=== design 1 ===
### Clock wiring as the flow saved it, design 1

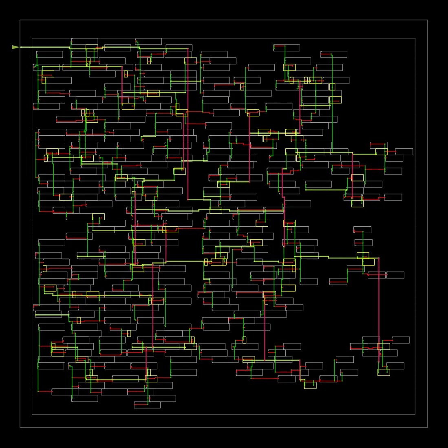

===== config.mk =====
export PLATFORM = sky130hd
export DESIGN_NAME = sine_voice_scheduler
export DESIGN_NICKNAME = d
export VERILOG_FILES = /design/src/rtl/sine_voice_scheduler.sv
export SDC_FILE = /design/constraint.sdc
export NUM_CORES = 1
export LEC_CHECK = 0
export CAP_MARGIN = 20
export CORE_MARGIN = 5
export CORE_UTILIZATION = 57
export CTS_BUF_LIST = sky130_fd_sc_hd__clkbuf_8
export CTS_CLUSTER_DIAMETER = 50
export DETAILED_ROUTE_END_ITERATION = 8
export PLACE_DENSITY = 0.82
export SYNTH_ARGS = -nofsm -noshare
export SYNTH_HDL_FRONTEND = slang
export SYNTH_SLANG_ARGS = --single-unit

===== constraint.sdc =====
create_clock -name clk -period 4.05 [get_ports clk]
set_clock_uncertainty 0.15 [all_clocks]
set_input_delay 0.81 -clock clk [delete_from_list [all_inputs] [get_ports clk]]
set_output_delay 0.81 -clock clk [all_outputs]
set_load 0.1 [all_outputs]

===== src/rtl/sine_voice_scheduler.sv =====
// Shares one synchronous quarter-wave sine ROM among NUM_VOICES phase-accumulator voices and mixes them per frame.
// Optional build macro MIX_SATURATE_EN: mix is the clamped full-precision sum instead of the averaged (>>> VW) sum.
module sine_voice_scheduler #(
    parameter int unsigned NUM_VOICES = 4,
    localparam int unsigned VW = $clog2(NUM_VOICES)
) (
    input  logic                  clk,
    input  logic                  reset,
    input  logic                  new_frame,
    input  logic [NUM_VOICES-1:0] voice_en,
    input  logic                  cfg_we,
    input  logic [VW-1:0]         cfg_voice,
    input  logic [19:0]           cfg_step,
    output logic [9:0]            rom_addr,
    input  logic [15:0]           rom_dout,
    output logic [15:0]           mix_sample,
    output logic                  mix_ready,
    output logic                  frame_overrun
);

    localparam int unsigned PW   = 22;
    localparam int unsigned SW   = 20;
    localparam int unsigned DW   = 16;
    localparam int unsigned ACCW = DW + VW;

    localparam logic [1:0] IDLE  = 2'd0;
    localparam logic [1:0] FETCH = 2'd1;
    localparam logic [1:0] ACCUM = 2'd2;
    localparam logic [1:0] OUT   = 2'd3;

    logic [1:0]            state;
    logic [1:0]            state_next;
    logic                  accept;
    logic                  last_voice;
    logic [VW-1:0]         idx;
    logic [NUM_VOICES-1:0] en_lat;
    logic [PW-1:0]         phase [NUM_VOICES];
    logic [SW-1:0]         step  [NUM_VOICES];
    logic [SW-1:0]         snap  [NUM_VOICES];
    logic signed [ACCW-1:0] acc;
    logic signed [ACCW-1:0] addend;
    logic signed [ACCW-1:0] acc_sum;
    logic [PW-1:0]         cur_phase;
    logic [9:0]            fold_addr;
    logic [DW-1:0]         sample;
    logic [DW-1:0]         mix_val;

    // Next-state logic; new_frame is only honoured in IDLE and OUT
    always_comb begin
        state_next = state;
        accept     = 1'b0;
        case (state)
            IDLE: begin
                if (new_frame) begin
                    accept     = 1'b1;
                    state_next = FETCH;
                end
            end
            FETCH: state_next = ACCUM;
            ACCUM: state_next = last_voice ? OUT : FETCH;
            OUT: begin
                if (new_frame) begin
                    accept     = 1'b1;
                    state_next = FETCH;
                end else begin
                    state_next = IDLE;
                end
            end
            default: state_next = IDLE;
        endcase
    end

    // Quadrant fold, sign, and running sum for the voice under service
    always_comb begin
        last_voice = (idx == VW'(NUM_VOICES - 1));
        cur_phase  = phase[idx];
        fold_addr  = cur_phase[20] ? (10'd1023 - cur_phase[19:10]) : cur_phase[19:10];
        rom_addr   = (state == FETCH) ? fold_addr : 10'd0;
        sample     = cur_phase[21] ? DW'(16'd0 - rom_dout) : rom_dout;
        addend     = en_lat[idx] ? {{VW{sample[DW-1]}}, sample} : '0;
        acc_sum    = acc + addend;
`ifdef MIX_SATURATE_EN
        if (acc_sum > ACCW'(32767)) begin
            mix_val = 16'h7FFF;
        end else if (acc_sum < ACCW'(-32768)) begin
            mix_val = 16'h8000;
        end else begin
            mix_val = DW'(acc_sum);
        end
`else
        mix_val = DW'(acc_sum >>> VW);
`endif
    end

    always_ff @(posedge clk) begin
        if (reset) begin
            state <= IDLE;
        end else begin
            state <= state_next;
        end
    end

    // Per-voice state, frame sequencing and registered outputs
    always_ff @(posedge clk) begin
        if (reset) begin
            idx           <= '0;
            en_lat        <= '0;
            acc           <= '0;
            mix_sample    <= '0;
            mix_ready     <= 1'b0;
            frame_overrun <= 1'b0;
            for (int v = 0; v < NUM_VOICES; v++) begin
                phase[v] <= '0;
                step[v]  <= '0;
                snap[v]  <= '0;
            end
        end else begin
            mix_ready <= 1'b0;
            if (cfg_we) begin
                step[cfg_voice] <= cfg_step;
            end
            if (new_frame && ((state == FETCH) || (state == ACCUM))) begin
                frame_overrun <= 1'b1;
            end
            if (accept) begin
                acc    <= '0;
                idx    <= '0;
                en_lat <= voice_en;
                // A step written in the accept cycle already counts for this frame
                for (int v = 0; v < NUM_VOICES; v++) begin
                    snap[v] <= (cfg_we && (cfg_voice == VW'(v))) ? cfg_step : step[v];
                end
            end
            if (state == ACCUM) begin
                acc <= acc_sum;
                if (en_lat[idx]) begin
                    phase[idx] <= cur_phase + {2'b00, snap[idx]};
                end
                if (last_voice) begin
                    mix_sample <= mix_val;
                    mix_ready  <= 1'b1;
                end else begin
                    idx <= idx + VW'(1);
                end
            end
        end
    end

endmodule


=== design 2 ===
--- config.mk ---
export PLATFORM = sky130hd
export DESIGN_NAME = fetch_prefetch_queue_flat
export DESIGN_NICKNAME = d
export VERILOG_FILES = /design/src/rtl/fetch_prefetch_queue_if.sv /design/src/rtl/fetch_prefetch_queue.sv /design/src/flat_wrapper.sv
export SDC_FILE = /design/constraint.sdc
export NUM_CORES = 1
export LEC_CHECK = 0
export CAP_MARGIN = 20
export CELL_PAD_IN_SITES_DETAIL_PLACEMENT = 0
export CELL_PAD_IN_SITES_GLOBAL_PLACEMENT = 1
export CORE_MARGIN = 8
export CORE_UTILIZATION = 40
export DETAILED_ROUTE_END_ITERATION = 6
export PLACE_DENSITY_LB_ADDON = 0.1
export SETUP_SLACK_MARGIN = 0.5
export SKIP_LAST_GASP = 1
export SLEW_MARGIN = 20
export SYNTH_ARGS = -nofsm -noshare
export SYNTH_HDL_FRONTEND = slang
export SYNTH_SLANG_ARGS = --single-unit
--- constraint.sdc ---
create_clock -name clk -period 2.8 [get_ports clk]
set_input_delay 0.84 -clock clk [delete_from_list [all_inputs] [get_ports clk]]
set_output_delay 0.84 -clock clk [all_outputs]
set_load 0.02 [all_outputs]
--- src/rtl/fetch_prefetch_queue_if.sv ---
// rtl/fetch_prefetch_queue_if.sv - fetch front end bus: ROM port, redirect, decode handshake
interface fetch_prefetch_queue_if #(
  parameter int DEPTH = 4
);
  localparam int CW = $clog2(DEPTH) + 1;

  logic [31:0]   imem_pc;
  logic [31:0]   imem_instr;
  logic          fetch_en;
  logic          redirect_valid;
  logic [31:0]   redirect_pc;
  logic          id_valid;
  logic          id_ready;
  logic [31:0]   id_pc;
  logic [31:0]   id_instr;
  logic [CW-1:0] q_count;

  modport master (
    output imem_pc, id_valid, id_pc, id_instr, q_count,
    input  imem_instr, fetch_en, redirect_valid, redirect_pc, id_ready
  );

  modport slave (
    input  imem_pc, id_valid, id_pc, id_instr, q_count,
    output imem_instr, fetch_en, redirect_valid, redirect_pc, id_ready
  );
endinterface

--- src/rtl/fetch_prefetch_queue.sv ---
// rtl/fetch_prefetch_queue.sv - fetch PC owner with {pc, instr} prefetch FIFO feeding decode
module fetch_prefetch_queue #(
  parameter int          DEPTH     = 4,
  parameter logic [31:0] RESET_PC  = 32'h0000_0000,
  parameter logic [31:0] NOP_INSTR = 32'h0000_0013
) (
  input logic                    clk,
  input logic                    reset_n,
  fetch_prefetch_queue_if.master bus
);
  localparam int PW = $clog2(DEPTH);
  localparam int CW = PW + 1;

  logic [31:0]   fetch_pc_q, fetch_pc_d;
  logic [PW-1:0] rd_q, rd_d;
  logic [PW-1:0] wr_q, wr_d;
  logic [CW-1:0] count_q, count_d;
  logic [31:0]   pc_mem    [DEPTH];
  logic [31:0]   instr_mem [DEPTH];
  logic          head_valid;
  logic          pop;
  logic          push;

  assign head_valid = (count_q != '0);
  assign pop        = head_valid & bus.id_ready & ~bus.redirect_valid;
  // A full queue may still accept a word when the head leaves in the same cycle.
  assign push       = bus.fetch_en & ~bus.redirect_valid & ((count_q < CW'(DEPTH)) | pop);

  always_comb begin
    fetch_pc_d = fetch_pc_q;
    rd_d       = rd_q;
    wr_d       = wr_q;
    count_d    = count_q;
    if (bus.redirect_valid) begin
      fetch_pc_d = {bus.redirect_pc[31:2], 2'b00};
      rd_d       = '0;
      wr_d       = '0;
      count_d    = '0;
    end else begin
      if (push) begin
        wr_d       = wr_q + PW'(1);
        fetch_pc_d = fetch_pc_q + 32'd4;
      end
      if (pop) begin
        rd_d = rd_q + PW'(1);
      end
      count_d = count_q + CW'(push) - CW'(pop);
    end
  end

  always_ff @(posedge clk or negedge reset_n) begin
    if (!reset_n) begin
      fetch_pc_q <= {RESET_PC[31:2], 2'b00};
      rd_q       <= '0;
      wr_q       <= '0;
      count_q    <= '0;
    end else begin
      fetch_pc_q <= fetch_pc_d;
      rd_q       <= rd_d;
      wr_q       <= wr_d;
      count_q    <= count_d;
    end
  end

  always_ff @(posedge clk) begin
    if (push) begin
      pc_mem[wr_q]    <= fetch_pc_q;
      instr_mem[wr_q] <= bus.imem_instr;
    end
  end

  assign bus.imem_pc  = fetch_pc_q;
  assign bus.id_valid = head_valid;
  assign bus.id_pc    = head_valid ? pc_mem[rd_q]    : 32'h0;
  assign bus.id_instr = head_valid ? instr_mem[rd_q] : NOP_INSTR;
  assign bus.q_count  = count_q;
endmodule

--- src/flat_wrapper.sv ---
// flat-port wrapper written by rule: the top's interface ports become plain ports
module fetch_prefetch_queue_flat 
#(
  parameter int          DEPTH     = 4,
  parameter logic [31:0] RESET_PC  = 32'h0000_0000,
  parameter logic [31:0] NOP_INSTR = 32'h0000_0013
)
  (clk, reset_n, bus_imem_pc, bus_id_valid, bus_id_pc, bus_id_instr, bus_q_count, bus_imem_instr, bus_fetch_en, bus_redirect_valid, bus_redirect_pc, bus_id_ready);
  fetch_prefetch_queue_if #(.DEPTH(DEPTH)) bus_i ();
  input logic clk;
  input logic reset_n;
  output wire logic [$bits(bus_i.imem_pc)-1:0] bus_imem_pc;
  output wire logic [$bits(bus_i.id_valid)-1:0] bus_id_valid;
  output wire logic [$bits(bus_i.id_pc)-1:0] bus_id_pc;
  output wire logic [$bits(bus_i.id_instr)-1:0] bus_id_instr;
  output wire logic [$bits(bus_i.q_count)-1:0] bus_q_count;
  input wire logic [$bits(bus_i.imem_instr)-1:0] bus_imem_instr;
  input wire logic [$bits(bus_i.fetch_en)-1:0] bus_fetch_en;
  input wire logic [$bits(bus_i.redirect_valid)-1:0] bus_redirect_valid;
  input wire logic [$bits(bus_i.redirect_pc)-1:0] bus_redirect_pc;
  input wire logic [$bits(bus_i.id_ready)-1:0] bus_id_ready;
  assign bus_imem_pc = bus_i.imem_pc;
  assign bus_id_valid = bus_i.id_valid;
  assign bus_id_pc = bus_i.id_pc;
  assign bus_id_instr = bus_i.id_instr;
  assign bus_q_count = bus_i.q_count;
  assign bus_i.imem_instr = bus_imem_instr;
  assign bus_i.fetch_en = bus_fetch_en;
  assign bus_i.redirect_valid = bus_redirect_valid;
  assign bus_i.redirect_pc = bus_redirect_pc;
  assign bus_i.id_ready = bus_id_ready;
  fetch_prefetch_queue #(.DEPTH(DEPTH), .RESET_PC(RESET_PC), .NOP_INSTR(NOP_INSTR)) u_core (.clk(clk), .reset_n(reset_n), .bus(bus_i));
endmodule
=== design 3 ===
## src/rtl/seq_pattern_tx.sv

```systemverilog
// Serial pattern transmitter: accepts a parallel word over valid/ready and emits
// preamble + data MSB-first on a single bit, followed by an idle gap.
module seq_pattern_tx #(
    parameter int                                    WIDTH   = 8,
    parameter int                                    PRE_LEN = 3,
    parameter logic [((PRE_LEN > 0) ? PRE_LEN : 1)-1:0] PRE_PAT = 3'b011,
    parameter int                                    GAP_CYC = 1
) (
    input  logic             clk_i,
    input  logic             rst_ni,
    input  logic [WIDTH-1:0] in_data_i,
    input  logic             in_valid_i,
    output logic             in_ready_o,
    input  logic             abort_i,
    output logic             sout_o,
    output logic             sout_vld_o,
    output logic             busy_o,
    output logic             done_o
);

    localparam int PW  = (PRE_LEN > 0) ? PRE_LEN : 1;
    localparam int SW  = PW + WIDTH;
    localparam int MX1 = (WIDTH > PRE_LEN) ? WIDTH : PRE_LEN;
    localparam int MX2 = (MX1 > GAP_CYC) ? MX1 : GAP_CYC;
    localparam int MX  = (MX2 > 2) ? MX2 : 2;
    localparam int CW  = $clog2(MX);

    localparam logic [CW-1:0] DATA_LOAD = CW'(WIDTH - 1);
    localparam logic [CW-1:0] PRE_LOAD  = CW'((PRE_LEN > 0) ? PRE_LEN - 1 : 0);
    localparam logic [CW-1:0] GAP_LOAD  = CW'((GAP_CYC > 0) ? GAP_CYC - 1 : 0);

    typedef enum logic [1:0] {S_IDLE, S_PRE, S_DATA, S_GAP} state_t;

    state_t          state_q, state_d;
    logic [CW-1:0]   cnt_q, cnt_d;
    logic [SW-1:0]   shreg_q, shreg_d;
    logic            sout_q, sout_d;
    logic            vld_q, vld_d;
    logic            busy_q, busy_d;
    logic            done_q, done_d;
    logic [SW-1:0]   frame_word;

    // Preamble and data share one shift register so both phases just shift out the MSB.
    generate
        if (PRE_LEN > 0) begin : g_pre
            assign frame_word = {PRE_PAT, in_data_i};
        end else begin : g_nopre
            assign frame_word = {in_data_i, 1'b0};
        end
    endgenerate

    assign in_ready_o = (state_q == S_IDLE) && !abort_i && rst_ni;

    always_comb begin
        state_d = state_q;
        cnt_d   = cnt_q;
        shreg_d = shreg_q;
        sout_d  = sout_q;
        vld_d   = vld_q;
        busy_d  = busy_q;
        done_d  = 1'b0;
        if (abort_i) begin
            state_d = S_IDLE;
            cnt_d   = '0;
            sout_d  = 1'b0;
            vld_d   = 1'b0;
            busy_d  = 1'b0;
        end else begin
            case (state_q)
                S_IDLE: begin
                    sout_d = 1'b0;
                    vld_d  = 1'b0;
                    busy_d = 1'b0;
                    if (in_valid_i && in_ready_o) begin
                        sout_d  = frame_word[SW-1];
                        shreg_d = frame_word << 1;
                        vld_d   = 1'b1;
                        busy_d  = 1'b1;
                        if (PRE_LEN > 0) begin
                            state_d = S_PRE;
                            cnt_d   = PRE_LOAD;
                        end else begin
                            state_d = S_DATA;
                            cnt_d   = DATA_LOAD;
                            done_d  = (WIDTH == 1);
                        end
                    end
                end
                S_PRE: begin
                    sout_d  = shreg_q[SW-1];
                    shreg_d = shreg_q << 1;
                    if (cnt_q != '0) begin
                        cnt_d = cnt_q - 1'b1;
                    end else begin
                        state_d = S_DATA;
                        cnt_d   = DATA_LOAD;
                        done_d  = (WIDTH == 1);
                    end
                end
                S_DATA: begin
                    // cnt_q counts data bits still to come after the one on sout now
                    if (cnt_q != '0) begin
                        sout_d  = shreg_q[SW-1];
                        shreg_d = shreg_q << 1;
                        cnt_d   = cnt_q - 1'b1;
                        done_d  = (cnt_q == CW'(1));
                    end else begin
                        sout_d = 1'b0;
                        vld_d  = 1'b0;
                        if (GAP_CYC > 0) begin
                            state_d = S_GAP;
                            cnt_d   = GAP_LOAD;
                        end else begin
                            state_d = S_IDLE;
                            busy_d  = 1'b0;
                        end
                    end
                end
                S_GAP: begin
                    if (cnt_q != '0) begin
                        cnt_d = cnt_q - 1'b1;
                    end else begin
                        state_d = S_IDLE;
                        busy_d  = 1'b0;
                    end
                end
                default: begin
                    state_d = S_IDLE;
                    sout_d  = 1'b0;
                    vld_d   = 1'b0;
                    busy_d  = 1'b0;
                end
            endcase
        end
    end

    always_ff @(posedge clk_i or negedge rst_ni) begin
        if (!rst_ni) begin
            state_q <= S_IDLE;
            cnt_q   <= '0;
            shreg_q <= '0;
            sout_q  <= 1'b0;
            vld_q   <= 1'b0;
            busy_q  <= 1'b0;
            done_q  <= 1'b0;
        end else begin
            state_q <= state_d;
            cnt_q   <= cnt_d;
            shreg_q <= shreg_d;
            sout_q  <= sout_d;
            vld_q   <= vld_d;
            busy_q  <= busy_d;
            done_q  <= done_d;
        end
    end

    assign sout_o     = sout_q;
    assign sout_vld_o = vld_q;
    assign busy_o     = busy_q;
    assign done_o     = done_q;

endmodule
```

## config.mk

```make
export PLATFORM = sky130hd
export DESIGN_NAME = seq_pattern_tx
export DESIGN_NICKNAME = d
export VERILOG_FILES = /design/src/rtl/seq_pattern_tx.sv
export SDC_FILE = /design/constraint.sdc
export NUM_CORES = 1
export LEC_CHECK = 0
export CORE_MARGIN = 2
export CORE_UTILIZATION = 53
export DETAILED_ROUTE_END_ITERATION = 8
export PLACE_DENSITY = 0.74
export SYNTH_ARGS = -nofsm -noshare
export SYNTH_HDL_FRONTEND = slang
export SYNTH_SLANG_ARGS = --single-unit
```

## constraint.sdc

```tcl
create_clock -name clk_i -period 2.1 [get_ports clk_i]
set_clock_uncertainty 0.2 [all_clocks]
set_input_delay 0.63 -clock clk_i [delete_from_list [all_inputs] [get_ports clk_i]]
set_output_delay 0.63 -clock clk_i [all_outputs]
set_load 0.02 [all_outputs]
```

=== design 4 ===
**src/rtl/isa_defs.sv**
```systemverilog
// isa_defs -- shared ISA definitions for the decode and execute stages.
//   Instruction field positions, opcode constants, opcode class encoding and
//   small decode helpers. No ports; imported with `import isa_defs::*;`.
package isa_defs;

   // Instruction field positions (LSB of each field)
   localparam int OP_LSB  = 26;
   localparam int RD_LSB  = 21;
   localparam int RS1_LSB = 16;
   localparam int RS2_LSB = 11;
   localparam int IMM_W   = 16;

   // Opcode constants
   localparam logic [5:0] OP_RTYPE    = 6'h00;
   localparam logic [5:0] OP_ITYPE_LO = 6'h01;
   localparam logic [5:0] OP_ITYPE_HI = 6'h0F;
   localparam logic [5:0] OP_ZEXT_LO  = 6'h0C;
   localparam logic [5:0] OP_ZEXT_HI  = 6'h0E;
   localparam logic [5:0] OP_LOAD     = 6'h10;
   localparam logic [5:0] OP_STORE    = 6'h11;
   localparam logic [5:0] OP_BEQ      = 6'h20;
   localparam logic [5:0] OP_HALT     = 6'h3F;
   localparam logic [5:0] OP_NOP      = 6'h00;

   typedef enum logic [2:0] {
      CLS_RTYPE  = 3'd0,
      CLS_ITYPE  = 3'd1,
      CLS_LOAD   = 3'd2,
      CLS_STORE  = 3'd3,
      CLS_BRANCH = 3'd4,
      CLS_HALT   = 3'd5,
      CLS_NOP    = 3'd6
   } op_class_e;

   function automatic op_class_e op_class(input logic [5:0] op);
      op_class_e c;
      if (op == OP_RTYPE)                               c = CLS_RTYPE;
      else if (op >= OP_ITYPE_LO && op <= OP_ITYPE_HI)  c = CLS_ITYPE;
      else if (op == OP_LOAD)                           c = CLS_LOAD;
      else if (op == OP_STORE)                          c = CLS_STORE;
      else if (op == OP_BEQ)                            c = CLS_BRANCH;
      else if (op == OP_HALT)                           c = CLS_HALT;
      else                                              c = CLS_NOP;
      return c;
   endfunction

   // Classes that actually read the rs2 field (the rest reuse those bits as imm)
   function automatic logic uses_rs2(input op_class_e c);
      return (c == CLS_RTYPE) || (c == CLS_STORE) || (c == CLS_BRANCH);
   endfunction

   // Logical immediates are zero-extended, everything else sign-extends
   function automatic logic imm_zext(input logic [5:0] op);
      return (op >= OP_ZEXT_LO) && (op <= OP_ZEXT_HI);
   endfunction

endpackage

```
**src/rtl/regfile.sv**
```systemverilog
// regfile -- 2-read / 1-write architectural register file with write-through.
//   clk, rst_n        : clock, synchronous active-low reset (clears all registers)
//   ra1/ra2, rd1/rd2  : combinational read ports
//   we, wa, wd        : write port, committed on the rising edge
// A read of the address being written in the same cycle returns wd, so decode
// never sees a stale value. With ZERO_REG, register 0 is hardwired to zero.
module regfile #(
   parameter int XLEN     = 32,
   parameter int NREG     = 32,
   parameter int ZERO_REG = 1,
   localparam int RAW     = $clog2(NREG)
) (
   input  logic            clk,
   input  logic            rst_n,
   input  logic [RAW-1:0]  ra1,
   input  logic [RAW-1:0]  ra2,
   output logic [XLEN-1:0] rd1,
   output logic [XLEN-1:0] rd2,
   input  logic            we,
   input  logic [RAW-1:0]  wa,
   input  logic [XLEN-1:0] wd
);

   logic [XLEN-1:0] regs [NREG];
   logic            wr_ok;

   // Writes to r0 are dropped entirely, which also disables its bypass
   assign wr_ok = we && !((ZERO_REG != 0) && (wa == '0));

   always_ff @(posedge clk) begin
      if (!rst_n) begin
         for (int i = 0; i < NREG; i++) regs[i] <= '0;
      end else if (wr_ok) begin
         regs[wa] <= wd;
      end
   end

   always_comb begin
      rd1 = regs[ra1];
      if (wr_ok && (wa == ra1)) rd1 = wd;
      if ((ZERO_REG != 0) && (ra1 == '0)) rd1 = '0;
   end

   always_comb begin
      rd2 = regs[ra2];
      if (wr_ok && (wa == ra2)) rd2 = wd;
      if ((ZERO_REG != 0) && (ra2 == '0)) rd2 = '0;
   end

endmodule

```
**src/rtl/instr_decode_stage.sv**
```systemverilog
// instr_decode_stage -- single-entry decode pipeline stage.
//   clk, rst_n                 : clock, synchronous active-low reset
//   in_valid/in_ready          : fetch -> decode handshake
//   in_pc, in_instr            : fetched PC and instruction word
//   flush                      : drop the held result, leave HALTED
//   wb_en/wb_addr/wb_data      : register file write port
//   out_valid/out_ready        : decode -> execute handshake
//   out_pc, out_rs1_val, out_rs2_val, out_imm, out_op, out_rd, out_is_load
//                              : registered decode result
//   out_halted                 : FSM state (1 = HALTED)
// Handshake: a transfer happens on a rising edge where valid and ready are both
// 1; a producer holding valid keeps its data stable until that edge, and
// in_ready never depends on in_valid.
module instr_decode_stage
   import isa_defs::*;
#(
   parameter int XLEN     = 32,
   parameter int NREG     = 32,
   parameter int ZERO_REG = 1,
   localparam int RAW     = $clog2(NREG)
) (
   input  logic            clk,
   input  logic            rst_n,
   input  logic            in_valid,
   output logic            in_ready,
   input  logic [XLEN-1:0] in_pc,
   input  logic [31:0]     in_instr,
   input  logic            flush,
   input  logic            wb_en,
   input  logic [RAW-1:0]  wb_addr,
   input  logic [XLEN-1:0] wb_data,
   output logic            out_valid,
   input  logic            out_ready,
   output logic [XLEN-1:0] out_pc,
   output logic [XLEN-1:0] out_rs1_val,
   output logic [XLEN-1:0] out_rs2_val,
   output logic [XLEN-1:0] out_imm,
   output logic [5:0]      out_op,
   output logic [RAW-1:0]  out_rd,
   output logic            out_is_load,
   output logic            out_halted
);

   localparam logic [0:0] ST_RUN    = 1'b0;
   localparam logic [0:0] ST_HALTED = 1'b1;

   logic [0:0]      state;

   // Field extraction and decode of the offered instruction
   logic [5:0]      f_op;
   logic [RAW-1:0]  f_rd, f_rs1, f_rs2;
   logic [15:0]     f_imm;
   op_class_e       d_cls;
   logic [5:0]      d_op;
   logic [RAW-1:0]  d_rd;
   logic [XLEN-1:0] d_imm;
   logic            d_uses_rs2;
   logic [XLEN-1:0] rs1_val, rs2_val;

   assign f_op  = in_instr[OP_LSB +: 6];
   assign f_rd  = in_instr[RD_LSB +: RAW];
   assign f_rs1 = in_instr[RS1_LSB +: RAW];
   assign f_rs2 = in_instr[RS2_LSB +: RAW];
   assign f_imm = in_instr[IMM_W-1:0];

   assign d_cls      = op_class(f_op);
   assign d_uses_rs2 = uses_rs2(d_cls);

   always_comb begin
      d_op = f_op;
      d_rd = f_rd;
      // Unknown opcodes become a harmless NOP writing r0
      if (d_cls == CLS_NOP) begin
         d_op = OP_NOP;
         d_rd = '0;
      end
      if (imm_zext(f_op)) d_imm = {{(XLEN-IMM_W){1'b0}}, f_imm};
      else                d_imm = {{(XLEN-IMM_W){f_imm[IMM_W-1]}}, f_imm};
   end

   regfile #(
      .XLEN     (XLEN),
      .NREG     (NREG),
      .ZERO_REG (ZERO_REG)
   ) u_regfile (
      .clk   (clk),
      .rst_n (rst_n),
      .ra1   (f_rs1),
      .ra2   (f_rs2),
      .rd1   (rs1_val),
      .rd2   (rs2_val),
      .we    (wb_en),
      .wa    (wb_addr),
      .wd    (wb_data)
   );

   // Handshake control. A load result is not available until after execute,
   // so a dependent instruction waits one cycle behind a bubble.
   logic hazard, advance, accept;

   assign hazard  = out_valid && out_is_load && (out_rd != '0) &&
                    ((out_rd == f_rs1) || (d_uses_rs2 && (out_rd == f_rs2)));
   assign advance = !out_valid || out_ready;
   assign in_ready = (state == ST_RUN) && !flush && !hazard && advance;
   assign accept  = in_valid && in_ready;

   assign out_halted = (state == ST_HALTED);

   always_ff @(posedge clk) begin
      if (!rst_n) begin
         state       <= ST_RUN;
         out_valid   <= 1'b0;
         out_pc      <= '0;
         out_rs1_val <= '0;
         out_rs2_val <= '0;
         out_imm     <= '0;
         out_op      <= '0;
         out_rd      <= '0;
         out_is_load <= 1'b0;
      end else if (flush) begin
         // Flush wins over any accept in the same cycle
         state     <= ST_RUN;
         out_valid <= 1'b0;
      end else begin
         if (advance) begin
            // No accept on an advance (hazard, idle, halted) emits a bubble
            out_valid <= accept;
            if (accept) begin
               out_pc      <= in_pc;
               out_rs1_val <= rs1_val;
               out_rs2_val <= rs2_val;
               out_imm     <= d_imm;
               out_op      <= d_op;
               out_rd      <= d_rd;
               out_is_load <= (d_cls == CLS_LOAD);
            end
         end
         // The HALT itself is still presented downstream
         if (accept && (d_cls == CLS_HALT)) state <= ST_HALTED;
      end
   end

endmodule

```
**config.mk**
```make
export PLATFORM = sky130hd
export DESIGN_NAME = instr_decode_stage
export DESIGN_NICKNAME = d
export VERILOG_FILES = /design/src/rtl/isa_defs.sv /design/src/rtl/regfile.sv /design/src/rtl/instr_decode_stage.sv
export SDC_FILE = /design/constraint.sdc
export NUM_CORES = 2
export LEC_CHECK = 0
export CORE_UTILIZATION = 56
export CTS_CLUSTER_DIAMETER = 50
export CTS_CLUSTER_SIZE = 20
export DETAILED_ROUTE_END_ITERATION = 10
export PLACE_DENSITY = 0.79
export SETUP_SLACK_MARGIN = 0.5
export SLEW_MARGIN = 20
export SYNTH_ARGS = -nofsm -noshare
export SYNTH_HDL_FRONTEND = slang
export SYNTH_SLANG_ARGS = --single-unit
```
**constraint.sdc**
```tcl
create_clock -name clk -period 4.3 [get_ports clk]
set_input_delay 0.86 -clock clk [delete_from_list [all_inputs] [get_ports clk]]
set_output_delay 0.86 -clock clk [all_outputs]
set_load 0.01 [all_outputs]
```
### Routed metal, one colour a layer, design 4

Bar = 100 um.
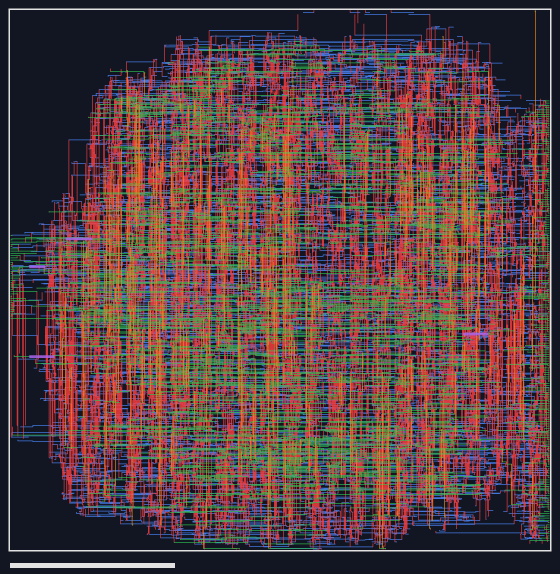
legend:
  blue:
    layer: metal 1
    wire_length: 65.5 mm
  green:
    layer: metal 3
    wire_length: 33.0 mm
  purple:
    layer: metal 5
    wire_length: 50.6 um
  red:
    layer: metal 2
    wire_length: 89.5 mm
  orange:
    layer: metal 4
    wire_length: 12700 um
Final Routed Wirelength: 201 mm
Wirelength per Cell: 34.2 um
GRT Total Usage: 37.2%
vias: 41581

==> impl_metrics.env, design 4 <==
# source this file to load flow results
export IMPL_n_antenna_cell=20
export IMPL_areaGrowthSynthToFinish_pct=15.4
export IMPL_pg_comb_w=0.00336
export IMPL_end_kind="output pin"
export IMPL_logic_area_um2=24700
export IMPL_final_layout_size_suffix_gt1_share_pct=23.6
export IMPL_status="finished clean"
export IMPL_cts_hold_buf=0
export IMPL_max_slew_margin_pct=14.9
export IMPL_cts_reportedPaths_clkPinSlew_ps=70
export IMPL_setup_viol=0
export IMPL_comb_cells=2622
export IMPL_place_congestion=0.968
export IMPL_drc_errors=0
export IMPL_worst_hold_path_type="reg2reg"
export IMPL_drv_slew=0
export IMPL_lay_top_cells="1024 x edfxtp_1, 992 x and2_1, 429 x mux4_2, 218 x clkdlybuf4s50_1, 195 x mux2i_1"
[design 4: registers in the layout (all words and copies together), names as in the netlist]
signal / flops
out_valid: 1
out_rd: 5
out_rs2_val: 32
out_op: 6
out_pc: 32
out_imm: 17
out_rs1_val: 32
out_halted: 1
out_is_load: 1
u_regfile.regs: 1024
[design 4: path summary, 6_finish.rpt]
check                                                   end  slack [ps]  depth (start not counted)
worst max register to register  out_rs2_val[9]$_SDFFE_PN0P_        1380                          9
worst max-delay path                               in_ready         600                          7
worst min register to register       out_op[0]$_SDFFE_PN0P_         450                          2
worst min-delay path                 out_op[0]$_SDFFE_PN0P_         450                          2
[design 4: cell families after synthesis]
logic type | Yosys count | synth area share (%)
compound gates | 494 | 5.70
xor+xnor | 20 | 0.295
buf+inv | 467 | 3.44
flops | 1151 | 56.1
mux | 706 | 21.1
other cells | 1 | 0.00632
simple gates | 1370 | 13.3
[design 4: worst max-delay path, delay by kind of cell]
kind	cells	cell delay [ps]
buf+inv	2	780
compound gates	4	810
simple gates	1	390
[design 4: what timing repair did]
item,in CTS,in global routing
resized,8,0
endpoints found under the setup margin,1,0
buffers inserted,1,0
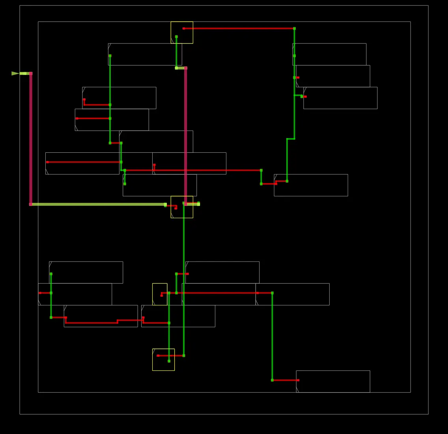
*Clock wiring as the flow saved it, design 3*
Clock group: 0.000188 W
flip-flops: 19
Sink Count: 19
clk latency late pin: 310 ps

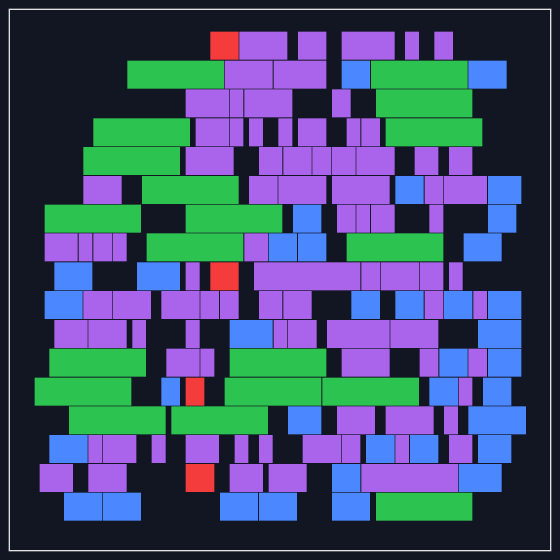
*Placed cells, one colour a class, design 3*
legend:
  purple:
    class: combinational and other logic
    cells: 88
    share_of_their_area: 45%
  green:
    class: sequential cells
    cells: 19
    share_of_their_area: 32%
  blue:
    class: remaining buffers and delay cells
    cells: 36
    share_of_their_area: 21%
  red:
    class: clock drivers and dummy loads
    cells: 4
    share_of_their_area: 1.8%
Core Rows: 17
core region area: 2150 um2
final instance area: 1530 um2
Util after Layout: 71.3%
flop share of the area: 31.0%

==> impl_metrics.env, design 3 <==
# source this file to load flow results
export IMPL_io_pin_count=17
export IMPL_end_kind="output pin"
export IMPL_max_slew_margin_pct=74.6
export IMPL_dp_slack_ps=-609
export IMPL_max_freq_mhz=485
export IMPL_wirelength_met1_mm=1.03
export IMPL_post_drt_wl_per_cell_um=13.7
export IMPL_rsz0062_at_grt="true"
export IMPL_reg2reg_depth=8
export IMPL_synth_seq_share_pct=40.6
export IMPL_maxCapViolations=0
export IMPL_status="finished clean"
export IMPL_initial_core_util_pct=54.5
export IMPL_clock_area_share_pct=1.80
export IMPL_nClkBuffers=3
export IMPL_top_usage_layer="met2"
export IMPL_p_leak_nw=0.699
export IMPL_track_usage_pct=21.6
export IMPL_seqCellArea_um2=475
design 3: worst min-delay path by stage:
stage | endpoint | cells after the start | start | slack, ps
CTS | sout_vld_o$_DFFE_PN0P_ | 2 | rst_ni | 190
floorplan | busy_o$_DFFE_PN0P_ | 0 | rst_ni | 130
global placement | cnt_q[1]$_DFFE_PN0P_ | 1 | cnt_q[1]$_DFFE_PN0P_ | 290
detailed placement | cnt_q[1]$_DFFE_PN0P_ | 1 | cnt_q[1]$_DFFE_PN0P_ | 300
global route | sout_vld_o$_DFFE_PN0P_ | 2 | rst_ni | 200
finish | shreg_q[8]$_DFFE_PN0P_ | 2 | rst_ni | 200
design 3: where the power goes:
part | leakage (nW) | switching [W] | internal (W)
combinational | 0.450 | 0.000698 | 0.000656
clock | 0.0177 | 0.000117 | 0.0000712
sequential | 0.231 | 0.0000863 | 0.000509
design 3: cell families (layout without fill, tap and decap cells):
| logic type | count (synthesis) | count (layout) | synth area share (%) |
|---|---|---|---|
| simple gates | 33 | 33 | 16.5 |
| mux | 8 | 8 | 6.95 |
| flops | 19 | 19 | 40.6 |
| buf+inv | 14 | 48 | 5.77 |
| fa+ha+maj | 7 | 7 | 7.49 |
| compound gates | 32 | 32 | 22.7 |
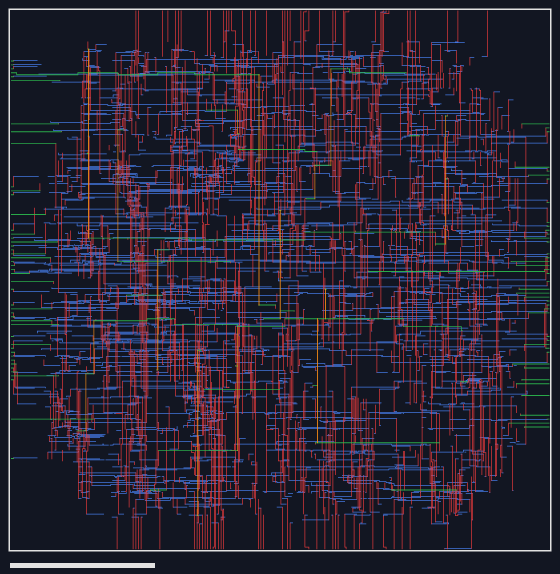
*Routed metal, one colour a layer, design 2*
Bar = 50 um.
legend:
  green:
    layer: metal 3
    wire_length: 1190 um
  blue:
    layer: metal 1
    wire_length: 12100 um
  red:
    layer: metal 2
    wire_length: 13800 um
  orange:
    layer: metal 4
    wire_length: 558 um
vias: 6371
GRT Total Usage: 15.9%

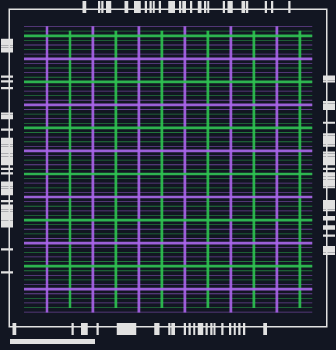
*Floorplan with the power grid, design 2*
Bar = 50 um. Pins as bars on the die edge.
legend:
  purple:
    net: VSS
  green:
    net: VDD
met1 rails: 63
rows: 62
die height: 187 um
die width: 187 um
core region area: 28700 um2

==> impl_metrics.env, design 2 <==
# source this file to load flow results
export IMPL_grt_max_degree=68
export IMPL_synth_warnings=0
export IMPL_setup_tns_ps=-9180
export IMPL_drc_errors=0
export IMPL_worst_endpoint_arrival_ps=2180
export IMPL_violations="setup timing"
export IMPL_period_minus_slack_ps=3020
export IMPL_setup_slack_ps=-218
export IMPL_yosysUniqueCellTypes=44
export IMPL_dpl_cell_count=1199
export IMPL_reg2reg_from="u_core.bus.q_count[0]$_DFF_PN0_"
export IMPL_status="finished, violations left"
export IMPL_post_drt_wl_per_cell_um=21.7
export IMPL_nClkBuffers=41
export IMPL_hold_violations=0
export IMPL_setup_viol=62
export IMPL_reg2reg_depth=13
export IMPL_grt_pass1_wl_mm=43.2
export IMPL_drv_slew=0
export IMPL_areaGrowthSynthToFinish_pct=36.7
export IMPL_post_cts_setup_buffer_count=10
export IMPL_clockBufferDepth=3
export IMPL_logic_area_um2=3250
export IMPL_ctsResizeCount=491
export IMPL_drt_total_wl_mm=27.7
design 2: Yosys cell counts, types with 7 or more instances:
cell	n	area share, %
nand3_1	10	0.43
ha_1	7	0.75
nor2_1	12	0.39
dfrtp_1	37	8.0
clkbuf_1	19	0.61
buf_2	8	0.34
mux4_2	62	12
and2_1	63	3.4
xnor2_1	26	2.0
inv_1	10	0.32
and3_1	7	0.38
nand2_1	41	1.3
edfxtp_1	248	64
o21ai_1	11	0.47
o21ai_0	18	0.77
design 2: report_power, final:
group | switching, W | internal (W)
clock network | 0.00158 | 0.00250
logic | 0.00213 | 0.00267
registers | 0.000165 | 0.00489
design 2: logic make-up after synthesis:
group / share of synthesized area [%]
compound gates: 1.49
xor+xnor: 2.41
fa+ha+maj: 0.924
buf+inv: 1.80
flops: 71.9
mux: 12.1
other cells: 0.0322
simple gates: 9.33
design 2: flip-flops by register name (all words and copies together), names as in the netlist:
signal and cells:
u_core.bus.imem_pc 30, u_core.bus.q_count 3, u_core.instr_mem 128, u_core.pc_mem 120
u_core.rd_q 2, u_core.wr_q 2
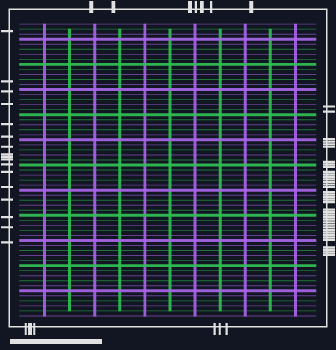
*Floorplan with the power grid, design 1*
Bar = 50 um. Pins as bars on the die edge.
legend:
  purple:
    net: VSS
  green:
    net: VDD
met4 straps: 11
rows: 58
met5 straps: 11
VDD IR-drop max: 0.303 mV
die width: 171 um

Notes on 'Clock wiring as the flow saved it' of design 1 above:
Sink Count: 292
Clock group: 0.00234 W

==> impl_metrics.env, design 1 <==
# source this file to load flow results
export IMPL_status="finished clean"
export IMPL_cts_reportedPaths_clkPinSlew_ps=60
export IMPL_worst_hold_path_type="reg2reg"
export IMPL_setup_viol=0
export IMPL_lay_top_cells="248 x edfxtp_1, 218 x nand2_1, 133 x nor2_1, 132 x a21oi_1, 89 x and2_1"
export IMPL_areaGrowthSynthToFinish_pct=17.7
export IMPL_topCombFamilyByArea="simple AND/OR/NAND/NOR gates"
export IMPL_seq_cell_count=292
export IMPL_dpl_hpwl_mm=22.8
export IMPL_fin_util_pct=68.5
export IMPL_period_used_pct=97.3
export IMPL_power_w=0.00811
export IMPL_max_freq_mhz=254
export IMPL_ys_flops=292
export IMPL_grt_max_degree=81
export IMPL_antenna_found_initial=0
export IMPL_whs_ps=306
==> design 1: cell usage after synthesis, drive strengths merged (8+ instances only) <==
| library cell | instances |
|---|---|
| nor2 | 135 |
| nor3 | 8 |
| ha | 44 |
| buf | 10 |
| a211oi | 11 |
| a21o | 21 |
| clkbuf | 60 |
| dfxtp | 44 |
| nand3 | 10 |
| o21a | 8 |
| nand2 | 218 |
| nand2b | 16 |
| mux4 | 42 |
| and3 | 10 |
| o21ai | 23 |
| inv | 19 |
| xor2 | 31 |
| and2 | 89 |
| edfxtp | 248 |
| nor3b | 9 |
| a21oi | 134 |
| xnor2 | 19 |
==> design 1: kinds of logic after synthesis <==
family	after synthesis
AND/OR/NAND/NOR	528
adder cells (fa/ha/maj)	46
flip-flops	292
XOR/XNOR	51
AND-OR/OR-AND	245
buffers and inverters	89
multiplexers	48
==> design 1: repair_timing <==
item,in CTS,in global routing
setup endpoints to repair,0,25
hold buffers,0,0
gates resized,0,13
==> design 1: metal layers <==
metal / global-route usage [%] / wire [um] / up-vias
met5: 0 / 0 / -
met4: 6.17 / 761 / 0
met3: 3.49 / 2920 / 71
met2: 44.0 / 17900 / 470
met1: 32.0 / 14100 / 5207
li1: - / - / 4975

=== design 5 ===
### Routed metal, one colour a layer, design 5

Bar = 100 um.
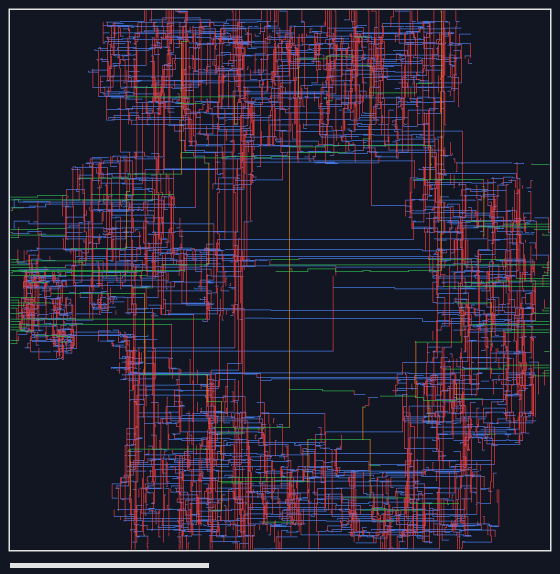

--- config.mk ---
export PLATFORM = sky130hd
export DESIGN_NAME = div_result_fifo_flat
export DESIGN_NICKNAME = d
export VERILOG_FILES = /design/src/rtl/div_result_fifo_if.sv /design/src/rtl/div_result_fifo.sv /design/src/flat_wrapper.sv
export SDC_FILE = /design/constraint.sdc
export NUM_CORES = 1
export LEC_CHECK = 0
export ABC_AREA = 0
export CAP_MARGIN = 30
export CORE_MARGIN = 2
export CORE_UTILIZATION = 29
export CTS_CLUSTER_DIAMETER = 80
export DETAILED_ROUTE_END_ITERATION = 10
export DONT_BUFFER_PORTS = 1
export PLACE_DENSITY = 0.56
export SLEW_MARGIN = 15
export SYNTH_ARGS = -nofsm -noshare
export SYNTH_HDL_FRONTEND = slang
export SYNTH_SLANG_ARGS = --single-unit
--- constraint.sdc ---
create_clock -name CLK -period 10.03 [get_ports CLK]
set_clock_uncertainty 0.2 [all_clocks]
set_input_delay 1.5045 -clock CLK [delete_from_list [all_inputs] [get_ports CLK]]
set_output_delay 1.5045 -clock CLK [all_outputs]
set_load 0.1 [all_outputs]
--- src/rtl/div_result_fifo_if.sv ---
// Handshake bundle between the divider issuer/consumer side and div_result_fifo.
// slave: the FIFO itself; master: the environment driving Start_req/Done/Out_ready.
interface div_result_fifo_if #(
  parameter int unsigned tamanyo = 32,
  parameter int unsigned DEPTH   = 8
);
  localparam int unsigned LVL_W = $clog2(DEPTH) + 1;

  logic               Start_req;
  logic               Start_ok;
  logic               Start;
  logic               Done;
  logic [tamanyo-1:0] Coc;
  logic [tamanyo-1:0] Res;
  logic               Out_valid;
  logic               Out_ready;
  logic [tamanyo-1:0] Out_coc;
  logic [tamanyo-1:0] Out_res;
  logic [LVL_W-1:0]   Level;
  logic               Ovf;

  modport master (
    output Start_req, Done, Coc, Res, Out_ready,
    input  Start_ok, Start, Out_valid, Out_coc, Out_res, Level, Ovf
  );

  modport slave (
    input  Start_req, Done, Coc, Res, Out_ready,
    output Start_ok, Start, Out_valid, Out_coc, Out_res, Level, Ovf
  );
endinterface

--- src/rtl/div_result_fifo.sv ---
// Credit-gated result FIFO behind the non-stallable pipelined signed divider.
// Optional macro DIV_FIFO_OVF_DET_EN enables the sticky Ovf drop detector.
module div_result_fifo #(
  parameter int unsigned tamanyo = 32,
  parameter int unsigned DEPTH   = 8
) (
  input logic              CLK,
  input logic              RSTa,
  div_result_fifo_if.slave bus
);
  localparam int unsigned PTR_W = $clog2(DEPTH);
  localparam int unsigned CNT_W = PTR_W + 1;
  localparam int unsigned ENT_W = 2 * tamanyo;
  localparam logic [CNT_W-1:0] DEPTH_C = CNT_W'(DEPTH);

  logic [ENT_W-1:0] mem [DEPTH];
  logic [PTR_W-1:0] rd_ptr;
  logic [PTR_W-1:0] wr_ptr;
  logic [CNT_W-1:0] level;
  logic [CNT_W-1:0] reservas;
  logic [CNT_W-1:0] level_nxt;
  logic [CNT_W-1:0] reservas_nxt;
  logic             start_ok_q;
  logic             out_valid_q;
  logic             issue;
  logic             pop;
  logic             wr_en;
  logic [ENT_W-1:0] head;

  // Handshake decode and counter updates; gating uses registered state only.
  always_comb begin
    issue        = bus.Start_req & start_ok_q;
    pop          = out_valid_q & bus.Out_ready;
    wr_en        = bus.Done & (level < DEPTH_C) & (reservas > level);
    reservas_nxt = reservas;
    level_nxt    = level;
    if (issue && !pop) begin
      reservas_nxt = reservas + CNT_W'(1);
    end else if (pop && !issue) begin
      reservas_nxt = reservas - CNT_W'(1);
    end
    if (wr_en && !pop) begin
      level_nxt = level + CNT_W'(1);
    end else if (pop && !wr_en) begin
      level_nxt = level - CNT_W'(1);
    end
  end

  // Control state; Start_ok and Out_valid are precomputed from next-state counters.
  always_ff @(posedge CLK) begin
    if (RSTa) begin
      rd_ptr      <= '0;
      wr_ptr      <= '0;
      level       <= '0;
      reservas    <= '0;
      start_ok_q  <= 1'b1;
      out_valid_q <= 1'b0;
    end else begin
      if (wr_en) begin
        wr_ptr <= wr_ptr + PTR_W'(1);
      end
      if (pop) begin
        rd_ptr <= rd_ptr + PTR_W'(1);
      end
      level       <= level_nxt;
      reservas    <= reservas_nxt;
      start_ok_q  <= (reservas_nxt < DEPTH_C);
      out_valid_q <= (level_nxt != '0);
    end
  end

  // Storage is not reset; Out_valid masks stale contents.
  always_ff @(posedge CLK) begin
    if (wr_en) begin
      mem[wr_ptr] <= {bus.Coc, bus.Res};
    end
  end

  assign head          = out_valid_q ? mem[rd_ptr] : '0;
  assign bus.Out_coc   = head[ENT_W-1:tamanyo];
  assign bus.Out_res   = head[tamanyo-1:0];
  assign bus.Out_valid = out_valid_q;
  assign bus.Start_ok  = start_ok_q;
  assign bus.Start     = issue;
  assign bus.Level     = level;

`ifdef DIV_FIFO_OVF_DET_EN
  logic ovf_q;

  // Sticky flag for any Done that could not be stored.
  always_ff @(posedge CLK) begin
    if (RSTa) begin
      ovf_q <= 1'b0;
    end else if (bus.Done && !wr_en) begin
      ovf_q <= 1'b1;
    end
  end

  assign bus.Ovf = ovf_q;
`else
  assign bus.Ovf = 1'b0;
`endif

endmodule
--- src/flat_wrapper.sv ---
// flat-port wrapper written by rule: the top's interface ports become plain ports
module div_result_fifo_flat 
#(
  parameter int unsigned tamanyo = 32,
  parameter int unsigned DEPTH   = 8
)
  (CLK, RSTa, bus_Start_req, bus_Done, bus_Coc, bus_Res, bus_Out_ready, bus_Start_ok, bus_Start, bus_Out_valid, bus_Out_coc, bus_Out_res, bus_Level, bus_Ovf);
  div_result_fifo_if #(.tamanyo(tamanyo), .DEPTH(DEPTH)) bus_i ();
  input logic CLK;
  input logic RSTa;
  input wire logic [$bits(bus_i.Start_req)-1:0] bus_Start_req;
  input wire logic [$bits(bus_i.Done)-1:0] bus_Done;
  input wire logic [$bits(bus_i.Coc)-1:0] bus_Coc;
  input wire logic [$bits(bus_i.Res)-1:0] bus_Res;
  input wire logic [$bits(bus_i.Out_ready)-1:0] bus_Out_ready;
  output wire logic [$bits(bus_i.Start_ok)-1:0] bus_Start_ok;
  output wire logic [$bits(bus_i.Start)-1:0] bus_Start;
  output wire logic [$bits(bus_i.Out_valid)-1:0] bus_Out_valid;
  output wire logic [$bits(bus_i.Out_coc)-1:0] bus_Out_coc;
  output wire logic [$bits(bus_i.Out_res)-1:0] bus_Out_res;
  output wire logic [$bits(bus_i.Level)-1:0] bus_Level;
  output wire logic [$bits(bus_i.Ovf)-1:0] bus_Ovf;
  assign bus_i.Start_req = bus_Start_req;
  assign bus_i.Done = bus_Done;
  assign bus_i.Coc = bus_Coc;
  assign bus_i.Res = bus_Res;
  assign bus_i.Out_ready = bus_Out_ready;
  assign bus_Start_ok = bus_i.Start_ok;
  assign bus_Start = bus_i.Start;
  assign bus_Out_valid = bus_i.Out_valid;
  assign bus_Out_coc = bus_i.Out_coc;
  assign bus_Out_res = bus_i.Out_res;
  assign bus_Level = bus_i.Level;
  assign bus_Ovf = bus_i.Ovf;
  div_result_fifo #(.tamanyo(tamanyo), .DEPTH(DEPTH)) u_core (.CLK(CLK), .RSTa(RSTa), .bus(bus_i));
endmodule
=== design 6 ===
## config.mk

```make
export PLATFORM = sky130hd
export DESIGN_NAME = onehot_decoder
export DESIGN_NICKNAME = d
export VERILOG_FILES = /design/src/rtl/onehot_decoder_pkg.sv /design/src/rtl/onehot_decode_core.sv /design/src/rtl/onehot_decoder.sv
export SDC_FILE = /design/constraint.sdc
export NUM_CORES = 1
export LEC_CHECK = 0
export CAP_MARGIN = 10
export CORE_MARGIN = 3
export CORE_UTILIZATION = 43
export DETAILED_ROUTE_END_ITERATION = 6
export PLACE_DENSITY = 0.79
export SLEW_MARGIN = 10
export SYNTH_ARGS = -nofsm -noshare
export SYNTH_HDL_FRONTEND = slang
export SYNTH_HIERARCHICAL = 1
export SYNTH_SLANG_ARGS = --single-unit
export TNS_END_PERCENT = 10
```

## constraint.sdc

```tcl
create_clock -name clk -period 2.65 [get_ports clk]
set_input_delay 0.53 -clock clk [delete_from_list [all_inputs] [get_ports clk]]
set_output_delay 0.53 -clock clk [all_outputs]
set_load 0.02 [all_outputs]
```

## src/rtl/onehot_decoder_pkg.sv

```systemverilog
`default_nettype none
// ============================================================================
// Module      : onehot_decoder_pkg
// Description : Shared constants and helper functions for the binary to
//               one-hot decoder.
//               - N_DEFAULT     : default binary index width
//               - C_MAX_N       : widest index the helpers support
//               - op_size(n)    : decoded width, 2^n
//               - onehot(en, a) : en-gated one-hot decode at maximum width
// Revision    : 1.0 - initial release
// ============================================================================
package onehot_decoder_pkg;

    localparam int N_DEFAULT     = 4;
    localparam int C_MAX_N       = 8;
    localparam int C_MAX_OP_SIZE = 1 << C_MAX_N;

    // Decoded output width for an n-bit index.
    function automatic int op_size(input int n);
        return 1 << n;
    endfunction

    // Decodes at the widest supported size; callers keep the low 2^N bits.
    // The index is only consulted when en is high, so an undriven index
    // cannot reach the result while decoding is disabled.
    function automatic logic [C_MAX_OP_SIZE-1:0] onehot(
        input logic               en,
        input logic [C_MAX_N-1:0] a
    );
        logic [C_MAX_OP_SIZE-1:0] v;
        v = '0;
        if (en) begin
            v[a] = 1'b1;
        end
        return v;
    endfunction

endpackage : onehot_decoder_pkg
`default_nettype wire

```

## src/rtl/onehot_decode_core.sv

```systemverilog
`default_nettype none
// ============================================================================
// Module      : onehot_decode_core
// Description : Purely combinational N-to-2^N one-hot decode with enable.
// Ports       : en  - decode enable; all outputs low when clear
//               a   - N-bit binary index
//               dec - 2^N-bit one-hot result (bit a set when en is high)
// Revision    : 1.0 - initial release
// ============================================================================
module onehot_decode_core
    import onehot_decoder_pkg::*;
#(
    parameter int N = N_DEFAULT
) (
    input  logic                  en,
    input  logic [N-1:0]          a,
    output logic [op_size(N)-1:0] dec
);

    localparam int OP_SIZE = op_size(N);

    logic [C_MAX_N-1:0]       w_a_ext;
    logic [C_MAX_OP_SIZE-1:0] w_full;

    always_comb begin
        w_a_ext         = '0;
        w_a_ext[N-1:0]  = a;
    end

    assign w_full = onehot(en, w_a_ext);
    assign dec    = w_full[OP_SIZE-1:0];

    // Bits above 2^N can never be set because the index is zero-extended;
    // they are gathered here only so they are visibly consumed.
    generate
        if (OP_SIZE < C_MAX_OP_SIZE) begin : g_trim
            logic w_unused_hi;
            assign w_unused_hi = |w_full[C_MAX_OP_SIZE-1:OP_SIZE];
        end
    endgenerate

endmodule : onehot_decode_core
`default_nettype wire

```

## src/rtl/onehot_decoder.sv

```systemverilog
`default_nettype none
// ============================================================================
// Module      : onehot_decoder
// Description : Parameterised N-to-2^N binary-to-one-hot decoder with enable
//               and a registered output stage (1-cycle latency, one decode
//               per cycle).
// Parameters  : N   - index width, legal range 1..8 (output is 2^N bits)
// Ports       : clk      - rising-edge clock
//               rst      - synchronous active-high reset, clears op
//               en       - decode enable; op registers all-zero when low
//               a        - N-bit binary index
//               op       - registered one-hot result
//               op_valid - registered copy of en (only when the build macro
//                          ONEHOT_DECODER_VALID_EN is defined)
// Revision    : 1.0 - initial release
// ============================================================================
module onehot_decoder
    import onehot_decoder_pkg::*;
#(
    parameter int N = N_DEFAULT
) (
    input  logic                  clk,
    input  logic                  rst,
    input  logic                  en,
    input  logic [N-1:0]          a,
    output logic [op_size(N)-1:0] op
`ifdef ONEHOT_DECODER_VALID_EN
    ,
    output logic                  op_valid
`endif
);

    localparam int OP_SIZE = op_size(N);

    logic [OP_SIZE-1:0] w_dec;
    logic [OP_SIZE-1:0] r_op;

    onehot_decode_core #(
        .N   (N)
    ) u_core (
        .en  (en),
        .a   (a),
        .dec (w_dec)
    );

    // en and a are sampled at the same edge, so a registered result is
    // always a consistent decode of one input pair.
    always_ff @(posedge clk) begin
        if (rst) begin
            r_op <= '0;
        end else begin
            r_op <= w_dec;
        end
    end

    assign op = r_op;

`ifdef ONEHOT_DECODER_VALID_EN
    logic r_op_valid;

    always_ff @(posedge clk) begin
        if (rst) begin
            r_op_valid <= 1'b0;
        end else begin
            r_op_valid <= en;
        end
    end

    assign op_valid = r_op_valid;
`endif

endmodule : onehot_decoder
`default_nettype wire

```

=== design 7 ===
===== src/rtl/display_pkg.sv =====
`default_nettype none
// ============================================================================
//  Module      : display_pkg
//  Description : Shared 640x480@60 raster timing constants, derived line and
//                frame totals, colour type and reference colours for the
//                display pipeline.
//  Revision    : 1.0  initial release
// ============================================================================
package display_pkg;

    // Horizontal timing in pixels
    localparam int VGA_H_ACTIVE = 640;
    localparam int VGA_H_FP     = 16;
    localparam int VGA_H_SYNC   = 96;
    localparam int VGA_H_BP     = 48;

    // Vertical timing in lines
    localparam int VGA_V_ACTIVE = 480;
    localparam int VGA_V_FP     = 10;
    localparam int VGA_V_SYNC   = 2;
    localparam int VGA_V_BP     = 33;

    localparam int VGA_H_TOTAL  = VGA_H_ACTIVE + VGA_H_FP + VGA_H_SYNC + VGA_H_BP;
    localparam int VGA_V_TOTAL  = VGA_V_ACTIVE + VGA_V_FP + VGA_V_SYNC + VGA_V_BP;

    // Coordinate counters are 10 bits; any axis total must fit in that range.
    localparam int CNT_W        = 10;
    localparam int MAX_TOTAL    = 1 << CNT_W;

    typedef logic [CNT_W-1:0] coord_t;
    typedef logic [7:0]       color332_t;   // RRRGGGBB

    localparam color332_t COLOR_BLACK      = 8'h00;
    localparam color332_t BACKGROUND_COLOR = 8'b00100101;

endpackage
`default_nettype wire


===== src/rtl/raster_axis_counter.sv =====
`default_nettype none
// ============================================================================
//  Module      : raster_axis_counter
//  Description : One raster axis (horizontal or vertical). Counts 0..TOTAL-1
//                while step is high and decodes active / sync regions.
//  Ports       : clk, rst_n   - clock, async active-low reset
//                step         - advance the counter this cycle
//                count        - current (registered) position
//                wrap         - count is at TOTAL-1 (next step returns to 0)
//                active       - position after this edge is < ACTIVE
//                in_sync      - position after this edge is in the sync band
//  Revision    : 1.0  initial release
// ============================================================================
module raster_axis_counter
    import display_pkg::*;
#(
    parameter int TOTAL      = 800,
    parameter int SYNC_START = 656,
    parameter int SYNC_LEN   = 96,
    parameter int ACTIVE     = 640
) (
    input  logic   clk,
    input  logic   rst_n,
    input  logic   step,
    output coord_t count,
    output logic   wrap,
    output logic   active,
    output logic   in_sync
);

    localparam coord_t C_LAST       = coord_t'(TOTAL - 1);
    localparam coord_t C_ACTIVE     = coord_t'(ACTIVE);
    localparam coord_t C_SYNC_FIRST = coord_t'(SYNC_START);
    localparam coord_t C_SYNC_LAST  = coord_t'(SYNC_START + SYNC_LEN - 1);

    coord_t r_count;
    coord_t w_next;

    assign wrap = (r_count == C_LAST);

    always_comb begin
        w_next = r_count;
        if (step) begin
            w_next = wrap ? '0 : r_count + coord_t'(1);
        end
    end

    // active / in_sync describe the value the counter is about to take, so a
    // parent that registers them lines its flops up with count.
    assign active  = (w_next < C_ACTIVE);
    assign in_sync = (w_next >= C_SYNC_FIRST) && (w_next <= C_SYNC_LAST);

    // Reset parks on the last position so the first edge lands on 0.
    always_ff @(posedge clk or negedge rst_n) begin
        if (!rst_n) begin
            r_count <= C_LAST;
        end else begin
            r_count <= w_next;
        end
    end

    assign count = r_count;

endmodule
`default_nettype wire


===== src/rtl/display_timing_controller.sv =====
`default_nettype none
// ============================================================================
//  Module      : display_timing_controller
//  Description : Raster timing generator (default 640x480@60) plus the
//                background colour register. New colours arrive on a
//                valid/ready port, wait in a single pending slot and are
//                committed only on the frame-wrap edge, so every frame shows
//                one colour.
//  Ports       : pixel_clk, reset_n       - clock, async active-low reset
//                cfg_valid/cfg_color      - colour offer (RRRGGGBB)
//                cfg_ready                - pending slot empty
//                pixel_x, pixel_y         - raster position
//                display_enable           - inside the visible area
//                hsync, vsync             - syncs at SYNC_ACTIVE polarity
//                frame_start              - one-cycle pulse at (0,0)
//                bg_color_332             - committed background colour
//  Revision    : 1.0  initial release
// ============================================================================
module display_timing_controller
    import display_pkg::*;
#(
    parameter int   H_ACTIVE    = VGA_H_ACTIVE,
    parameter int   H_FP        = VGA_H_FP,
    parameter int   H_SYNC      = VGA_H_SYNC,
    parameter int   H_BP        = VGA_H_BP,
    parameter int   V_ACTIVE    = VGA_V_ACTIVE,
    parameter int   V_FP        = VGA_V_FP,
    parameter int   V_SYNC      = VGA_V_SYNC,
    parameter int   V_BP        = VGA_V_BP,
    parameter logic SYNC_ACTIVE = 1'b0
) (
    input  logic      pixel_clk,
    input  logic      reset_n,
    input  logic      cfg_valid,
    input  color332_t cfg_color,
    output logic      cfg_ready,
    output coord_t    pixel_x,
    output coord_t    pixel_y,
    output logic      display_enable,
    output logic      hsync,
    output logic      vsync,
    output logic      frame_start,
    output color332_t bg_color_332
);

    localparam int H_TOTAL = H_ACTIVE + H_FP + H_SYNC + H_BP;
    localparam int V_TOTAL = V_ACTIVE + V_FP + V_SYNC + V_BP;

    generate
        if (H_TOTAL > MAX_TOTAL || V_TOTAL > MAX_TOTAL) begin : g_total_check
            $error("display_timing_controller: H_TOTAL/V_TOTAL exceed counter range");
        end
    endgenerate

    // ------------------------------------------------------------------
    // Axis counters
    // ------------------------------------------------------------------
    coord_t w_h_count;
    coord_t w_v_count;
    logic   w_h_wrap;
    logic   w_v_wrap;
    logic   w_h_active;
    logic   w_v_active;
    logic   w_h_sync;
    logic   w_v_sync;
    logic   w_frame_wrap;

    raster_axis_counter #(
        .TOTAL      (H_TOTAL),
        .SYNC_START (H_ACTIVE + H_FP),
        .SYNC_LEN   (H_SYNC),
        .ACTIVE     (H_ACTIVE)
    ) u_h_axis (
        .clk     (pixel_clk),
        .rst_n   (reset_n),
        .step    (1'b1),
        .count   (w_h_count),
        .wrap    (w_h_wrap),
        .active  (w_h_active),
        .in_sync (w_h_sync)
    );

    raster_axis_counter #(
        .TOTAL      (V_TOTAL),
        .SYNC_START (V_ACTIVE + V_FP),
        .SYNC_LEN   (V_SYNC),
        .ACTIVE     (V_ACTIVE)
    ) u_v_axis (
        .clk     (pixel_clk),
        .rst_n   (reset_n),
        .step    (w_h_wrap),
        .count   (w_v_count),
        .wrap    (w_v_wrap),
        .active  (w_v_active),
        .in_sync (w_v_sync)
    );

    // Both axes at their last position: this edge moves the raster to (0,0).
    assign w_frame_wrap = w_h_wrap && w_v_wrap;

    // ------------------------------------------------------------------
    // Registered raster outputs, decoded from the counters' next values
    // ------------------------------------------------------------------
    logic r_display_enable;
    logic r_hsync;
    logic r_vsync;
    logic r_frame_start;

    always_ff @(posedge pixel_clk or negedge reset_n) begin
        if (!reset_n) begin
            r_display_enable <= 1'b0;
            r_hsync          <= ~SYNC_ACTIVE;
            r_vsync          <= ~SYNC_ACTIVE;
            r_frame_start    <= 1'b0;
        end else begin
            r_display_enable <= w_h_active && w_v_active;
            r_hsync          <= w_h_sync ? SYNC_ACTIVE : ~SYNC_ACTIVE;
            r_vsync          <= w_v_sync ? SYNC_ACTIVE : ~SYNC_ACTIVE;
            r_frame_start    <= w_frame_wrap;
        end
    end

    // ------------------------------------------------------------------
    // Background colour: one pending slot, committed on the frame wrap
    // ------------------------------------------------------------------
    color332_t r_pending_color;
    logic      r_pending;
    color332_t r_bg_color;

    // With the slot full no accept can happen, and with it empty the commit
    // is a no-op, so the two branches never compete on the same edge.
    always_ff @(posedge pixel_clk or negedge reset_n) begin
        if (!reset_n) begin
            r_pending_color <= COLOR_BLACK;
            r_pending       <= 1'b0;
            r_bg_color      <= BACKGROUND_COLOR;
        end else if (w_frame_wrap && r_pending) begin
            r_bg_color <= r_pending_color;
            r_pending  <= 1'b0;
        end else if (cfg_valid && !r_pending) begin
            r_pending_color <= cfg_color;
            r_pending       <= 1'b1;
        end
    end

    assign cfg_ready      = ~r_pending;
    assign pixel_x        = w_h_count;
    assign pixel_y        = w_v_count;
    assign display_enable = r_display_enable;
    assign hsync          = r_hsync;
    assign vsync          = r_vsync;
    assign frame_start    = r_frame_start;
    assign bg_color_332   = r_bg_color;

endmodule
`default_nettype wire


===== config.mk =====
export PLATFORM = sky130hd
export DESIGN_NAME = display_timing_controller
export DESIGN_NICKNAME = d
export VERILOG_FILES = /design/src/rtl/display_pkg.sv /design/src/rtl/raster_axis_counter.sv /design/src/rtl/display_timing_controller.sv
export SDC_FILE = /design/constraint.sdc
export NUM_CORES = 1
export LEC_CHECK = 0
export CAP_MARGIN = 20
export CELL_PAD_IN_SITES_DETAIL_PLACEMENT = 1
export CELL_PAD_IN_SITES_GLOBAL_PLACEMENT = 1
export CORE_MARGIN = 1
export CORE_UTILIZATION = 35
export CTS_BUF_LIST = sky130_fd_sc_hd__clkbuf_4 sky130_fd_sc_hd__clkbuf_8 sky130_fd_sc_hd__clkbuf_16
export DETAILED_ROUTE_END_ITERATION = 8
export PLACE_DENSITY = 0.85
export SYNTH_ARGS = -nofsm -noshare
export SYNTH_HDL_FRONTEND = slang
export SYNTH_SLANG_ARGS = --single-unit

===== constraint.sdc =====
create_clock -name pixel_clk -period 2.3 [get_ports pixel_clk]
set_clock_uncertainty 0.15 [all_clocks]
set_input_delay 0.575 -clock pixel_clk [delete_from_list [all_inputs] [get_ports pixel_clk]]
set_output_delay 0.575 -clock pixel_clk [all_outputs]
set_load 0.02 [all_outputs]

=== design 8 ===
$ cat config.mk
export PLATFORM = sky130hd
export DESIGN_NAME = layer_argmax_pipe
export DESIGN_NICKNAME = d
export VERILOG_FILES = /design/src/rtl/mlp_pkg.sv /design/src/rtl/argmax_cmp_sel.sv /design/src/rtl/layer_argmax_pipe.sv
export SDC_FILE = /design/constraint.sdc
export NUM_CORES = 1
export LEC_CHECK = 0
export CORE_ASPECT_RATIO = 0.7
export CORE_MARGIN = 10
export CORE_UTILIZATION = 54
export DETAILED_ROUTE_END_ITERATION = 10
export GPL_ROUTABILITY_DRIVEN = 0
export PLACE_DENSITY = 0.85
export SYNTH_ARGS = -nofsm -noshare
export SYNTH_HDL_FRONTEND = slang
export SYNTH_HIERARCHICAL = 1
export SYNTH_SLANG_ARGS = --single-unit
$ cat constraint.sdc
create_clock -name clk -period 3.3 [get_ports clk]
set_input_delay 0.495 -clock clk [delete_from_list [all_inputs] [get_ports clk]]
set_output_delay 0.495 -clock clk [all_outputs]
set_load 0.02 [all_outputs]
$ cat src/rtl/mlp_pkg.sv
// mlp_pkg: shared score/index widths and types for the classifier output stage
package mlp_pkg;
  localparam int DATA_WIDTH = 16;
  localparam int NUM_CLASSES = 10;
  localparam int IDX_WIDTH = $clog2(NUM_CLASSES);
  typedef logic signed [DATA_WIDTH-1:0] score_t;
  typedef logic [IDX_WIDTH-1:0] class_idx_t;
endpackage

$ cat src/rtl/argmax_cmp_sel.sv
// argmax_cmp_sel: one step of the running argmax; strict compare so ties keep the lower index
module argmax_cmp_sel #(
  parameter int DATA_WIDTH = mlp_pkg::DATA_WIDTH,
  parameter int IDX_WIDTH = mlp_pkg::IDX_WIDTH
) (
  input  logic signed [DATA_WIDTH-1:0] in,
  input  logic signed [DATA_WIDTH-1:0] run_max,
  input  logic        [IDX_WIDTH-1:0]  run_idx,
  input  logic        [IDX_WIDTH-1:0]  cnt,
  input  logic                         first,
  output logic signed [DATA_WIDTH-1:0] nxt_max,
  output logic        [IDX_WIDTH-1:0]  nxt_idx
);
  logic gt;
  always_comb begin
    gt = in > run_max;
    nxt_max = (first || gt) ? in : run_max;
    nxt_idx = first ? '0 : (gt ? cnt : run_idx);
  end
endmodule

$ cat src/rtl/layer_argmax_pipe.sv
// layer_argmax_pipe: per-frame argmax over the final layer's score stream,
// accepts one score every cycle with no backpressure
module layer_argmax_pipe #(
  parameter int DATA_WIDTH = mlp_pkg::DATA_WIDTH,
  parameter int NUM_CLASSES = mlp_pkg::NUM_CLASSES,
  parameter int IDX_WIDTH = $clog2(NUM_CLASSES)
) (
  input  logic                         clk,
  input  logic                         rst,
  input  logic                         valid_in,
  input  logic signed [DATA_WIDTH-1:0] in,
  input  logic                         frame_clr,
  output logic        [IDX_WIDTH-1:0]  class_idx,
  output logic signed [DATA_WIDTH-1:0] max_val,
  output logic                         valid_out,
  output logic                         busy
);
  localparam logic [IDX_WIDTH-1:0] LAST = IDX_WIDTH'(NUM_CLASSES - 1);
  logic        [IDX_WIDTH-1:0]  cnt, cnt_nxt, run_idx, nxt_idx;
  logic signed [DATA_WIDTH-1:0] run_max, nxt_max;
  logic                         first, done;
  argmax_cmp_sel #(.DATA_WIDTH(DATA_WIDTH), .IDX_WIDTH(IDX_WIDTH)) u_sel (
    .in(in), .run_max(run_max), .run_idx(run_idx), .cnt(cnt), .first(first),
    .nxt_max(nxt_max), .nxt_idx(nxt_idx)
  );
  // A clear restarts the frame, so a coincident sample is element 0 and can never complete one
  always_comb begin
    first = frame_clr || cnt == '0;
    done = valid_in && !frame_clr && cnt == LAST;
    cnt_nxt = done ? '0
            : valid_in ? (frame_clr ? IDX_WIDTH'(1) : cnt + IDX_WIDTH'(1))
            : frame_clr ? '0 : cnt;
  end
  always_ff @(posedge clk or posedge rst) begin
    if (rst) begin
      cnt <= '0;
      run_max <= '0;
      run_idx <= '0;
      class_idx <= '0;
      max_val <= '0;
      valid_out <= 1'b0;
      busy <= 1'b0;
    end else begin
      cnt <= cnt_nxt;
      busy <= cnt_nxt != '0;
      valid_out <= done;
      if (valid_in) begin
        run_max <= nxt_max;
        run_idx <= nxt_idx;
      end
      if (done) begin
        class_idx <= nxt_idx;
        max_val <= nxt_max;
      end
    end
  end
endmodule


## Gallery

Routed metal, one colour a layer.
shot_01.png
Bar = 20 um.
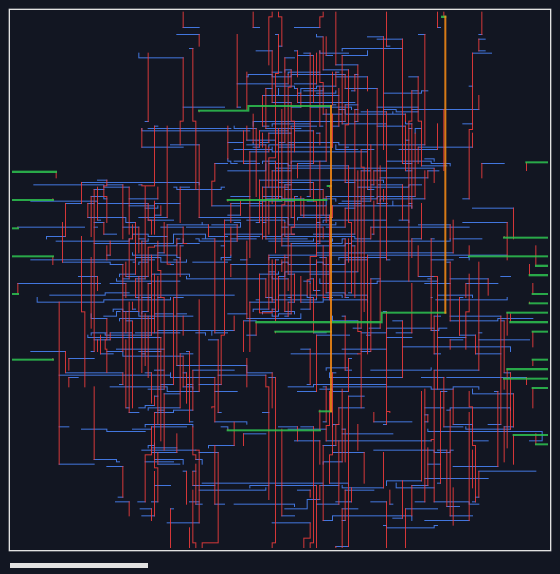
shot_02.png
Bar = 10 um.
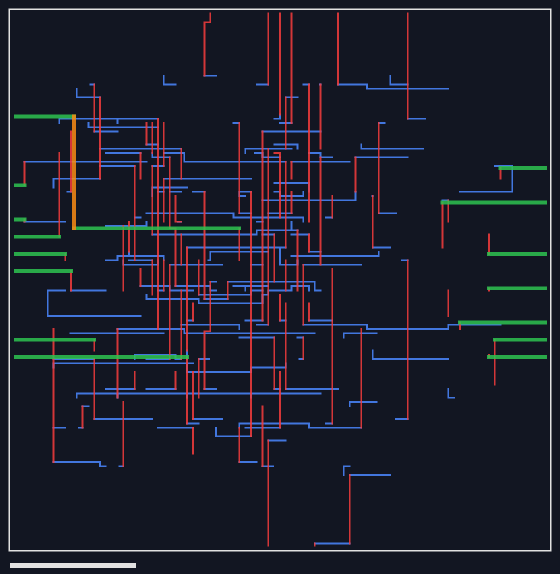
shot_03.png
Bar = 20 um.
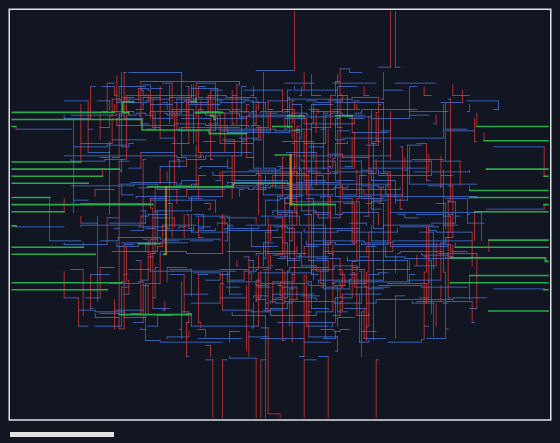
shot_03.png: design 8
shot_02.png: design 6
shot_01.png: design 7
Of these, least wire: shot_02.png

Key to shot_03.png:
legend:
  red:
    layer: metal 2
    wire_length: 2460 um
  blue:
    layer: metal 1
    wire_length: 2720 um
  green:
    layer: metal 3
    wire_length: 506 um
  orange:
    layer: metal 4
    wire_length: 22.4 um

### Clock network drawn from the DEF, design 8

Bar = 20 um.
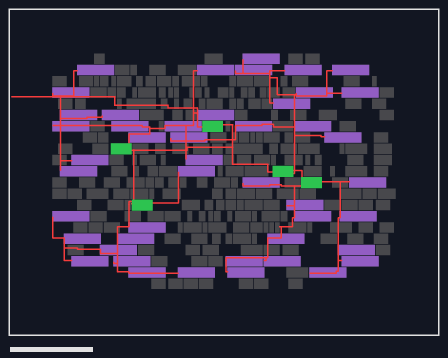
legend:
  purple:
    item: flip-flops
    count: 46
  green:
    item: clock drivers
    count: 5
  red:
    item: clock wires
    length: 546 um
routed clock nets: 6
power share of the clock group: 24.9%
Clock Skew: 11.1 ps

==> impl_metrics.env, design 8 <==
# source this file to load flow results
export IMPL_cp_startpoint="in[0]"
export IMPL_grt_pass1_wl_mm=8.89
export IMPL_cp_num_cells=11
export IMPL_wirelength_met1_mm=2.72
export IMPL_max_freq_mhz=309
export IMPL_cp_buffers_inverters=3
export IMPL_path_cells="clkdlybuf4s50_1 > inv_1 > ha_1 > nand4_1 > or4_4 > o31a_1 > and4_2 > nor3_4 > buf_6 > mux2_2 > mux2_1"
export IMPL_dr_pass1_iters=4
export IMPL_largest_class="logic gates"
export IMPL_syn_area_per_cell_um2=11.9
export IMPL_syn_inst=222
export IMPL_dr_wl_met2_mm=2.46
export IMPL_met1_usage_pct=18.1
export IMPL_maxCapViolations=0
export IMPL_io_pin_count=42
export IMPL_grt_max_degree=47
export IMPL_top_power_group="sequential cells"
export IMPL_track_usage_pct=13.5
export IMPL_crit_slowest_cell="or4_4"
export IMPL_swShare_pct=29.8
export IMPL_power_combinational_fraction_pct=28.9
export IMPL_reg2reg_from="run_max[13]$_DFFE_PP0P_"
export IMPL_cts_reportedPaths_clkPinSlew_ps=70
export IMPL_area_share_nonclk_buffers_pct=16.1
export IMPL_seq_area_share_pct=34.6
export IMPL_grt_use_met3_pct=6.21
export IMPL_status="finished clean"
## design 8: per-stage QoR
step | util [%] | hold WS, ps | worst slack, ps | instances
finish | 69.9 | 490 | 68.8 | 345
global route | 69.9 | 510 | -14.0 | 345
CTS | 68.2 | 496 | 70.4 | 344
detailed placement | 66.3 | 478 | -231 | 336
global placement | 66.3 | 468 | -142 | 336
floorplan | - | 473 | 206 | 222
## design 8: cells in the final DEF (no fill, tap or decap), types with 6 or more instances in the layout
| cell type | n |
|---|---|
| buf_4 | 11 |
| clkbuf_8 | 6 |
| nor2_1 | 6 |
| clkdlybuf4s50_1 | 37 |
| a21oi_1 | 15 |
| mux2_1 | 19 |
| o21ai_0 | 7 |
| ha_1 | 18 |
| mux2_2 | 28 |
| mux2_4 | 9 |
| dfrtp_1 | 46 |
| inv_1 | 19 |
| nand2_1 | 7 |
## design 8: cells by family (layout without fill, tap and decap cells)
| kind of cell | Yosys count | after routing |
|---|---|---|
| adders and majority gates | 19 | 19 |
| and+or+nand+nor | 36 | 36 |
| AOI/OAI and AO/OA | 33 | 33 |
| DFF | 46 | 46 |
| muxes | 58 | 58 |
| buffers and inverters | 30 | 84 |
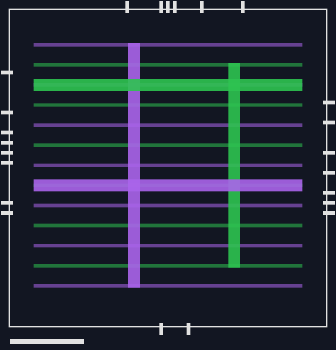
*Floorplan with the power grid, design 6*
Bar = 10 um. Pins as bars on the die edge.
legend:
  green:
    net: VDD
  purple:
    net: VSS
met5 straps: 2
met4 straps: 2
rows: 12
signal pins: 23
met1 rails: 13
die height: 42.8 um
core region area: 1190 um2

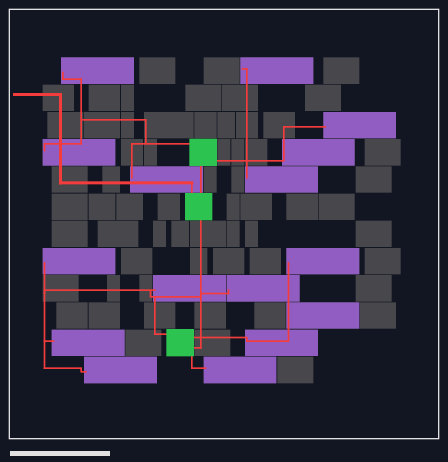
*Clock network drawn from the DEF, design 6*
Bar = 10 um.
legend:
  purple:
    item: flip-flops
    count: 16
  red:
    item: clock wires
    length: 178 um
  green:
    item: clock drivers
    count: 3
routed clock nets: 4
Clock group: 0.000157 W
power share of the clock group: 35.8%

==> impl_metrics.env, design 6 <==
# source this file to load flow results
export IMPL_grt_pass1_wl_mm=1.75
export IMPL_rows=12
export IMPL_yosysTopAreaCell="dfxtp_1"
export IMPL_start_kind="register"
export IMPL_pwr_density_cell_nw_per_um2=518
export IMPL_dpl_hpwl_um=762
export IMPL_met1_usage_pct=15.1
export IMPL_max_slew_margin_pct=59.3
export IMPL_final_layout_size_suffix_gt1_share_pct=23.5
export IMPL_synth_nets=63
export IMPL_status="finished clean"
export IMPL_swShare_pct=21.3
export IMPL_period_minus_slack_ps=1730
export IMPL_nets=89
export IMPL_p_seq_w=0.000243
design 6: layout by cell type, fill, tap and decap left out:
| cell type | Yosys | final |
|---|---|---|
| clkdlybuf4s50_1 | 0 | 22 |
| dfxtp_1 | 16 | 16 |
| nor2_1 | 12 | 12 |
| nor2b_2 | 7 | 7 |
| and2b_2 | 6 | 6 |
| nor2b_1 | 3 | 3 |
| clkbuf_4 | 0 | 3 |
| nor3_1 | 3 | 3 |
| nand2b_1 | 2 | 2 |
| nand3b_1 | 2 | 2 |
| clkbuf_8 | 0 | 1 |
| nand3_1 | 1 | 1 |
| nand2_1 | 1 | 1 |
| or3b_4 | 1 | 1 |
| nor3_2 | 1 | 1 |
design 6: stage by stage:
step                      total power, W  cells
final                           0.000438     95
after global routing            0.000461     95
after CTS                       0.000442     95
after detailed placement        0.000287     91
after global placement          0.000286     91
after floorplan                 0.000268     56
design 6: layout make-up:
class | count | area [um2] | area share [%]
flip-flops and latches | 16 | 320 | 37.9
well taps | 14 | 17.5 | 2.07
repair buffers | 22 | 220 | 26.1
clock buffers | 4 | 36.3 | 4.30
multi-input cells | 39 | 250 | 29.6
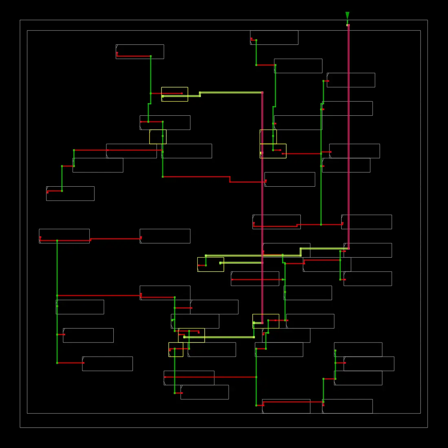
*Clock wiring as the flow saved it, design 7*
Clock group: 0.000502 W
cts bufs inserted: 5
clk latency late pin: 300 ps
flip-flops: 41
Sink Count: 41

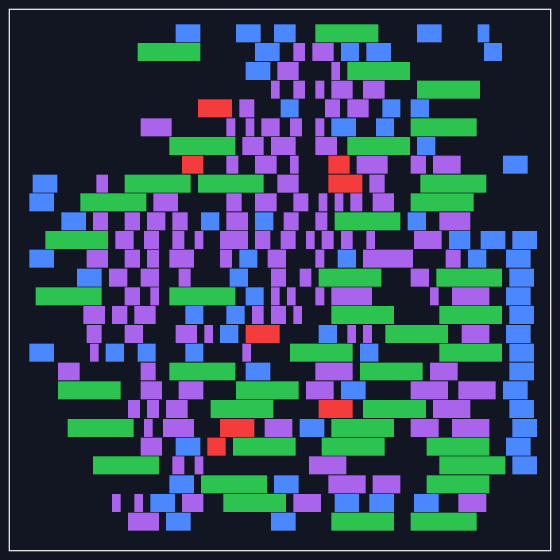
*Placed cells, one colour a class, design 7*
legend:
  purple:
    class: combinational and other logic
    cells: 126
    share_of_their_area: 35%
  blue:
    class: remaining buffers and delay cells
    cells: 66
    share_of_their_area: 22%
  green:
    class: sequential cells
    cells: 41
    share_of_their_area: 39%
  red:
    class: clock drivers and dummy loads
    cells: 8
    share_of_their_area: 3.5%
Core Rows: 27
Util after Layout: 50.2%
final instance area: 2780 um2

==> impl_metrics.env, design 7 <==
# source this file to load flow results
export IMPL_status="finished clean"
export IMPL_dpl_hpwl_mm=3.73
export IMPL_core_um2=5540
export IMPL_place_congestion=0.843
export IMPL_power_switching_w=0.000312
export IMPL_yosysUniqueCellTypes=44
export IMPL_start_kind="register"
export IMPL_track_usage_pct=18.6
export IMPL_worst_endpoint_arrival_ps=1510
export IMPL_viasPerCell=5.21
export IMPL_fin_cells=313
export IMPL_initial_core_util_pct=36.7
export IMPL_top_power_group="sequential cells"
export IMPL_drt_iter0_drc=77
export IMPL_max_freq_mhz=447
## design 7: cell usage after synthesis, drive strengths merged, types with 6 or more instances
library cell | n | share of area, %
clkbuf | 6 | 1.1
dfrtp | 26 | 32
dfstp | 15 | 19
inv | 6 | 1.1
mux2 | 16 | 10
nand2 | 15 | 3.1
nand3 | 9 | 2.2
nand4 | 11 | 3.4
nor2 | 9 | 2.5
xor2 | 8 | 3.5
## design 7: final cells by class
class	count	area (um2)	share of cell area, %
inverter	6	22.5	0.810
clock inverter	3	25.0	0.900
tap	72	90.1	3.24
sequential	41	1050	37.6
clock buffer	5	68.8	2.48
multi-input combinational	120	931	33.5
timing repair buffer	66	596	21.4
## design 7: kinds of logic after synthesis
kind of cell,count (synthesis),share of synthesized area [%]
and+or+nand+nor,66,18.9
muxes,18,11.3
buffers and inverters,16,3.82
xor gates and xnor gates,11,4.74
DFF,41,51.4
adders and majority gates,4,2.46
AOI/OAI and AO/OA,21,7.33
## design 7: timing repair
item | CTS | global route
setup endpoints to repair | 2 | 7
gates resized | 2 | 6
endpoints found under the hold margin | 0 | 0
buffers inserted | 0 | 0
hold buffers | 0 | 0
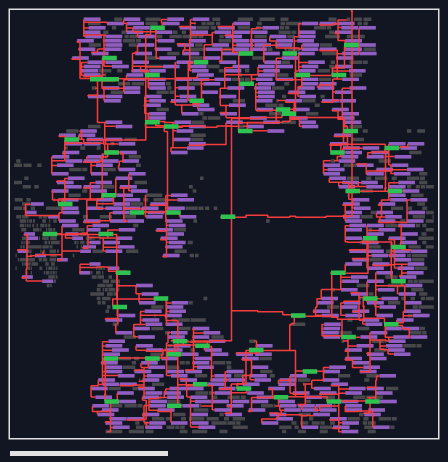
*Clock network drawn from the DEF, design 5*
Bar = 100 um.
legend:
  purple:
    item: flip-flops
    count: 531
  red:
    item: clock wires
    length: 6320 um
  green:
    item: clock drivers
    count: 57
routed clock nets: 58
flops lie: all over the die
clk latency late pin: 590 ps
Clock group: 0.00205 W

## Picture notes: 'Routed metal, one colour a layer' of design 5
legend:
  red:
    layer: metal 2
    wire_length: 22.0 mm
  green:
    layer: metal 3
    wire_length: 2540 um
  orange:
    layer: metal 4
    wire_length: 807 um
  blue:
    layer: metal 1
    wire_length: 19000 um
Wirelength per Cell: 21.8 um
GRT Total Usage: 12.0%

==> impl_metrics.env, design 5 <==
# source this file to load flow results
export IMPL_ys_sh_aoi_pct=0.744
export IMPL_clockBufferDepth=3
export IMPL_p_seq_w=0.00269
export IMPL_detail_route_antenna_nets=0
export IMPL_rows=97
export IMPL_ir_worst_vdd_mv=0.307
export IMPL_xor_share_pct=0.381
export IMPL_status="finished clean"
export IMPL_cp_num_cells=7
export IMPL_yosysUniqueCellTypes=40
export IMPL_reg2reg_depth=10
export IMPL_finalInstanceArea_um2=25100
export IMPL_maxCapViolations=0
export IMPL_end_kind="output pin"
export IMPL_power_combinational_fraction_pct=30.3
export IMPL_reg2reg_from="u_core.bus.Level[1]$_SDFF_PP0_"
export IMPL_common_cells="512 x edfxtp_1, 128 x mux4_2, 66 x mux2i_1"
export IMPL_cts_max_level=2
export IMPL_ys_cells=937
export IMPL_worst_hold_path_type="reg2reg"
export IMPL_core_um2=70300
export IMPL_syn_area_per_cell_um2=22.1
export IMPL_cts_hold_buf=0
export IMPL_power_switching_w=0.00222
export IMPL_ff2ff_setup_slack_ps=5960
export IMPL_synth_cell_area_um2=20700
export IMPL_simple_gate_area_share_pct=3.04
export IMPL_p_seq_share_pct=39.5
export IMPL_fin_util_pct=35.7
export IMPL_synthArstFlopShare_pct=0
## design 5: layout make-up
| type | count | area [um2] | share of cell area (%) |
|---|---|---|---|
| Sequential cell | 531 | 15800 | 62.8 |
| Multi-Input combinational cell | 348 | 4780 | 19.0 |
| Clock buffer | 69 | 1510 | 6.03 |
| Timing Repair Buffer | 94 | 1500 | 5.98 |
| Tap cell | 940 | 1180 | 4.68 |
| Clock inverter | 37 | 334 | 1.33 |
| Inverter | 11 | 41.3 | 0.164 |
## design 5: layout by cell type, fill, tap and decap left out, types with 9 or more instances in the layout
cell / n
mux2i_1: 66
nor2_1: 14
dfxtp_1: 15
clkbuf_16: 59
nand2_1: 12
buf_8: 44
buf_4: 24
nor2b_2: 64
clkinv_2: 9
inv_1: 10
clkinv_1: 14
buf_16: 23
edfxtp_1: 512
ha_1: 12
mux4_2: 128
clkbuf_1: 10
## design 5: metal layers
layer	GRT usage, %	wire length, um	part of all wire [%]	vias up
met2	20.2	22000	50	192
met5	0	0	0	-
met4	3.31	807	1.8	0
li1	-	-	-	4083
met1	15.3	19000	43	4995
met3	3.28	2540	5.7	56

=== design 9 ===
### Routed metal, one colour a layer, design 9

Bar = 20 um.
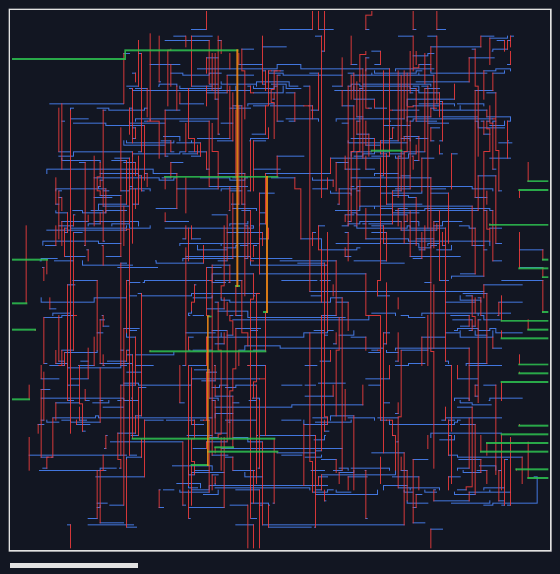

==> config.mk <==
export PLATFORM = sky130hd
export DESIGN_NAME = mem_wr_master_flat
export DESIGN_NICKNAME = d
export VERILOG_FILES = /design/src/rtl/mem_tst_pkg.sv /design/src/rtl/mem_wr_master_if.sv /design/src/rtl/mem_tst_fifo.sv /design/src/rtl/mem_wr_master.sv /design/src/flat_wrapper.sv
export SDC_FILE = /design/constraint.sdc
export NUM_CORES = 1
export LEC_CHECK = 0
export ABC_AREA = 1
export CAP_MARGIN = 20
export CELL_PAD_IN_SITES_DETAIL_PLACEMENT = 1
export CELL_PAD_IN_SITES_GLOBAL_PLACEMENT = 1
export CORE_MARGIN = 2
export CORE_UTILIZATION = 42
export DETAILED_ROUTE_END_ITERATION = 10
export GPL_TIMING_DRIVEN = 0
export HOLD_SLACK_MARGIN = 0.06
export PLACE_DENSITY_LB_ADDON = 0.1
export SETUP_SLACK_MARGIN = 0.5
export SLEW_MARGIN = 20
export SYNTH_ARGS = -nofsm -noshare
export SYNTH_HDL_FRONTEND = slang
export SYNTH_HIERARCHICAL = 1
export SYNTH_SLANG_ARGS = --single-unit
==> constraint.sdc <==
create_clock -name in_clk -period 2.68 [get_ports in_clk]
set_clock_uncertainty 0.1 [all_clocks]
set_input_delay 0.67 -clock in_clk [delete_from_list [all_inputs] [get_ports in_clk]]
set_output_delay 0.67 -clock in_clk [all_outputs]
set_load 0.05 [all_outputs]
==> src/rtl/mem_tst_pkg.sv <==
// Shared types and constants for the memory write initiator.
// Latency: n/a (types and constants only).
// Backpressure: n/a.
package mem_tst_pkg;

    // Word width of the tester memory write port; the memory block uses the same value.
    localparam int MEM_DATA_W = 6;

    // Number of WAIT_ACK cycles allowed before a write is abandoned.
    localparam int DEFAULT_TIMEOUT = 15;

    typedef enum logic [1:0] {
        ST_IDLE     = 2'd0,
        ST_ISSUE    = 2'd1,
        ST_WAIT_ACK = 2'd2
    } state_t;

endpackage

==> src/rtl/mem_wr_master_if.sv <==
// Bundle of sequencer, memory and status signals around the write initiator.
// Latency: n/a (wiring only).
// Backpressure: out_ready gates in_valid; the memory answers through in_mem_wrt_rd.
// Ports (master view = initiator):
//   in_data/in_valid -> out_ready          sequencer word push
//   out_mem/out_mem_wrt_en -> in_mem/in_mem_wrt_rd   memory write and echo
//   in_clr_err, out_busy, out_done, out_err_cnt, out_timeout   status
interface mem_wr_master_if #(
    parameter int DATA_W = mem_tst_pkg::MEM_DATA_W,
    parameter int ERR_W  = 8
);
    logic [DATA_W-1:0] in_data;
    logic              in_valid;
    logic              out_ready;
    logic [DATA_W-1:0] out_mem;
    logic              out_mem_wrt_en;
    logic [DATA_W-1:0] in_mem;
    logic              in_mem_wrt_rd;
    logic              in_clr_err;
    logic              out_busy;
    logic              out_done;
    logic [ERR_W-1:0]  out_err_cnt;
    logic              out_timeout;

    modport master (
        input  in_data, in_valid, in_mem, in_mem_wrt_rd, in_clr_err,
        output out_ready, out_mem, out_mem_wrt_en, out_busy, out_done,
               out_err_cnt, out_timeout
    );

    modport slave (
        output in_data, in_valid, in_mem, in_mem_wrt_rd, in_clr_err,
        input  out_ready, out_mem, out_mem_wrt_en, out_busy, out_done,
               out_err_cnt, out_timeout
    );
endinterface

==> src/rtl/mem_tst_fifo.sv <==
// Synchronous FIFO holding pattern words between the sequencer and the write FSM.
// Latency: a pushed word is poppable the cycle after the push edge; pop data is combinational from the head.
// Backpressure: pushes while full are dropped (caller must gate on !full_o); pops while empty are ignored.
// Ports: clk/rst_n, push_i/push_dat_i, pop_i/pop_dat_o, full_o, empty_o, count_o.
module mem_tst_fifo #(
    parameter int  DATA_W = 6,
    parameter int  DEPTH  = 4,
    localparam int AW     = $clog2(DEPTH),
    localparam int CNT_W  = AW + 1
) (
    input  logic              clk,
    input  logic              rst_n,
    input  logic              push_i,
    input  logic [DATA_W-1:0] push_dat_i,
    input  logic              pop_i,
    output logic [DATA_W-1:0] pop_dat_o,
    output logic              full_o,
    output logic              empty_o,
    output logic [CNT_W-1:0]  count_o
);

    logic [DATA_W-1:0] mem_q [DEPTH];
    logic [AW-1:0]     wr_ptr_q;
    logic [AW-1:0]     rd_ptr_q;
    logic [CNT_W-1:0]  count_q;
    logic [CNT_W-1:0]  count_d;
    logic              push_ok;
    logic              pop_ok;

    assign full_o    = (count_q == CNT_W'(DEPTH));
    assign empty_o   = (count_q == '0);
    assign count_o   = count_q;
    assign pop_dat_o = mem_q[rd_ptr_q];

    // A push into a full FIFO is refused even when a pop frees a slot in the same cycle.
    assign push_ok = push_i && !full_o;
    assign pop_ok  = pop_i && !empty_o;

    always_comb begin
        count_d = count_q;
        case ({push_ok, pop_ok})
            2'b10:   count_d = count_q + CNT_W'(1);
            2'b01:   count_d = count_q - CNT_W'(1);
            default: count_d = count_q;
        endcase
    end

    // Storage carries no reset; the count alone decides what is valid.
    always_ff @(posedge clk) begin
        if (push_ok) begin
            mem_q[wr_ptr_q] <= push_dat_i;
        end
    end

    // Pointers are AW bits wide, so they wrap modulo DEPTH on their own.
    always_ff @(posedge clk or negedge rst_n) begin
        if (!rst_n) begin
            wr_ptr_q <= '0;
            rd_ptr_q <= '0;
            count_q  <= '0;
        end else begin
            if (push_ok) begin
                wr_ptr_q <= wr_ptr_q + AW'(1);
            end
            if (pop_ok) begin
                rd_ptr_q <= rd_ptr_q + AW'(1);
            end
            count_q <= count_d;
        end
    end

endmodule

==> src/rtl/mem_wr_master.sv <==
// Write initiator: buffers sequencer words, issues one memory write per word, checks the echo.
// Latency: push at edge k -> write enable during k+1..k+2 -> done/error visible after k+3 (ack one cycle late).
// Backpressure: out_ready drops when the FIFO is full; a missing ack is abandoned after TIMEOUT cycles.
// Ports: in_clk, in_rst_n (async active-low), bus (mem_wr_master_if.master).
module mem_wr_master
    import mem_tst_pkg::*;
#(
    parameter int DATA_W  = MEM_DATA_W,
    parameter int DEPTH   = 4,
    parameter int TIMEOUT = DEFAULT_TIMEOUT,
    parameter int ERR_W   = 8
) (
    input  logic            in_clk,
    input  logic            in_rst_n,
    mem_wr_master_if.master bus
);

    localparam int CNT_W = $clog2(DEPTH) + 1;
    localparam int TMO_W = $clog2(TIMEOUT + 1);

    state_t            state_q;
    state_t            state_d;
    logic [DATA_W-1:0] mem_q;       // doubles as the hold register for the echo compare
    logic [DATA_W-1:0] mem_d;
    logic              wrt_en_q;
    logic              wrt_en_d;
    logic              done_q;
    logic              done_d;
    logic              busy_q;
    logic              busy_d;
    logic [TMO_W-1:0]  tmo_cnt_q;
    logic [TMO_W-1:0]  tmo_cnt_d;
    logic [ERR_W-1:0]  err_q;
    logic [ERR_W-1:0]  err_d;
    logic              timeout_q;
    logic              timeout_d;
    logic              err_inc;
    logic              tmo_hit;

    logic              fifo_pop;
    logic [DATA_W-1:0] fifo_dat;
    logic              fifo_full;
    logic              fifo_empty;
    logic [CNT_W-1:0]  fifo_cnt;

    mem_tst_fifo #(
        .DATA_W (DATA_W),
        .DEPTH  (DEPTH)
    ) u_fifo (
        .clk        (in_clk),
        .rst_n      (in_rst_n),
        .push_i     (bus.in_valid),
        .push_dat_i (bus.in_data),
        .pop_i      (fifo_pop),
        .pop_dat_o  (fifo_dat),
        .full_o     (fifo_full),
        .empty_o    (fifo_empty),
        .count_o    (fifo_cnt)
    );

    assign bus.out_ready      = !fifo_full;
    assign bus.out_mem        = mem_q;
    assign bus.out_mem_wrt_en = wrt_en_q;
    assign bus.out_done       = done_q;
    assign bus.out_busy       = busy_q;
    assign bus.out_err_cnt    = err_q;
    assign bus.out_timeout    = timeout_q;

    always_comb begin
        state_d   = state_q;
        mem_d     = mem_q;
        wrt_en_d  = 1'b0;
        done_d    = 1'b0;
        tmo_cnt_d = tmo_cnt_q;
        fifo_pop  = 1'b0;
        err_inc   = 1'b0;
        tmo_hit   = 1'b0;

        case (state_q)
            ST_IDLE: begin
                // The enable register is loaded here so it is high exactly while in ISSUE.
                if (!fifo_empty) begin
                    fifo_pop = 1'b1;
                    mem_d    = fifo_dat;
                    wrt_en_d = 1'b1;
                    state_d  = ST_ISSUE;
                end
            end
            ST_ISSUE: begin
                tmo_cnt_d = '0;
                state_d   = ST_WAIT_ACK;
            end
            ST_WAIT_ACK: begin
                if (bus.in_mem_wrt_rd) begin
                    err_inc = (bus.in_mem != mem_q);
                    done_d  = 1'b1;
                    state_d = ST_IDLE;
                end else if (tmo_cnt_q == TMO_W'(TIMEOUT - 1)) begin
                    // Abandon the write; the word is not retried.
                    tmo_hit = 1'b1;
                    err_inc = 1'b1;
                    done_d  = 1'b1;
                    state_d = ST_IDLE;
                end else begin
                    tmo_cnt_d = tmo_cnt_q + TMO_W'(1);
                end
            end
            default: begin
                state_d = ST_IDLE;
            end
        endcase
    end

    // Status. A clear wins over an increment or a timeout landing in the same cycle.
    always_comb begin
        err_d     = err_q;
        timeout_d = timeout_q;
        if (bus.in_clr_err) begin
            err_d     = '0;
            timeout_d = 1'b0;
        end else begin
            if (err_inc && (err_q != {ERR_W{1'b1}})) begin
                err_d = err_q + ERR_W'(1);
            end
            if (tmo_hit) begin
                timeout_d = 1'b1;
            end
        end
    end

    // Busy is a registered view of the current state and occupancy, so it drops
    // the cycle after the final done once nothing is left queued.
    assign busy_d = (state_q != ST_IDLE) || (fifo_cnt != '0);

    always_ff @(posedge in_clk or negedge in_rst_n) begin
        if (!in_rst_n) begin
            state_q   <= ST_IDLE;
            mem_q     <= '0;
            wrt_en_q  <= 1'b0;
            done_q    <= 1'b0;
            busy_q    <= 1'b0;
            tmo_cnt_q <= '0;
            err_q     <= '0;
            timeout_q <= 1'b0;
        end else begin
            state_q   <= state_d;
            mem_q     <= mem_d;
            wrt_en_q  <= wrt_en_d;
            done_q    <= done_d;
            busy_q    <= busy_d;
            tmo_cnt_q <= tmo_cnt_d;
            err_q     <= err_d;
            timeout_q <= timeout_d;
        end
    end

endmodule

==> src/flat_wrapper.sv <==
// flat-port wrapper written by rule: the top's interface ports become plain ports
module mem_wr_master_flat import mem_tst_pkg::*;
#(
    parameter int DATA_W  = MEM_DATA_W,
    parameter int DEPTH   = 4,
    parameter int TIMEOUT = DEFAULT_TIMEOUT,
    parameter int ERR_W   = 8
)
  (in_clk, in_rst_n, bus_in_data, bus_in_valid, bus_in_mem, bus_in_mem_wrt_rd, bus_in_clr_err, bus_out_ready, bus_out_mem, bus_out_mem_wrt_en, bus_out_busy, bus_out_done, bus_out_err_cnt, bus_out_timeout);
  mem_wr_master_if #(.DATA_W(DATA_W), .ERR_W(ERR_W)) bus_i ();
  input  logic in_clk;
  input  logic in_rst_n;
  input wire logic [$bits(bus_i.in_data)-1:0] bus_in_data;
  input wire logic [$bits(bus_i.in_valid)-1:0] bus_in_valid;
  input wire logic [$bits(bus_i.in_mem)-1:0] bus_in_mem;
  input wire logic [$bits(bus_i.in_mem_wrt_rd)-1:0] bus_in_mem_wrt_rd;
  input wire logic [$bits(bus_i.in_clr_err)-1:0] bus_in_clr_err;
  output wire logic [$bits(bus_i.out_ready)-1:0] bus_out_ready;
  output wire logic [$bits(bus_i.out_mem)-1:0] bus_out_mem;
  output wire logic [$bits(bus_i.out_mem_wrt_en)-1:0] bus_out_mem_wrt_en;
  output wire logic [$bits(bus_i.out_busy)-1:0] bus_out_busy;
  output wire logic [$bits(bus_i.out_done)-1:0] bus_out_done;
  output wire logic [$bits(bus_i.out_err_cnt)-1:0] bus_out_err_cnt;
  output wire logic [$bits(bus_i.out_timeout)-1:0] bus_out_timeout;
  assign bus_i.in_data = bus_in_data;
  assign bus_i.in_valid = bus_in_valid;
  assign bus_i.in_mem = bus_in_mem;
  assign bus_i.in_mem_wrt_rd = bus_in_mem_wrt_rd;
  assign bus_i.in_clr_err = bus_in_clr_err;
  assign bus_out_ready = bus_i.out_ready;
  assign bus_out_mem = bus_i.out_mem;
  assign bus_out_mem_wrt_en = bus_i.out_mem_wrt_en;
  assign bus_out_busy = bus_i.out_busy;
  assign bus_out_done = bus_i.out_done;
  assign bus_out_err_cnt = bus_i.out_err_cnt;
  assign bus_out_timeout = bus_i.out_timeout;
  mem_wr_master #(.DATA_W(DATA_W), .DEPTH(DEPTH), .TIMEOUT(TIMEOUT), .ERR_W(ERR_W)) u_core (.in_clk(in_clk), .in_rst_n(in_rst_n), .bus(bus_i));
endmodule
=== design 10 ===
===== src/rtl/usr_shift_sequencer_pkg.sv =====
// rtl/usr_shift_sequencer_pkg.sv - shared mode codes, state encoding and helpers for the shift sequencer
package usr_shift_sequencer_pkg;

  typedef enum logic [1:0] {
    MODE_HOLD = 2'b00,
    MODE_SHR  = 2'b01,
    MODE_SHL  = 2'b10,
    MODE_LOAD = 2'b11
  } mode_e;

  typedef enum logic [1:0] {
    IDLE  = 2'b00,
    LOAD  = 2'b01,
    SHIFT = 2'b10
  } state_e;

  function automatic mode_e shift_mode(input logic dir);
    return dir ? MODE_SHL : MODE_SHR;
  endfunction

  function automatic int cnt_width(input int n);
    return (n > 1) ? $clog2(n) : 1;
  endfunction

endpackage


===== src/rtl/usr_step_timer.sv =====
// rtl/usr_step_timer.sv - divide-by-DIV step timer with enable and restart
module usr_step_timer #(
  parameter int DIV   = 1,
  parameter int DIV_W = 8
) (
  input  logic clk,
  input  logic clear,
  input  logic en,
  input  logic restart,
  output logic step,
  output logic step_next
);

  localparam logic [DIV_W-1:0] LAST = DIV_W'(DIV - 1);

  logic [DIV_W-1:0] cnt;
  logic [DIV_W-1:0] cnt_d;

  // step_next lets a consumer register a strobe-aligned output one cycle early
  always_comb begin
    step  = en && (cnt == LAST);
    cnt_d = cnt;
    if (restart || step) begin
      cnt_d = '0;
    end else if (en) begin
      cnt_d = cnt + 1'b1;
    end
    step_next = (cnt_d == LAST);
  end

  always_ff @(posedge clk or negedge clear) begin
    if (!clear) begin
      cnt <= '0;
    end else begin
      cnt <= cnt_d;
    end
  end

endmodule


===== src/rtl/usr_shift_sequencer.sv =====
// rtl/usr_shift_sequencer.sv - load/shift sequencer for a universal shift register; USR_SEQ_ROTATE_EN adds in_rot
module usr_shift_sequencer
  import usr_shift_sequencer_pkg::*;
#(
  parameter int WIDTH = 4,
  parameter int DIV   = 1,
  parameter int DIV_W = 8
) (
  input  logic             clk,
  input  logic             clear,
  input  logic             in_valid,
  output logic             in_ready,
  input  logic [WIDTH-1:0] in_data,
  input  logic             in_dir,
  input  logic             in_fill,
`ifdef USR_SEQ_ROTATE_EN
  input  logic             in_rot,
`endif
  input  logic [WIDTH-1:0] reg_q,
  output logic [1:0]       s,
  output logic [WIDTH-1:0] p_in,
  output logic             msb_in,
  output logic             lsb_in,
  output logic             ser_bit,
  output logic             ser_valid,
  output logic             busy,
  output logic             done
);

  localparam int BC_W = cnt_width(WIDTH);
  localparam logic [BC_W-1:0] LAST_BIT = BC_W'(WIDTH - 1);

  state_e          state, state_d;
  mode_e           s_q, s_d;
  logic [BC_W-1:0] bit_cnt, bit_cnt_d;
  logic            dir_q, fill_q;
  logic            done_d;
  logic            accept;
  logic            step, step_next;
  logic            unused_reg_mid;

  assign accept   = in_valid && in_ready;
  assign in_ready = (state == IDLE);

  usr_step_timer #(
    .DIV   (DIV),
    .DIV_W (DIV_W)
  ) u_step_timer (
    .clk       (clk),
    .clear     (clear),
    .en        (state == SHIFT),
    .restart   (state != SHIFT),
    .step      (step),
    .step_next (step_next)
  );

  always_comb begin
    state_d   = state;
    bit_cnt_d = bit_cnt;
    done_d    = 1'b0;
    s_d       = MODE_HOLD;
    case (state)
      IDLE: begin
        if (accept) state_d = LOAD;
      end
      LOAD: begin
        state_d   = SHIFT;
        bit_cnt_d = '0;
      end
      SHIFT: begin
        if (step) begin
          bit_cnt_d = bit_cnt + 1'b1;
          if (bit_cnt == LAST_BIT) begin
            state_d   = IDLE;
            bit_cnt_d = '0;
            done_d    = 1'b1;
          end
        end
      end
      default: state_d = IDLE;
    endcase
    // s is registered, so it is chosen from where the FSM and timer will be next cycle
    case (state_d)
      LOAD:    s_d = MODE_LOAD;
      SHIFT:   s_d = step_next ? shift_mode(dir_q) : MODE_HOLD;
      default: s_d = MODE_HOLD;
    endcase
  end

`ifdef USR_SEQ_ROTATE_EN
  logic rot_q;
`endif

  always_ff @(posedge clk or negedge clear) begin
    if (!clear) begin
      state   <= IDLE;
      s_q     <= MODE_HOLD;
      bit_cnt <= '0;
      p_in    <= '0;
      dir_q   <= 1'b0;
      fill_q  <= 1'b0;
      busy    <= 1'b0;
      done    <= 1'b0;
`ifdef USR_SEQ_ROTATE_EN
      rot_q   <= 1'b0;
`endif
    end else begin
      state   <= state_d;
      s_q     <= s_d;
      bit_cnt <= bit_cnt_d;
      busy    <= (state_d != IDLE);
      done    <= done_d;
      if (accept) begin
        p_in   <= in_data;
        dir_q  <= in_dir;
        fill_q <= in_fill;
`ifdef USR_SEQ_ROTATE_EN
        rot_q  <= in_rot;
`endif
      end
    end
  end

  assign s = s_q;

  // rotation feeds the outgoing bit straight back, so the fill must follow reg_q combinationally
`ifdef USR_SEQ_ROTATE_EN
  assign msb_in = rot_q ? reg_q[0] : fill_q;
  assign lsb_in = rot_q ? reg_q[WIDTH-1] : fill_q;
`else
  assign msb_in = fill_q;
  assign lsb_in = fill_q;
`endif

  assign ser_valid      = (state == SHIFT) && step;
  assign ser_bit        = ser_valid && (dir_q ? reg_q[WIDTH-1] : reg_q[0]);
  assign unused_reg_mid = ^reg_q;

endmodule

===== config.mk =====
export PLATFORM = sky130hd
export DESIGN_NAME = usr_shift_sequencer
export DESIGN_NICKNAME = d
export VERILOG_FILES = /design/src/rtl/usr_shift_sequencer_pkg.sv /design/src/rtl/usr_step_timer.sv /design/src/rtl/usr_shift_sequencer.sv
export SDC_FILE = /design/constraint.sdc
export NUM_CORES = 1
export LEC_CHECK = 0
export CAP_MARGIN = 5
export CELL_PAD_IN_SITES_DETAIL_PLACEMENT = 0
export CELL_PAD_IN_SITES_GLOBAL_PLACEMENT = 1
export CORE_ASPECT_RATIO = 0.6
export CORE_MARGIN = 3
export CORE_UTILIZATION = 35
export DETAILED_ROUTE_END_ITERATION = 7
export MAX_ROUTING_LAYER = met4
export PLACE_DENSITY_LB_ADDON = 0.2
export SETUP_SLACK_MARGIN = 0.5
export SKIP_LAST_GASP = 1
export SLEW_MARGIN = 30
export SYNTH_ARGS = -nofsm -noshare
export SYNTH_HDL_FRONTEND = slang
export SYNTH_SLANG_ARGS = --single-unit

===== constraint.sdc =====
create_clock -name clk -period 2.7 [get_ports clk]
set_clock_uncertainty 0.15 [all_clocks]
set_input_delay 0.675 -clock clk [delete_from_list [all_inputs] [get_ports clk]]
set_output_delay 0.675 -clock clk [all_outputs]
set_load 0.01 [all_outputs]

=== design 11 ===
### src/rtl/hasti_arb_pkg.sv
// Shared types and constants for the two-path HASTI slave-port arbiter.
package hasti_arb_pkg;

    typedef enum logic [1:0] {
        OWN_IDLE = 2'd0,
        OWN0     = 2'd1,
        OWN1     = 2'd2
    } owner_t;

    localparam logic [1:0] HTRANS_IDLE   = 2'b00;
    localparam logic [1:0] HTRANS_BUSY   = 2'b01;
    localparam logic [1:0] HTRANS_NONSEQ = 2'b10;
    localparam logic [1:0] HTRANS_SEQ    = 2'b11;

    localparam int HOLD_W = 4;

    function automatic logic [1:0] owner_onehot(input owner_t o);
        case (o)
            OWN0:    return 2'b01;
            OWN1:    return 2'b10;
            default: return 2'b00;
        endcase
    endfunction

    function automatic owner_t onehot_owner(input logic [1:0] oh);
        case (oh)
            2'b01:   return OWN0;
            2'b10:   return OWN1;
            default: return OWN_IDLE;
        endcase
    endfunction

endpackage

### src/rtl/hasti_slave_arbiter_pick.sv
// Combinational winner selection: pending requests beat live ones, ties go to ptr_i.
module hasti_arb_pick
    import hasti_arb_pkg::*;
(
    input  logic [1:0] pend_i,
    input  logic [1:0] live_i,
    input  logic       ptr_i,
    output logic [1:0] win_o
);

    logic [1:0] cand;

    always_comb begin
        cand  = (|pend_i) ? pend_i : live_i;
        win_o = cand;
        if (&cand) begin
            win_o = ptr_i ? 2'b10 : 2'b01;
        end
    end

endmodule

### src/rtl/hasti_slave_arbiter.sv
// Arbitration control for one HASTI slave port shared by two master paths.
// Define HASTI_ARB_ROUND_ROBIN_EN for round-robin ties; default is fixed priority to path 0.
module hasti_slave_arbiter
    import hasti_arb_pkg::*;
#(
    parameter int unsigned MAX_HOLD = 4
) (
    input  logic       hclk,
    input  logic       hresetn,
    input  logic [1:0] m_htrans0,
    input  logic [1:0] m_htrans1,
    input  logic [1:0] m_hmastlock,
    input  logic       s_hreadyout,
    output logic [1:0] a_grant,
    output logic       a_use_pend,
    output logic [1:0] cap,
    output logic [1:0] d_grant,
    output logic       s_htrans_en,
    output logic [1:0] m_hready
);

    localparam logic [HOLD_W-1:0] HOLD_MAX = HOLD_W'(MAX_HOLD);

    owner_t            state_q, state_d;
    logic [1:0]        pend_q, pend_d;
    logic [HOLD_W-1:0] hold_q, hold_d, hold_base;
    logic [1:0]        live, seq, nonseq, req, own_oh, keep, pick_win, win;
    logic              hold_lt, ptr;

`ifdef HASTI_ARB_ROUND_ROBIN_EN
    logic rr_q, rr_d;
    assign ptr = rr_q;
`else
    assign ptr = 1'b0;
`endif

    assign live    = {m_htrans1[1], m_htrans0[1]};
    assign seq     = {m_htrans1 == HTRANS_SEQ, m_htrans0 == HTRANS_SEQ};
    assign nonseq  = {m_htrans1 == HTRANS_NONSEQ, m_htrans0 == HTRANS_NONSEQ};
    assign req     = pend_q | live;
    assign own_oh  = owner_onehot(state_q);
    assign hold_lt = hold_q < HOLD_MAX;

    // Owner keeps the port while locked, mid-burst, or within its hold budget under contention.
    assign keep[0] = own_oh[0] & (m_hmastlock[0] | seq[0] | (&req & hold_lt));
    assign keep[1] = own_oh[1] & (m_hmastlock[1] | seq[1] | (&req & hold_lt));

    hasti_arb_pick u_pick (
        .pend_i (pend_q),
        .live_i (live),
        .ptr_i  (ptr),
        .win_o  (pick_win)
    );

    always_comb begin
        if (!hresetn) begin
            win = 2'b00;
        end else if (!s_hreadyout) begin
            win = own_oh;
        end else if (|keep) begin
            win = keep;
        end else begin
            win = pick_win;
        end
    end

    assign d_grant     = own_oh;
    assign m_hready    = ~pend_q & (~own_oh | {2{s_hreadyout}});
    assign a_grant     = win;
    assign a_use_pend  = |(win & pend_q);
    assign s_htrans_en = |win;
    // A path whose address phase the master believes accepted, but which did not win, is captured.
    assign cap         = live & m_hready & ~pend_q & ~win & {2{hresetn}};

    always_comb begin
        state_d   = state_q;
        pend_d    = pend_q | cap;
        hold_d    = hold_q;
        hold_base = (win == own_oh) ? hold_q : '0;
`ifdef HASTI_ARB_ROUND_ROBIN_EN
        rr_d      = rr_q;
`endif
        if (s_hreadyout) begin
            state_d = onehot_owner(win);
            pend_d  = (pend_q & ~win) | cap;
            hold_d  = hold_base;
            // Captured transfers always began as NONSEQ, so they count toward the hold budget.
            if ((|(win & (pend_q | nonseq))) && (hold_base < HOLD_MAX)) begin
                hold_d = hold_base + HOLD_W'(1);
            end
`ifdef HASTI_ARB_ROUND_ROBIN_EN
            if ((|win) && (win != own_oh)) begin
                rr_d = win[0];
            end
`endif
        end
    end

    always_ff @(posedge hclk or negedge hresetn) begin
        if (!hresetn) begin
            state_q <= OWN_IDLE;
            pend_q  <= 2'b00;
            hold_q  <= '0;
`ifdef HASTI_ARB_ROUND_ROBIN_EN
            rr_q    <= 1'b0;
`endif
        end else begin
            state_q <= state_d;
            pend_q  <= pend_d;
            hold_q  <= hold_d;
`ifdef HASTI_ARB_ROUND_ROBIN_EN
            rr_q    <= rr_d;
`endif
        end
    end

endmodule

### config.mk
export PLATFORM = sky130hd
export DESIGN_NAME = hasti_slave_arbiter
export DESIGN_NICKNAME = d
export VERILOG_FILES = /design/src/rtl/hasti_arb_pkg.sv /design/src/rtl/hasti_slave_arbiter_pick.sv /design/src/rtl/hasti_slave_arbiter.sv
export SDC_FILE = /design/constraint.sdc
export NUM_CORES = 1
export LEC_CHECK = 0
export ABC_AREA = 1
export CAP_MARGIN = 20
export CORE_MARGIN = 2
export CORE_UTILIZATION = 50
export DETAILED_ROUTE_END_ITERATION = 12
export GPL_TIMING_DRIVEN = 0
export PLACE_DENSITY = 0.82
export SYNTH_ARGS = -nofsm -noshare
export SYNTH_HDL_FRONTEND = slang
export SYNTH_HIERARCHICAL = 1
export SYNTH_SLANG_ARGS = --single-unit
### constraint.sdc
create_clock -name hclk -period 3.3 [get_ports hclk]
set_input_delay 0.66 -clock hclk [delete_from_list [all_inputs] [get_ports hclk]]
set_output_delay 0.66 -clock hclk [all_outputs]
set_load 0.01 [all_outputs]

==> gallery <==
Placed cells, one colour a class.
(a)
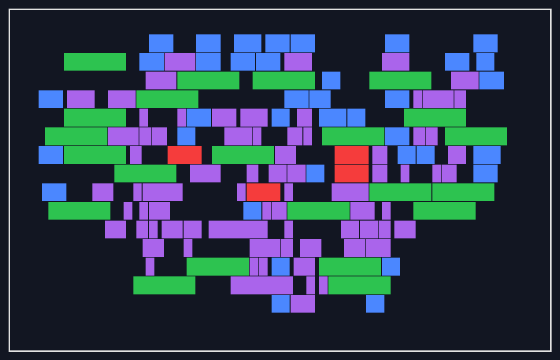
(b)
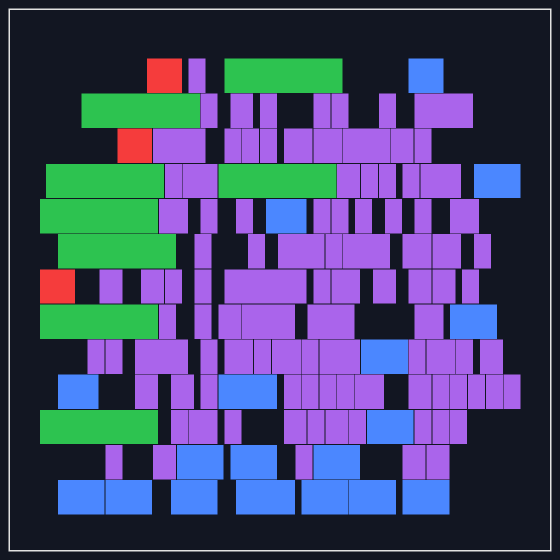
(c)
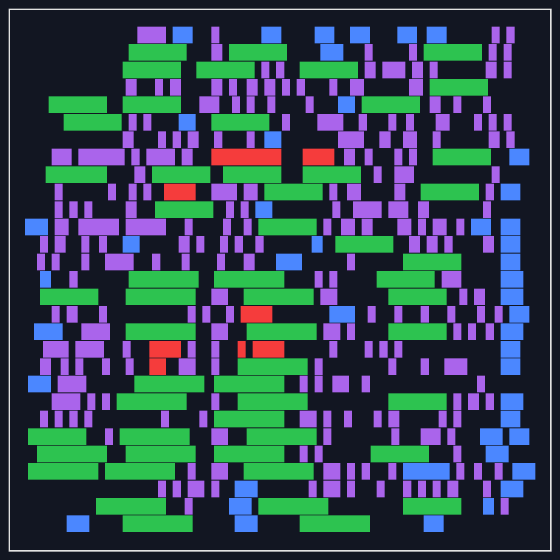
For design 11, see (b).
For design 10, see (a).
For design 9, see (c).
- most cells: (c)

Key to (c):
legend:
  blue:
    class: remaining buffers and delay cells
    cells: 45
    share_of_their_area: 13%
  purple:
    class: combinational and other logic
    cells: 235
    share_of_their_area: 37%
  green:
    class: sequential cells
    cells: 55
    share_of_their_area: 47%
  red:
    class: clock drivers and dummy loads
    cells: 8
    share_of_their_area: 3.4%

### Clock wiring as the flow saved it, design 9

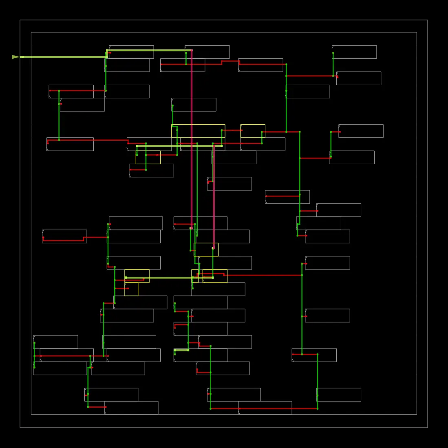
Sink Count: 55
Clock group: 0.000541 W
cts bufs inserted: 5
clk latency late pin: 300 ps
flip-flops: 55

## Picture notes: 'Routed metal, one colour a layer' of design 9
legend:
  green:
    layer: metal 3
    wire_length: 224 um
  red:
    layer: metal 2
    wire_length: 2920 um
  blue:
    layer: metal 1
    wire_length: 2540 um
  orange:
    layer: metal 4
    wire_length: 80.9 um
Final Routed Wirelength: 5.77 mm
GRT Total Usage: 17.1%
Wirelength per Cell: 13.7 um
vias: 2069

==> impl_metrics.env, design 9 <==
# source this file to load flow results
export IMPL_min_to="u_core/tmo_cnt_q[2]$_DFFE_PN0P_"
export IMPL_core_um2=6280
export IMPL_ff_type="dfrtp_1"
export IMPL_ff2ff_setup_slack_ps=670
export IMPL_p_seq_share_pct=38.3
export IMPL_detail_route_antenna_nets=0
export IMPL_root_buffer="clkbuf_8"
export IMPL_status="finished clean"
export IMPL_ys_cells=294
export IMPL_dr_pass1_iters=4
export IMPL_nNonClkInverters=53
export IMPL_synth_warnings=6
export IMPL_hold_violations=0
export IMPL_drc_errors=0
export IMPL_logic_area_um2=981
export IMPL_worstHoldStart="u_core/tmo_cnt_q[2]$_DFFE_PN0P_"
export IMPL_dpl_hpwl_mm=4.11
export IMPL_n_antenna_cell=0
export IMPL_die_w_um=84.1
export IMPL_xor_share_pct=1.95
export IMPL_swShare_pct=42.3
export IMPL_fillers=744
-- design 9: sequential cells by signal, indices dropped and copies added, names as in the netlist, 2 cells and up --
name and count:
u_core/bus.out_mem 6, u_core/state_q 2, u_core/u_fifo/count_o 3, u_core/u_fifo/wr_ptr_q 2, u_core/bus.out_err_cnt 8, u_core/tmo_cnt_q 4
u_core/u_fifo/mem_q 24, u_core/u_fifo/rd_ptr_q 2
-- design 9: power by group through the flow --
stage	clock network, W	logic, W	registers, W
final	0.000541	0.00148	0.00125
after floorplan	0	0.000808	0.00147
after CTS	0.000559	0.00144	0.00126
after detailed placement	0	0.00145	0.00128
after global routing	0.000589	0.00166	0.00128
after global placement	0	0.00140	0.00126
-- design 9: routing by layer --
metal | share of wire, % | GRT usage (%) | vias to the layer above | wire length (um)
met4 | 1.4 | 5.43 | 0 | 80
li1 | - | - | 1033 | -
met5 | 0 | 0 | - | 0
met1 | 44 | 21.1 | 989 | 2540
met3 | 3.9 | 3.26 | 7 | 223
met2 | 51 | 30.2 | 40 | 2920
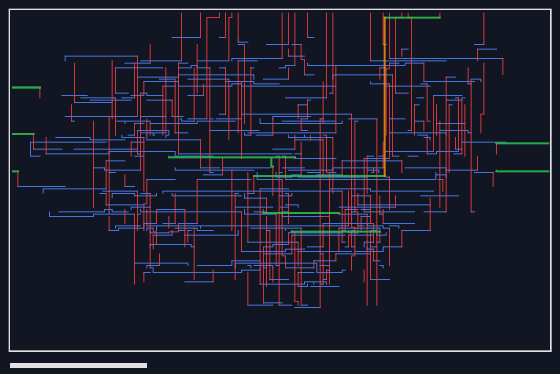
*Routed metal, one colour a layer, design 10*
Bar = 20 um.
legend:
  red:
    layer: metal 2
    wire_length: 1120 um
  orange:
    layer: metal 4
    wire_length: 23.1 um
  blue:
    layer: metal 1
    wire_length: 1260 um
  green:
    layer: metal 3
    wire_length: 93.8 um
vias: 846
Final Routed Wirelength: 2.50 mm
GRT Total Usage: 13.8%
Wirelength per Cell: 13.9 um

==> impl_metrics.env, design 10 <==
# source this file to load flow results
export IMPL_min_to="bit_cnt[0]$_DFFE_PN0P_"
export IMPL_drv_slew=0
export IMPL_fin_cells=180
export IMPL_simple_gate_area_share_pct=17.2
export IMPL_synthArstFlopShare_pct=100
export IMPL_status="finished clean"
export IMPL_pwr_density_cell_nw_per_um2=840
export IMPL_comb_cell_share_pct=35.0
export IMPL_taps=42
export IMPL_overflow=0
export IMPL_die_area_um2=3920
export IMPL_viasPerCell=4.70
export IMPL_antenna_found_initial=0
export IMPL_path_cells="inv_2 > ha_4 > nor4b_4 > nand3_2 > buf_6 > nor2_4 > buf_6"
export IMPL_start_kind="register"
export IMPL_topCombFamilyByArea="simple AND/OR/NAND/NOR gates"
export IMPL_period_used_pct=88.4
export IMPL_cp_num_cells=7
export IMPL_finalInstanceArea_um2=1580
export IMPL_cpPeakStageDelay_ps=410
export IMPL_synthMuxAreaShare_pct=6.95
export IMPL_reg_top3="u_step_timer.cnt: 8 flops, p_in: 4 flops"
export IMPL_area_share_nonclk_buffers_pct=21.6
export IMPL_cts_sinks=22
export IMPL_detail_route_antenna_nets=0
export IMPL_nClkBuffers=4
export IMPL_initial_core_util_pct=37.6
==> design 10: metrics by stage <==
step | power [W] | utilization, % | setup WS [ps]
after CTS | 0.00131 | 52.2 | 371
after global placement | 0.000990 | 47.3 | 62.2
after global routing | 0.00141 | 53.2 | 222
after detailed placement | 0.00100 | 47.3 | 23.4
after floorplan | 0.000753 | - | 610
final | 0.00132 | 53.2 | 312
==> design 10: metal layers <==
metal	GRT usage (%)	part of all wire, %	vias up
met5	-	0	-
li1	-	-	419
met4	3.43	0.92	0
met1	20.9	50	411
met3	3.83	3.7	2
met2	17.7	45	14
==> design 10: Yosys cell counts, drive strengths merged, types with 2 or more instances <==
cell / instances / share of area [%]
nand2b: 2 / 1.1
xnor2: 3 / 2.4
nor2: 13 / 4.4
nand3: 8 / 3.6
nand2: 5 / 1.7
inv: 7 / 2.4
o31ai: 2 / 1.8
xor2: 4 / 3.1
buf: 4 / 3.1
mux2: 6 / 6.1
ha: 6 / 6.7
dfrtp: 22 / 49
o21ai: 2 / 0.90
==> design 10: power by group <==
group          switching, W  internal (W)
Clock              0.000108      0.000130
Sequential        0.0000647      0.000419
Combinational      0.000257      0.000346
Total              0.000430      0.000895
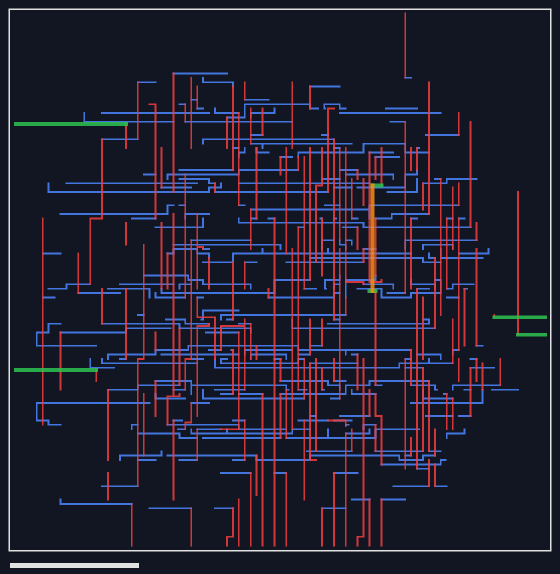
*Routed metal, one colour a layer, design 11*
Bar = 10 um.
legend:
  orange:
    layer: metal 4
    wire_length: 8.20 um
  red:
    layer: metal 2
    wire_length: 778 um
  blue:
    layer: metal 1
    wire_length: 802 um
  green:
    layer: metal 3
    wire_length: 21.6 um
Final Routed Wirelength: 1.61 mm
vias: 717
Wirelength per Cell: 11.2 um
GRT Total Usage: 21.0%

==> impl_metrics.env, design 11 <==
# source this file to load flow results
export IMPL_fillers=119
export IMPL_critPathMaxFanout=6
export IMPL_ff2ff_setup_slack_ps=1160
export IMPL_min_to="hold_q[1]$_DFFE_PN0P_"
export IMPL_signal_buffers=18
export IMPL_power_combinational_fraction_pct=63.3
export IMPL_syn_area_per_cell_um2=6.55
export IMPL_ff_type="dfrtp_1"
export IMPL_wirelength_met1_um=801
export IMPL_synth_warnings=6
export IMPL_period_minus_slack_ps=3140
export IMPL_lay_top_cells="29 x nand2_1, 17 x inv_1, 13 x clkdlybuf4s50_1, 8 x nand2_2, 8 x dfrtp_1"
export IMPL_clk_latency_ps=250
export IMPL_worst_hold_path_type="reg2reg"
export IMPL_status="finished clean"
export IMPL_synthMuxAreaShare_pct=0
export IMPL_common_cells="29 x nand2_1, 17 x inv_1, 8 x dfrtp_1, 8 x nand2_2"
export IMPL_cp_required_ps=2640
export IMPL_comb_cells=77
export IMPL_place_congestion=0.849
export IMPL_dr_pass1_iters=4
design 11: worst max-delay path, stage by stage:
cell and delay, ps:
clkdlybuf4s50_1 430, a21oi_1 250, nand2_2 90, a21oi_2 170, nand2_2 90, nand2_4 90
nand2_4 80, nand2_1 90, clkdlybuf4s50_1 530
design 11: worst max path at each step:
stage | to | slack, ps | cells past startpoint
6_report | s_htrans_en | 160 | 9
5_1_grt | cap[0] | 30 | 4
4_1_cts | a_use_pend | 30 | 12
3_5_place_dp | cap[1] | -50 | 12
3_3_place_gp | cap[1] | -3 | 12
2_1_floorplan | a_use_pend | 1140 | 7
design 11: flip-flops by register name, summed over array words and instances (netlist names):
register / flops
hold_q: 4
pend_q: 2
state_q: 2
design 11: timing repair:
item,in CTS,in global routing
pin swaps,1,0
hold buffers,0,0
resized,3,2
endpoints found under the setup margin,1,2
design 11: per-stage QoR:
stage / hold slack, ps / power [W]
floorplan: 364 / 0.000417
global placement: 473 / 0.000538
detailed placement: 476 / 0.000550
CTS: 488 / 0.000626
global route: 543 / 0.000681
finish: 485 / 0.000623
design 11: per-layer routing:
layer	up-vias	GRT usage (%)
met5	-	0
met4	0	8.39
met3	2	2.61
met2	6	32.8
met1	330	29.3
li1	379	-


==> notes/layouts.md <==
Pictures saved along the way, in no particular order.

Placed cells, one colour a class.
panel A
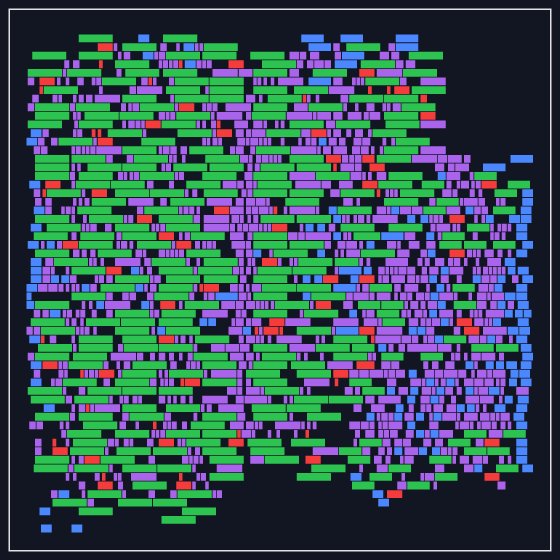
panel B
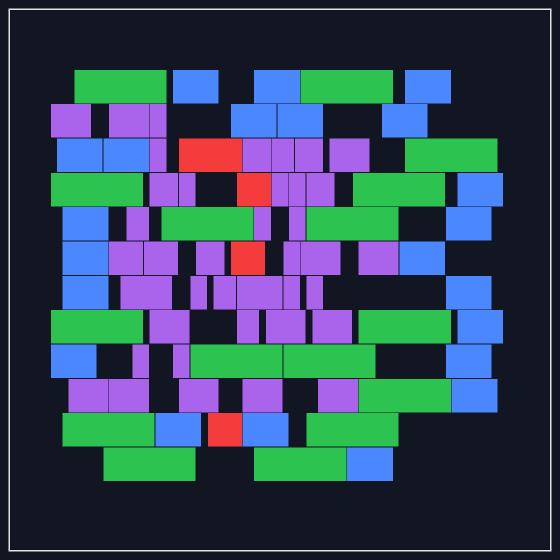
panel C
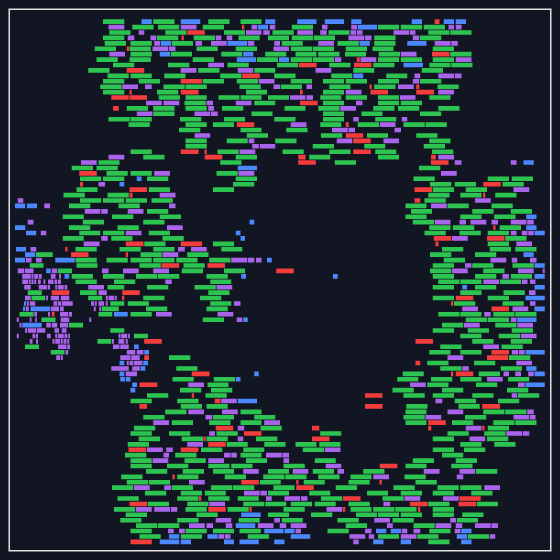
panel D
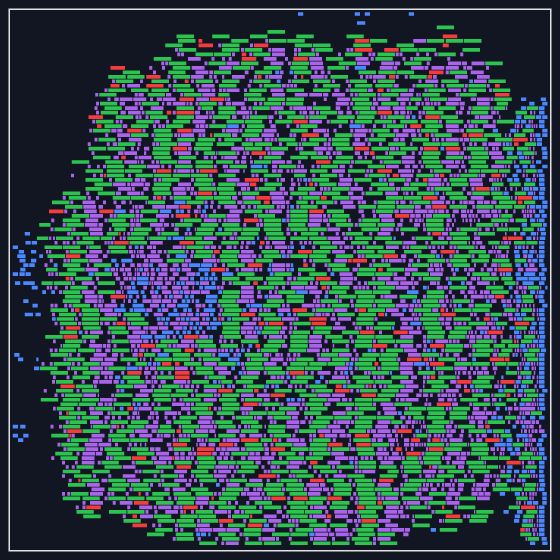
panel E
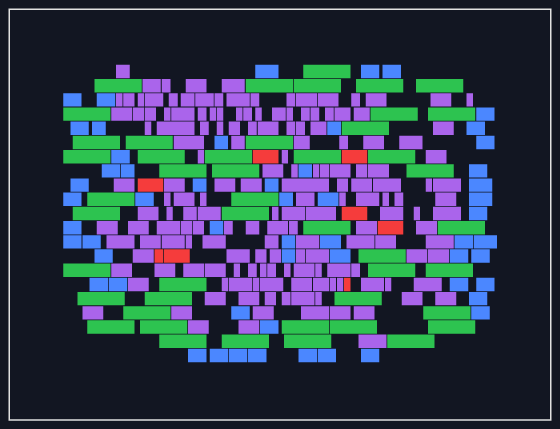
panel F
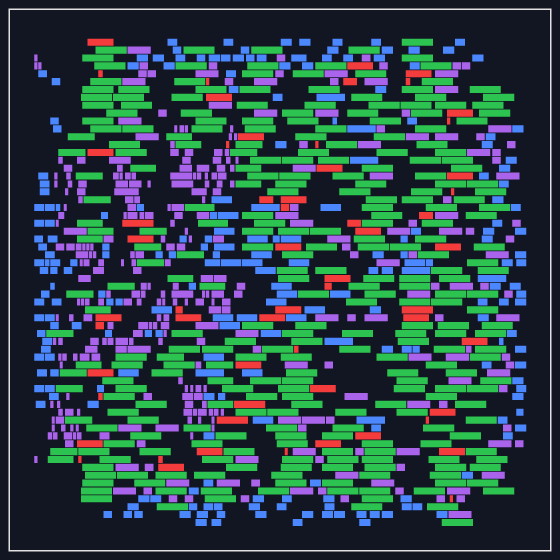
Of these, fewest sequential cells: panel B
Of these, fewest cells: panel B
- panel B = design 6
- panel C = design 5
- panel A = design 1
- panel E = design 8
- panel D = design 4
- panel F = design 2


==> notes/layouts.md <==
Pictures saved along the way, in no particular order.

Clock wiring as the flow saved it.
image #1
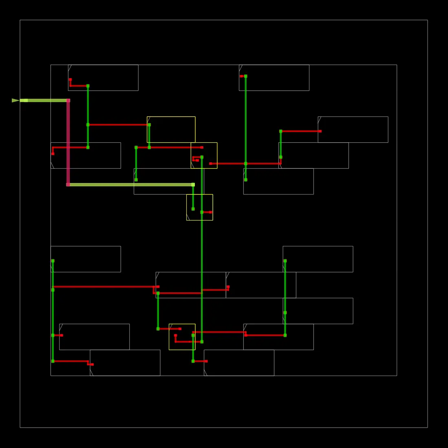
image #2
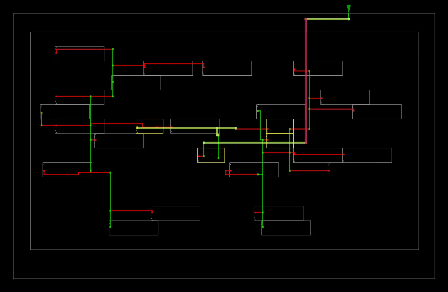
image #3
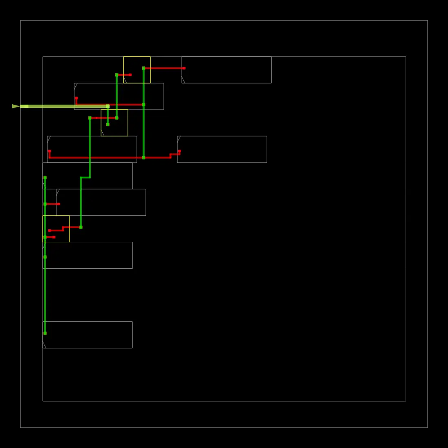
image #4
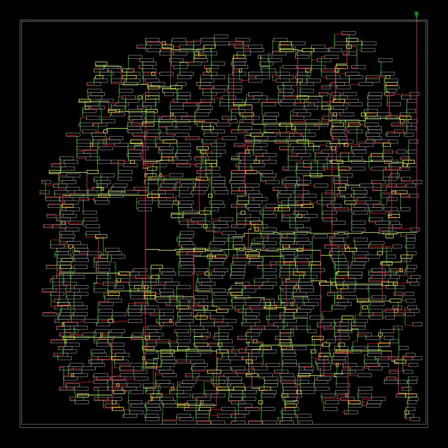
image #5
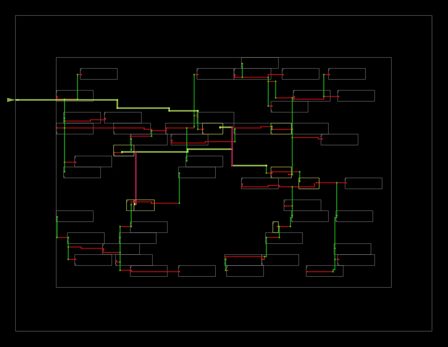
image #6
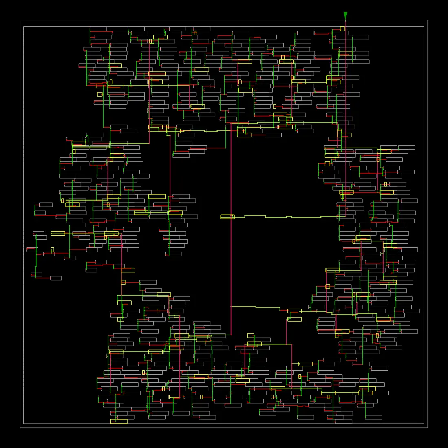
The one with the fewest sequential cells is image #3.
The one with the most clock buffers is image #4.
Image #6 comes from design 5.
Image #3 comes from design 11.
Image #5 comes from design 8.
Image #2 comes from design 10.
Image #1 comes from design 6.
Image #4 comes from design 4.

Power and IR drop assume default switching activity.
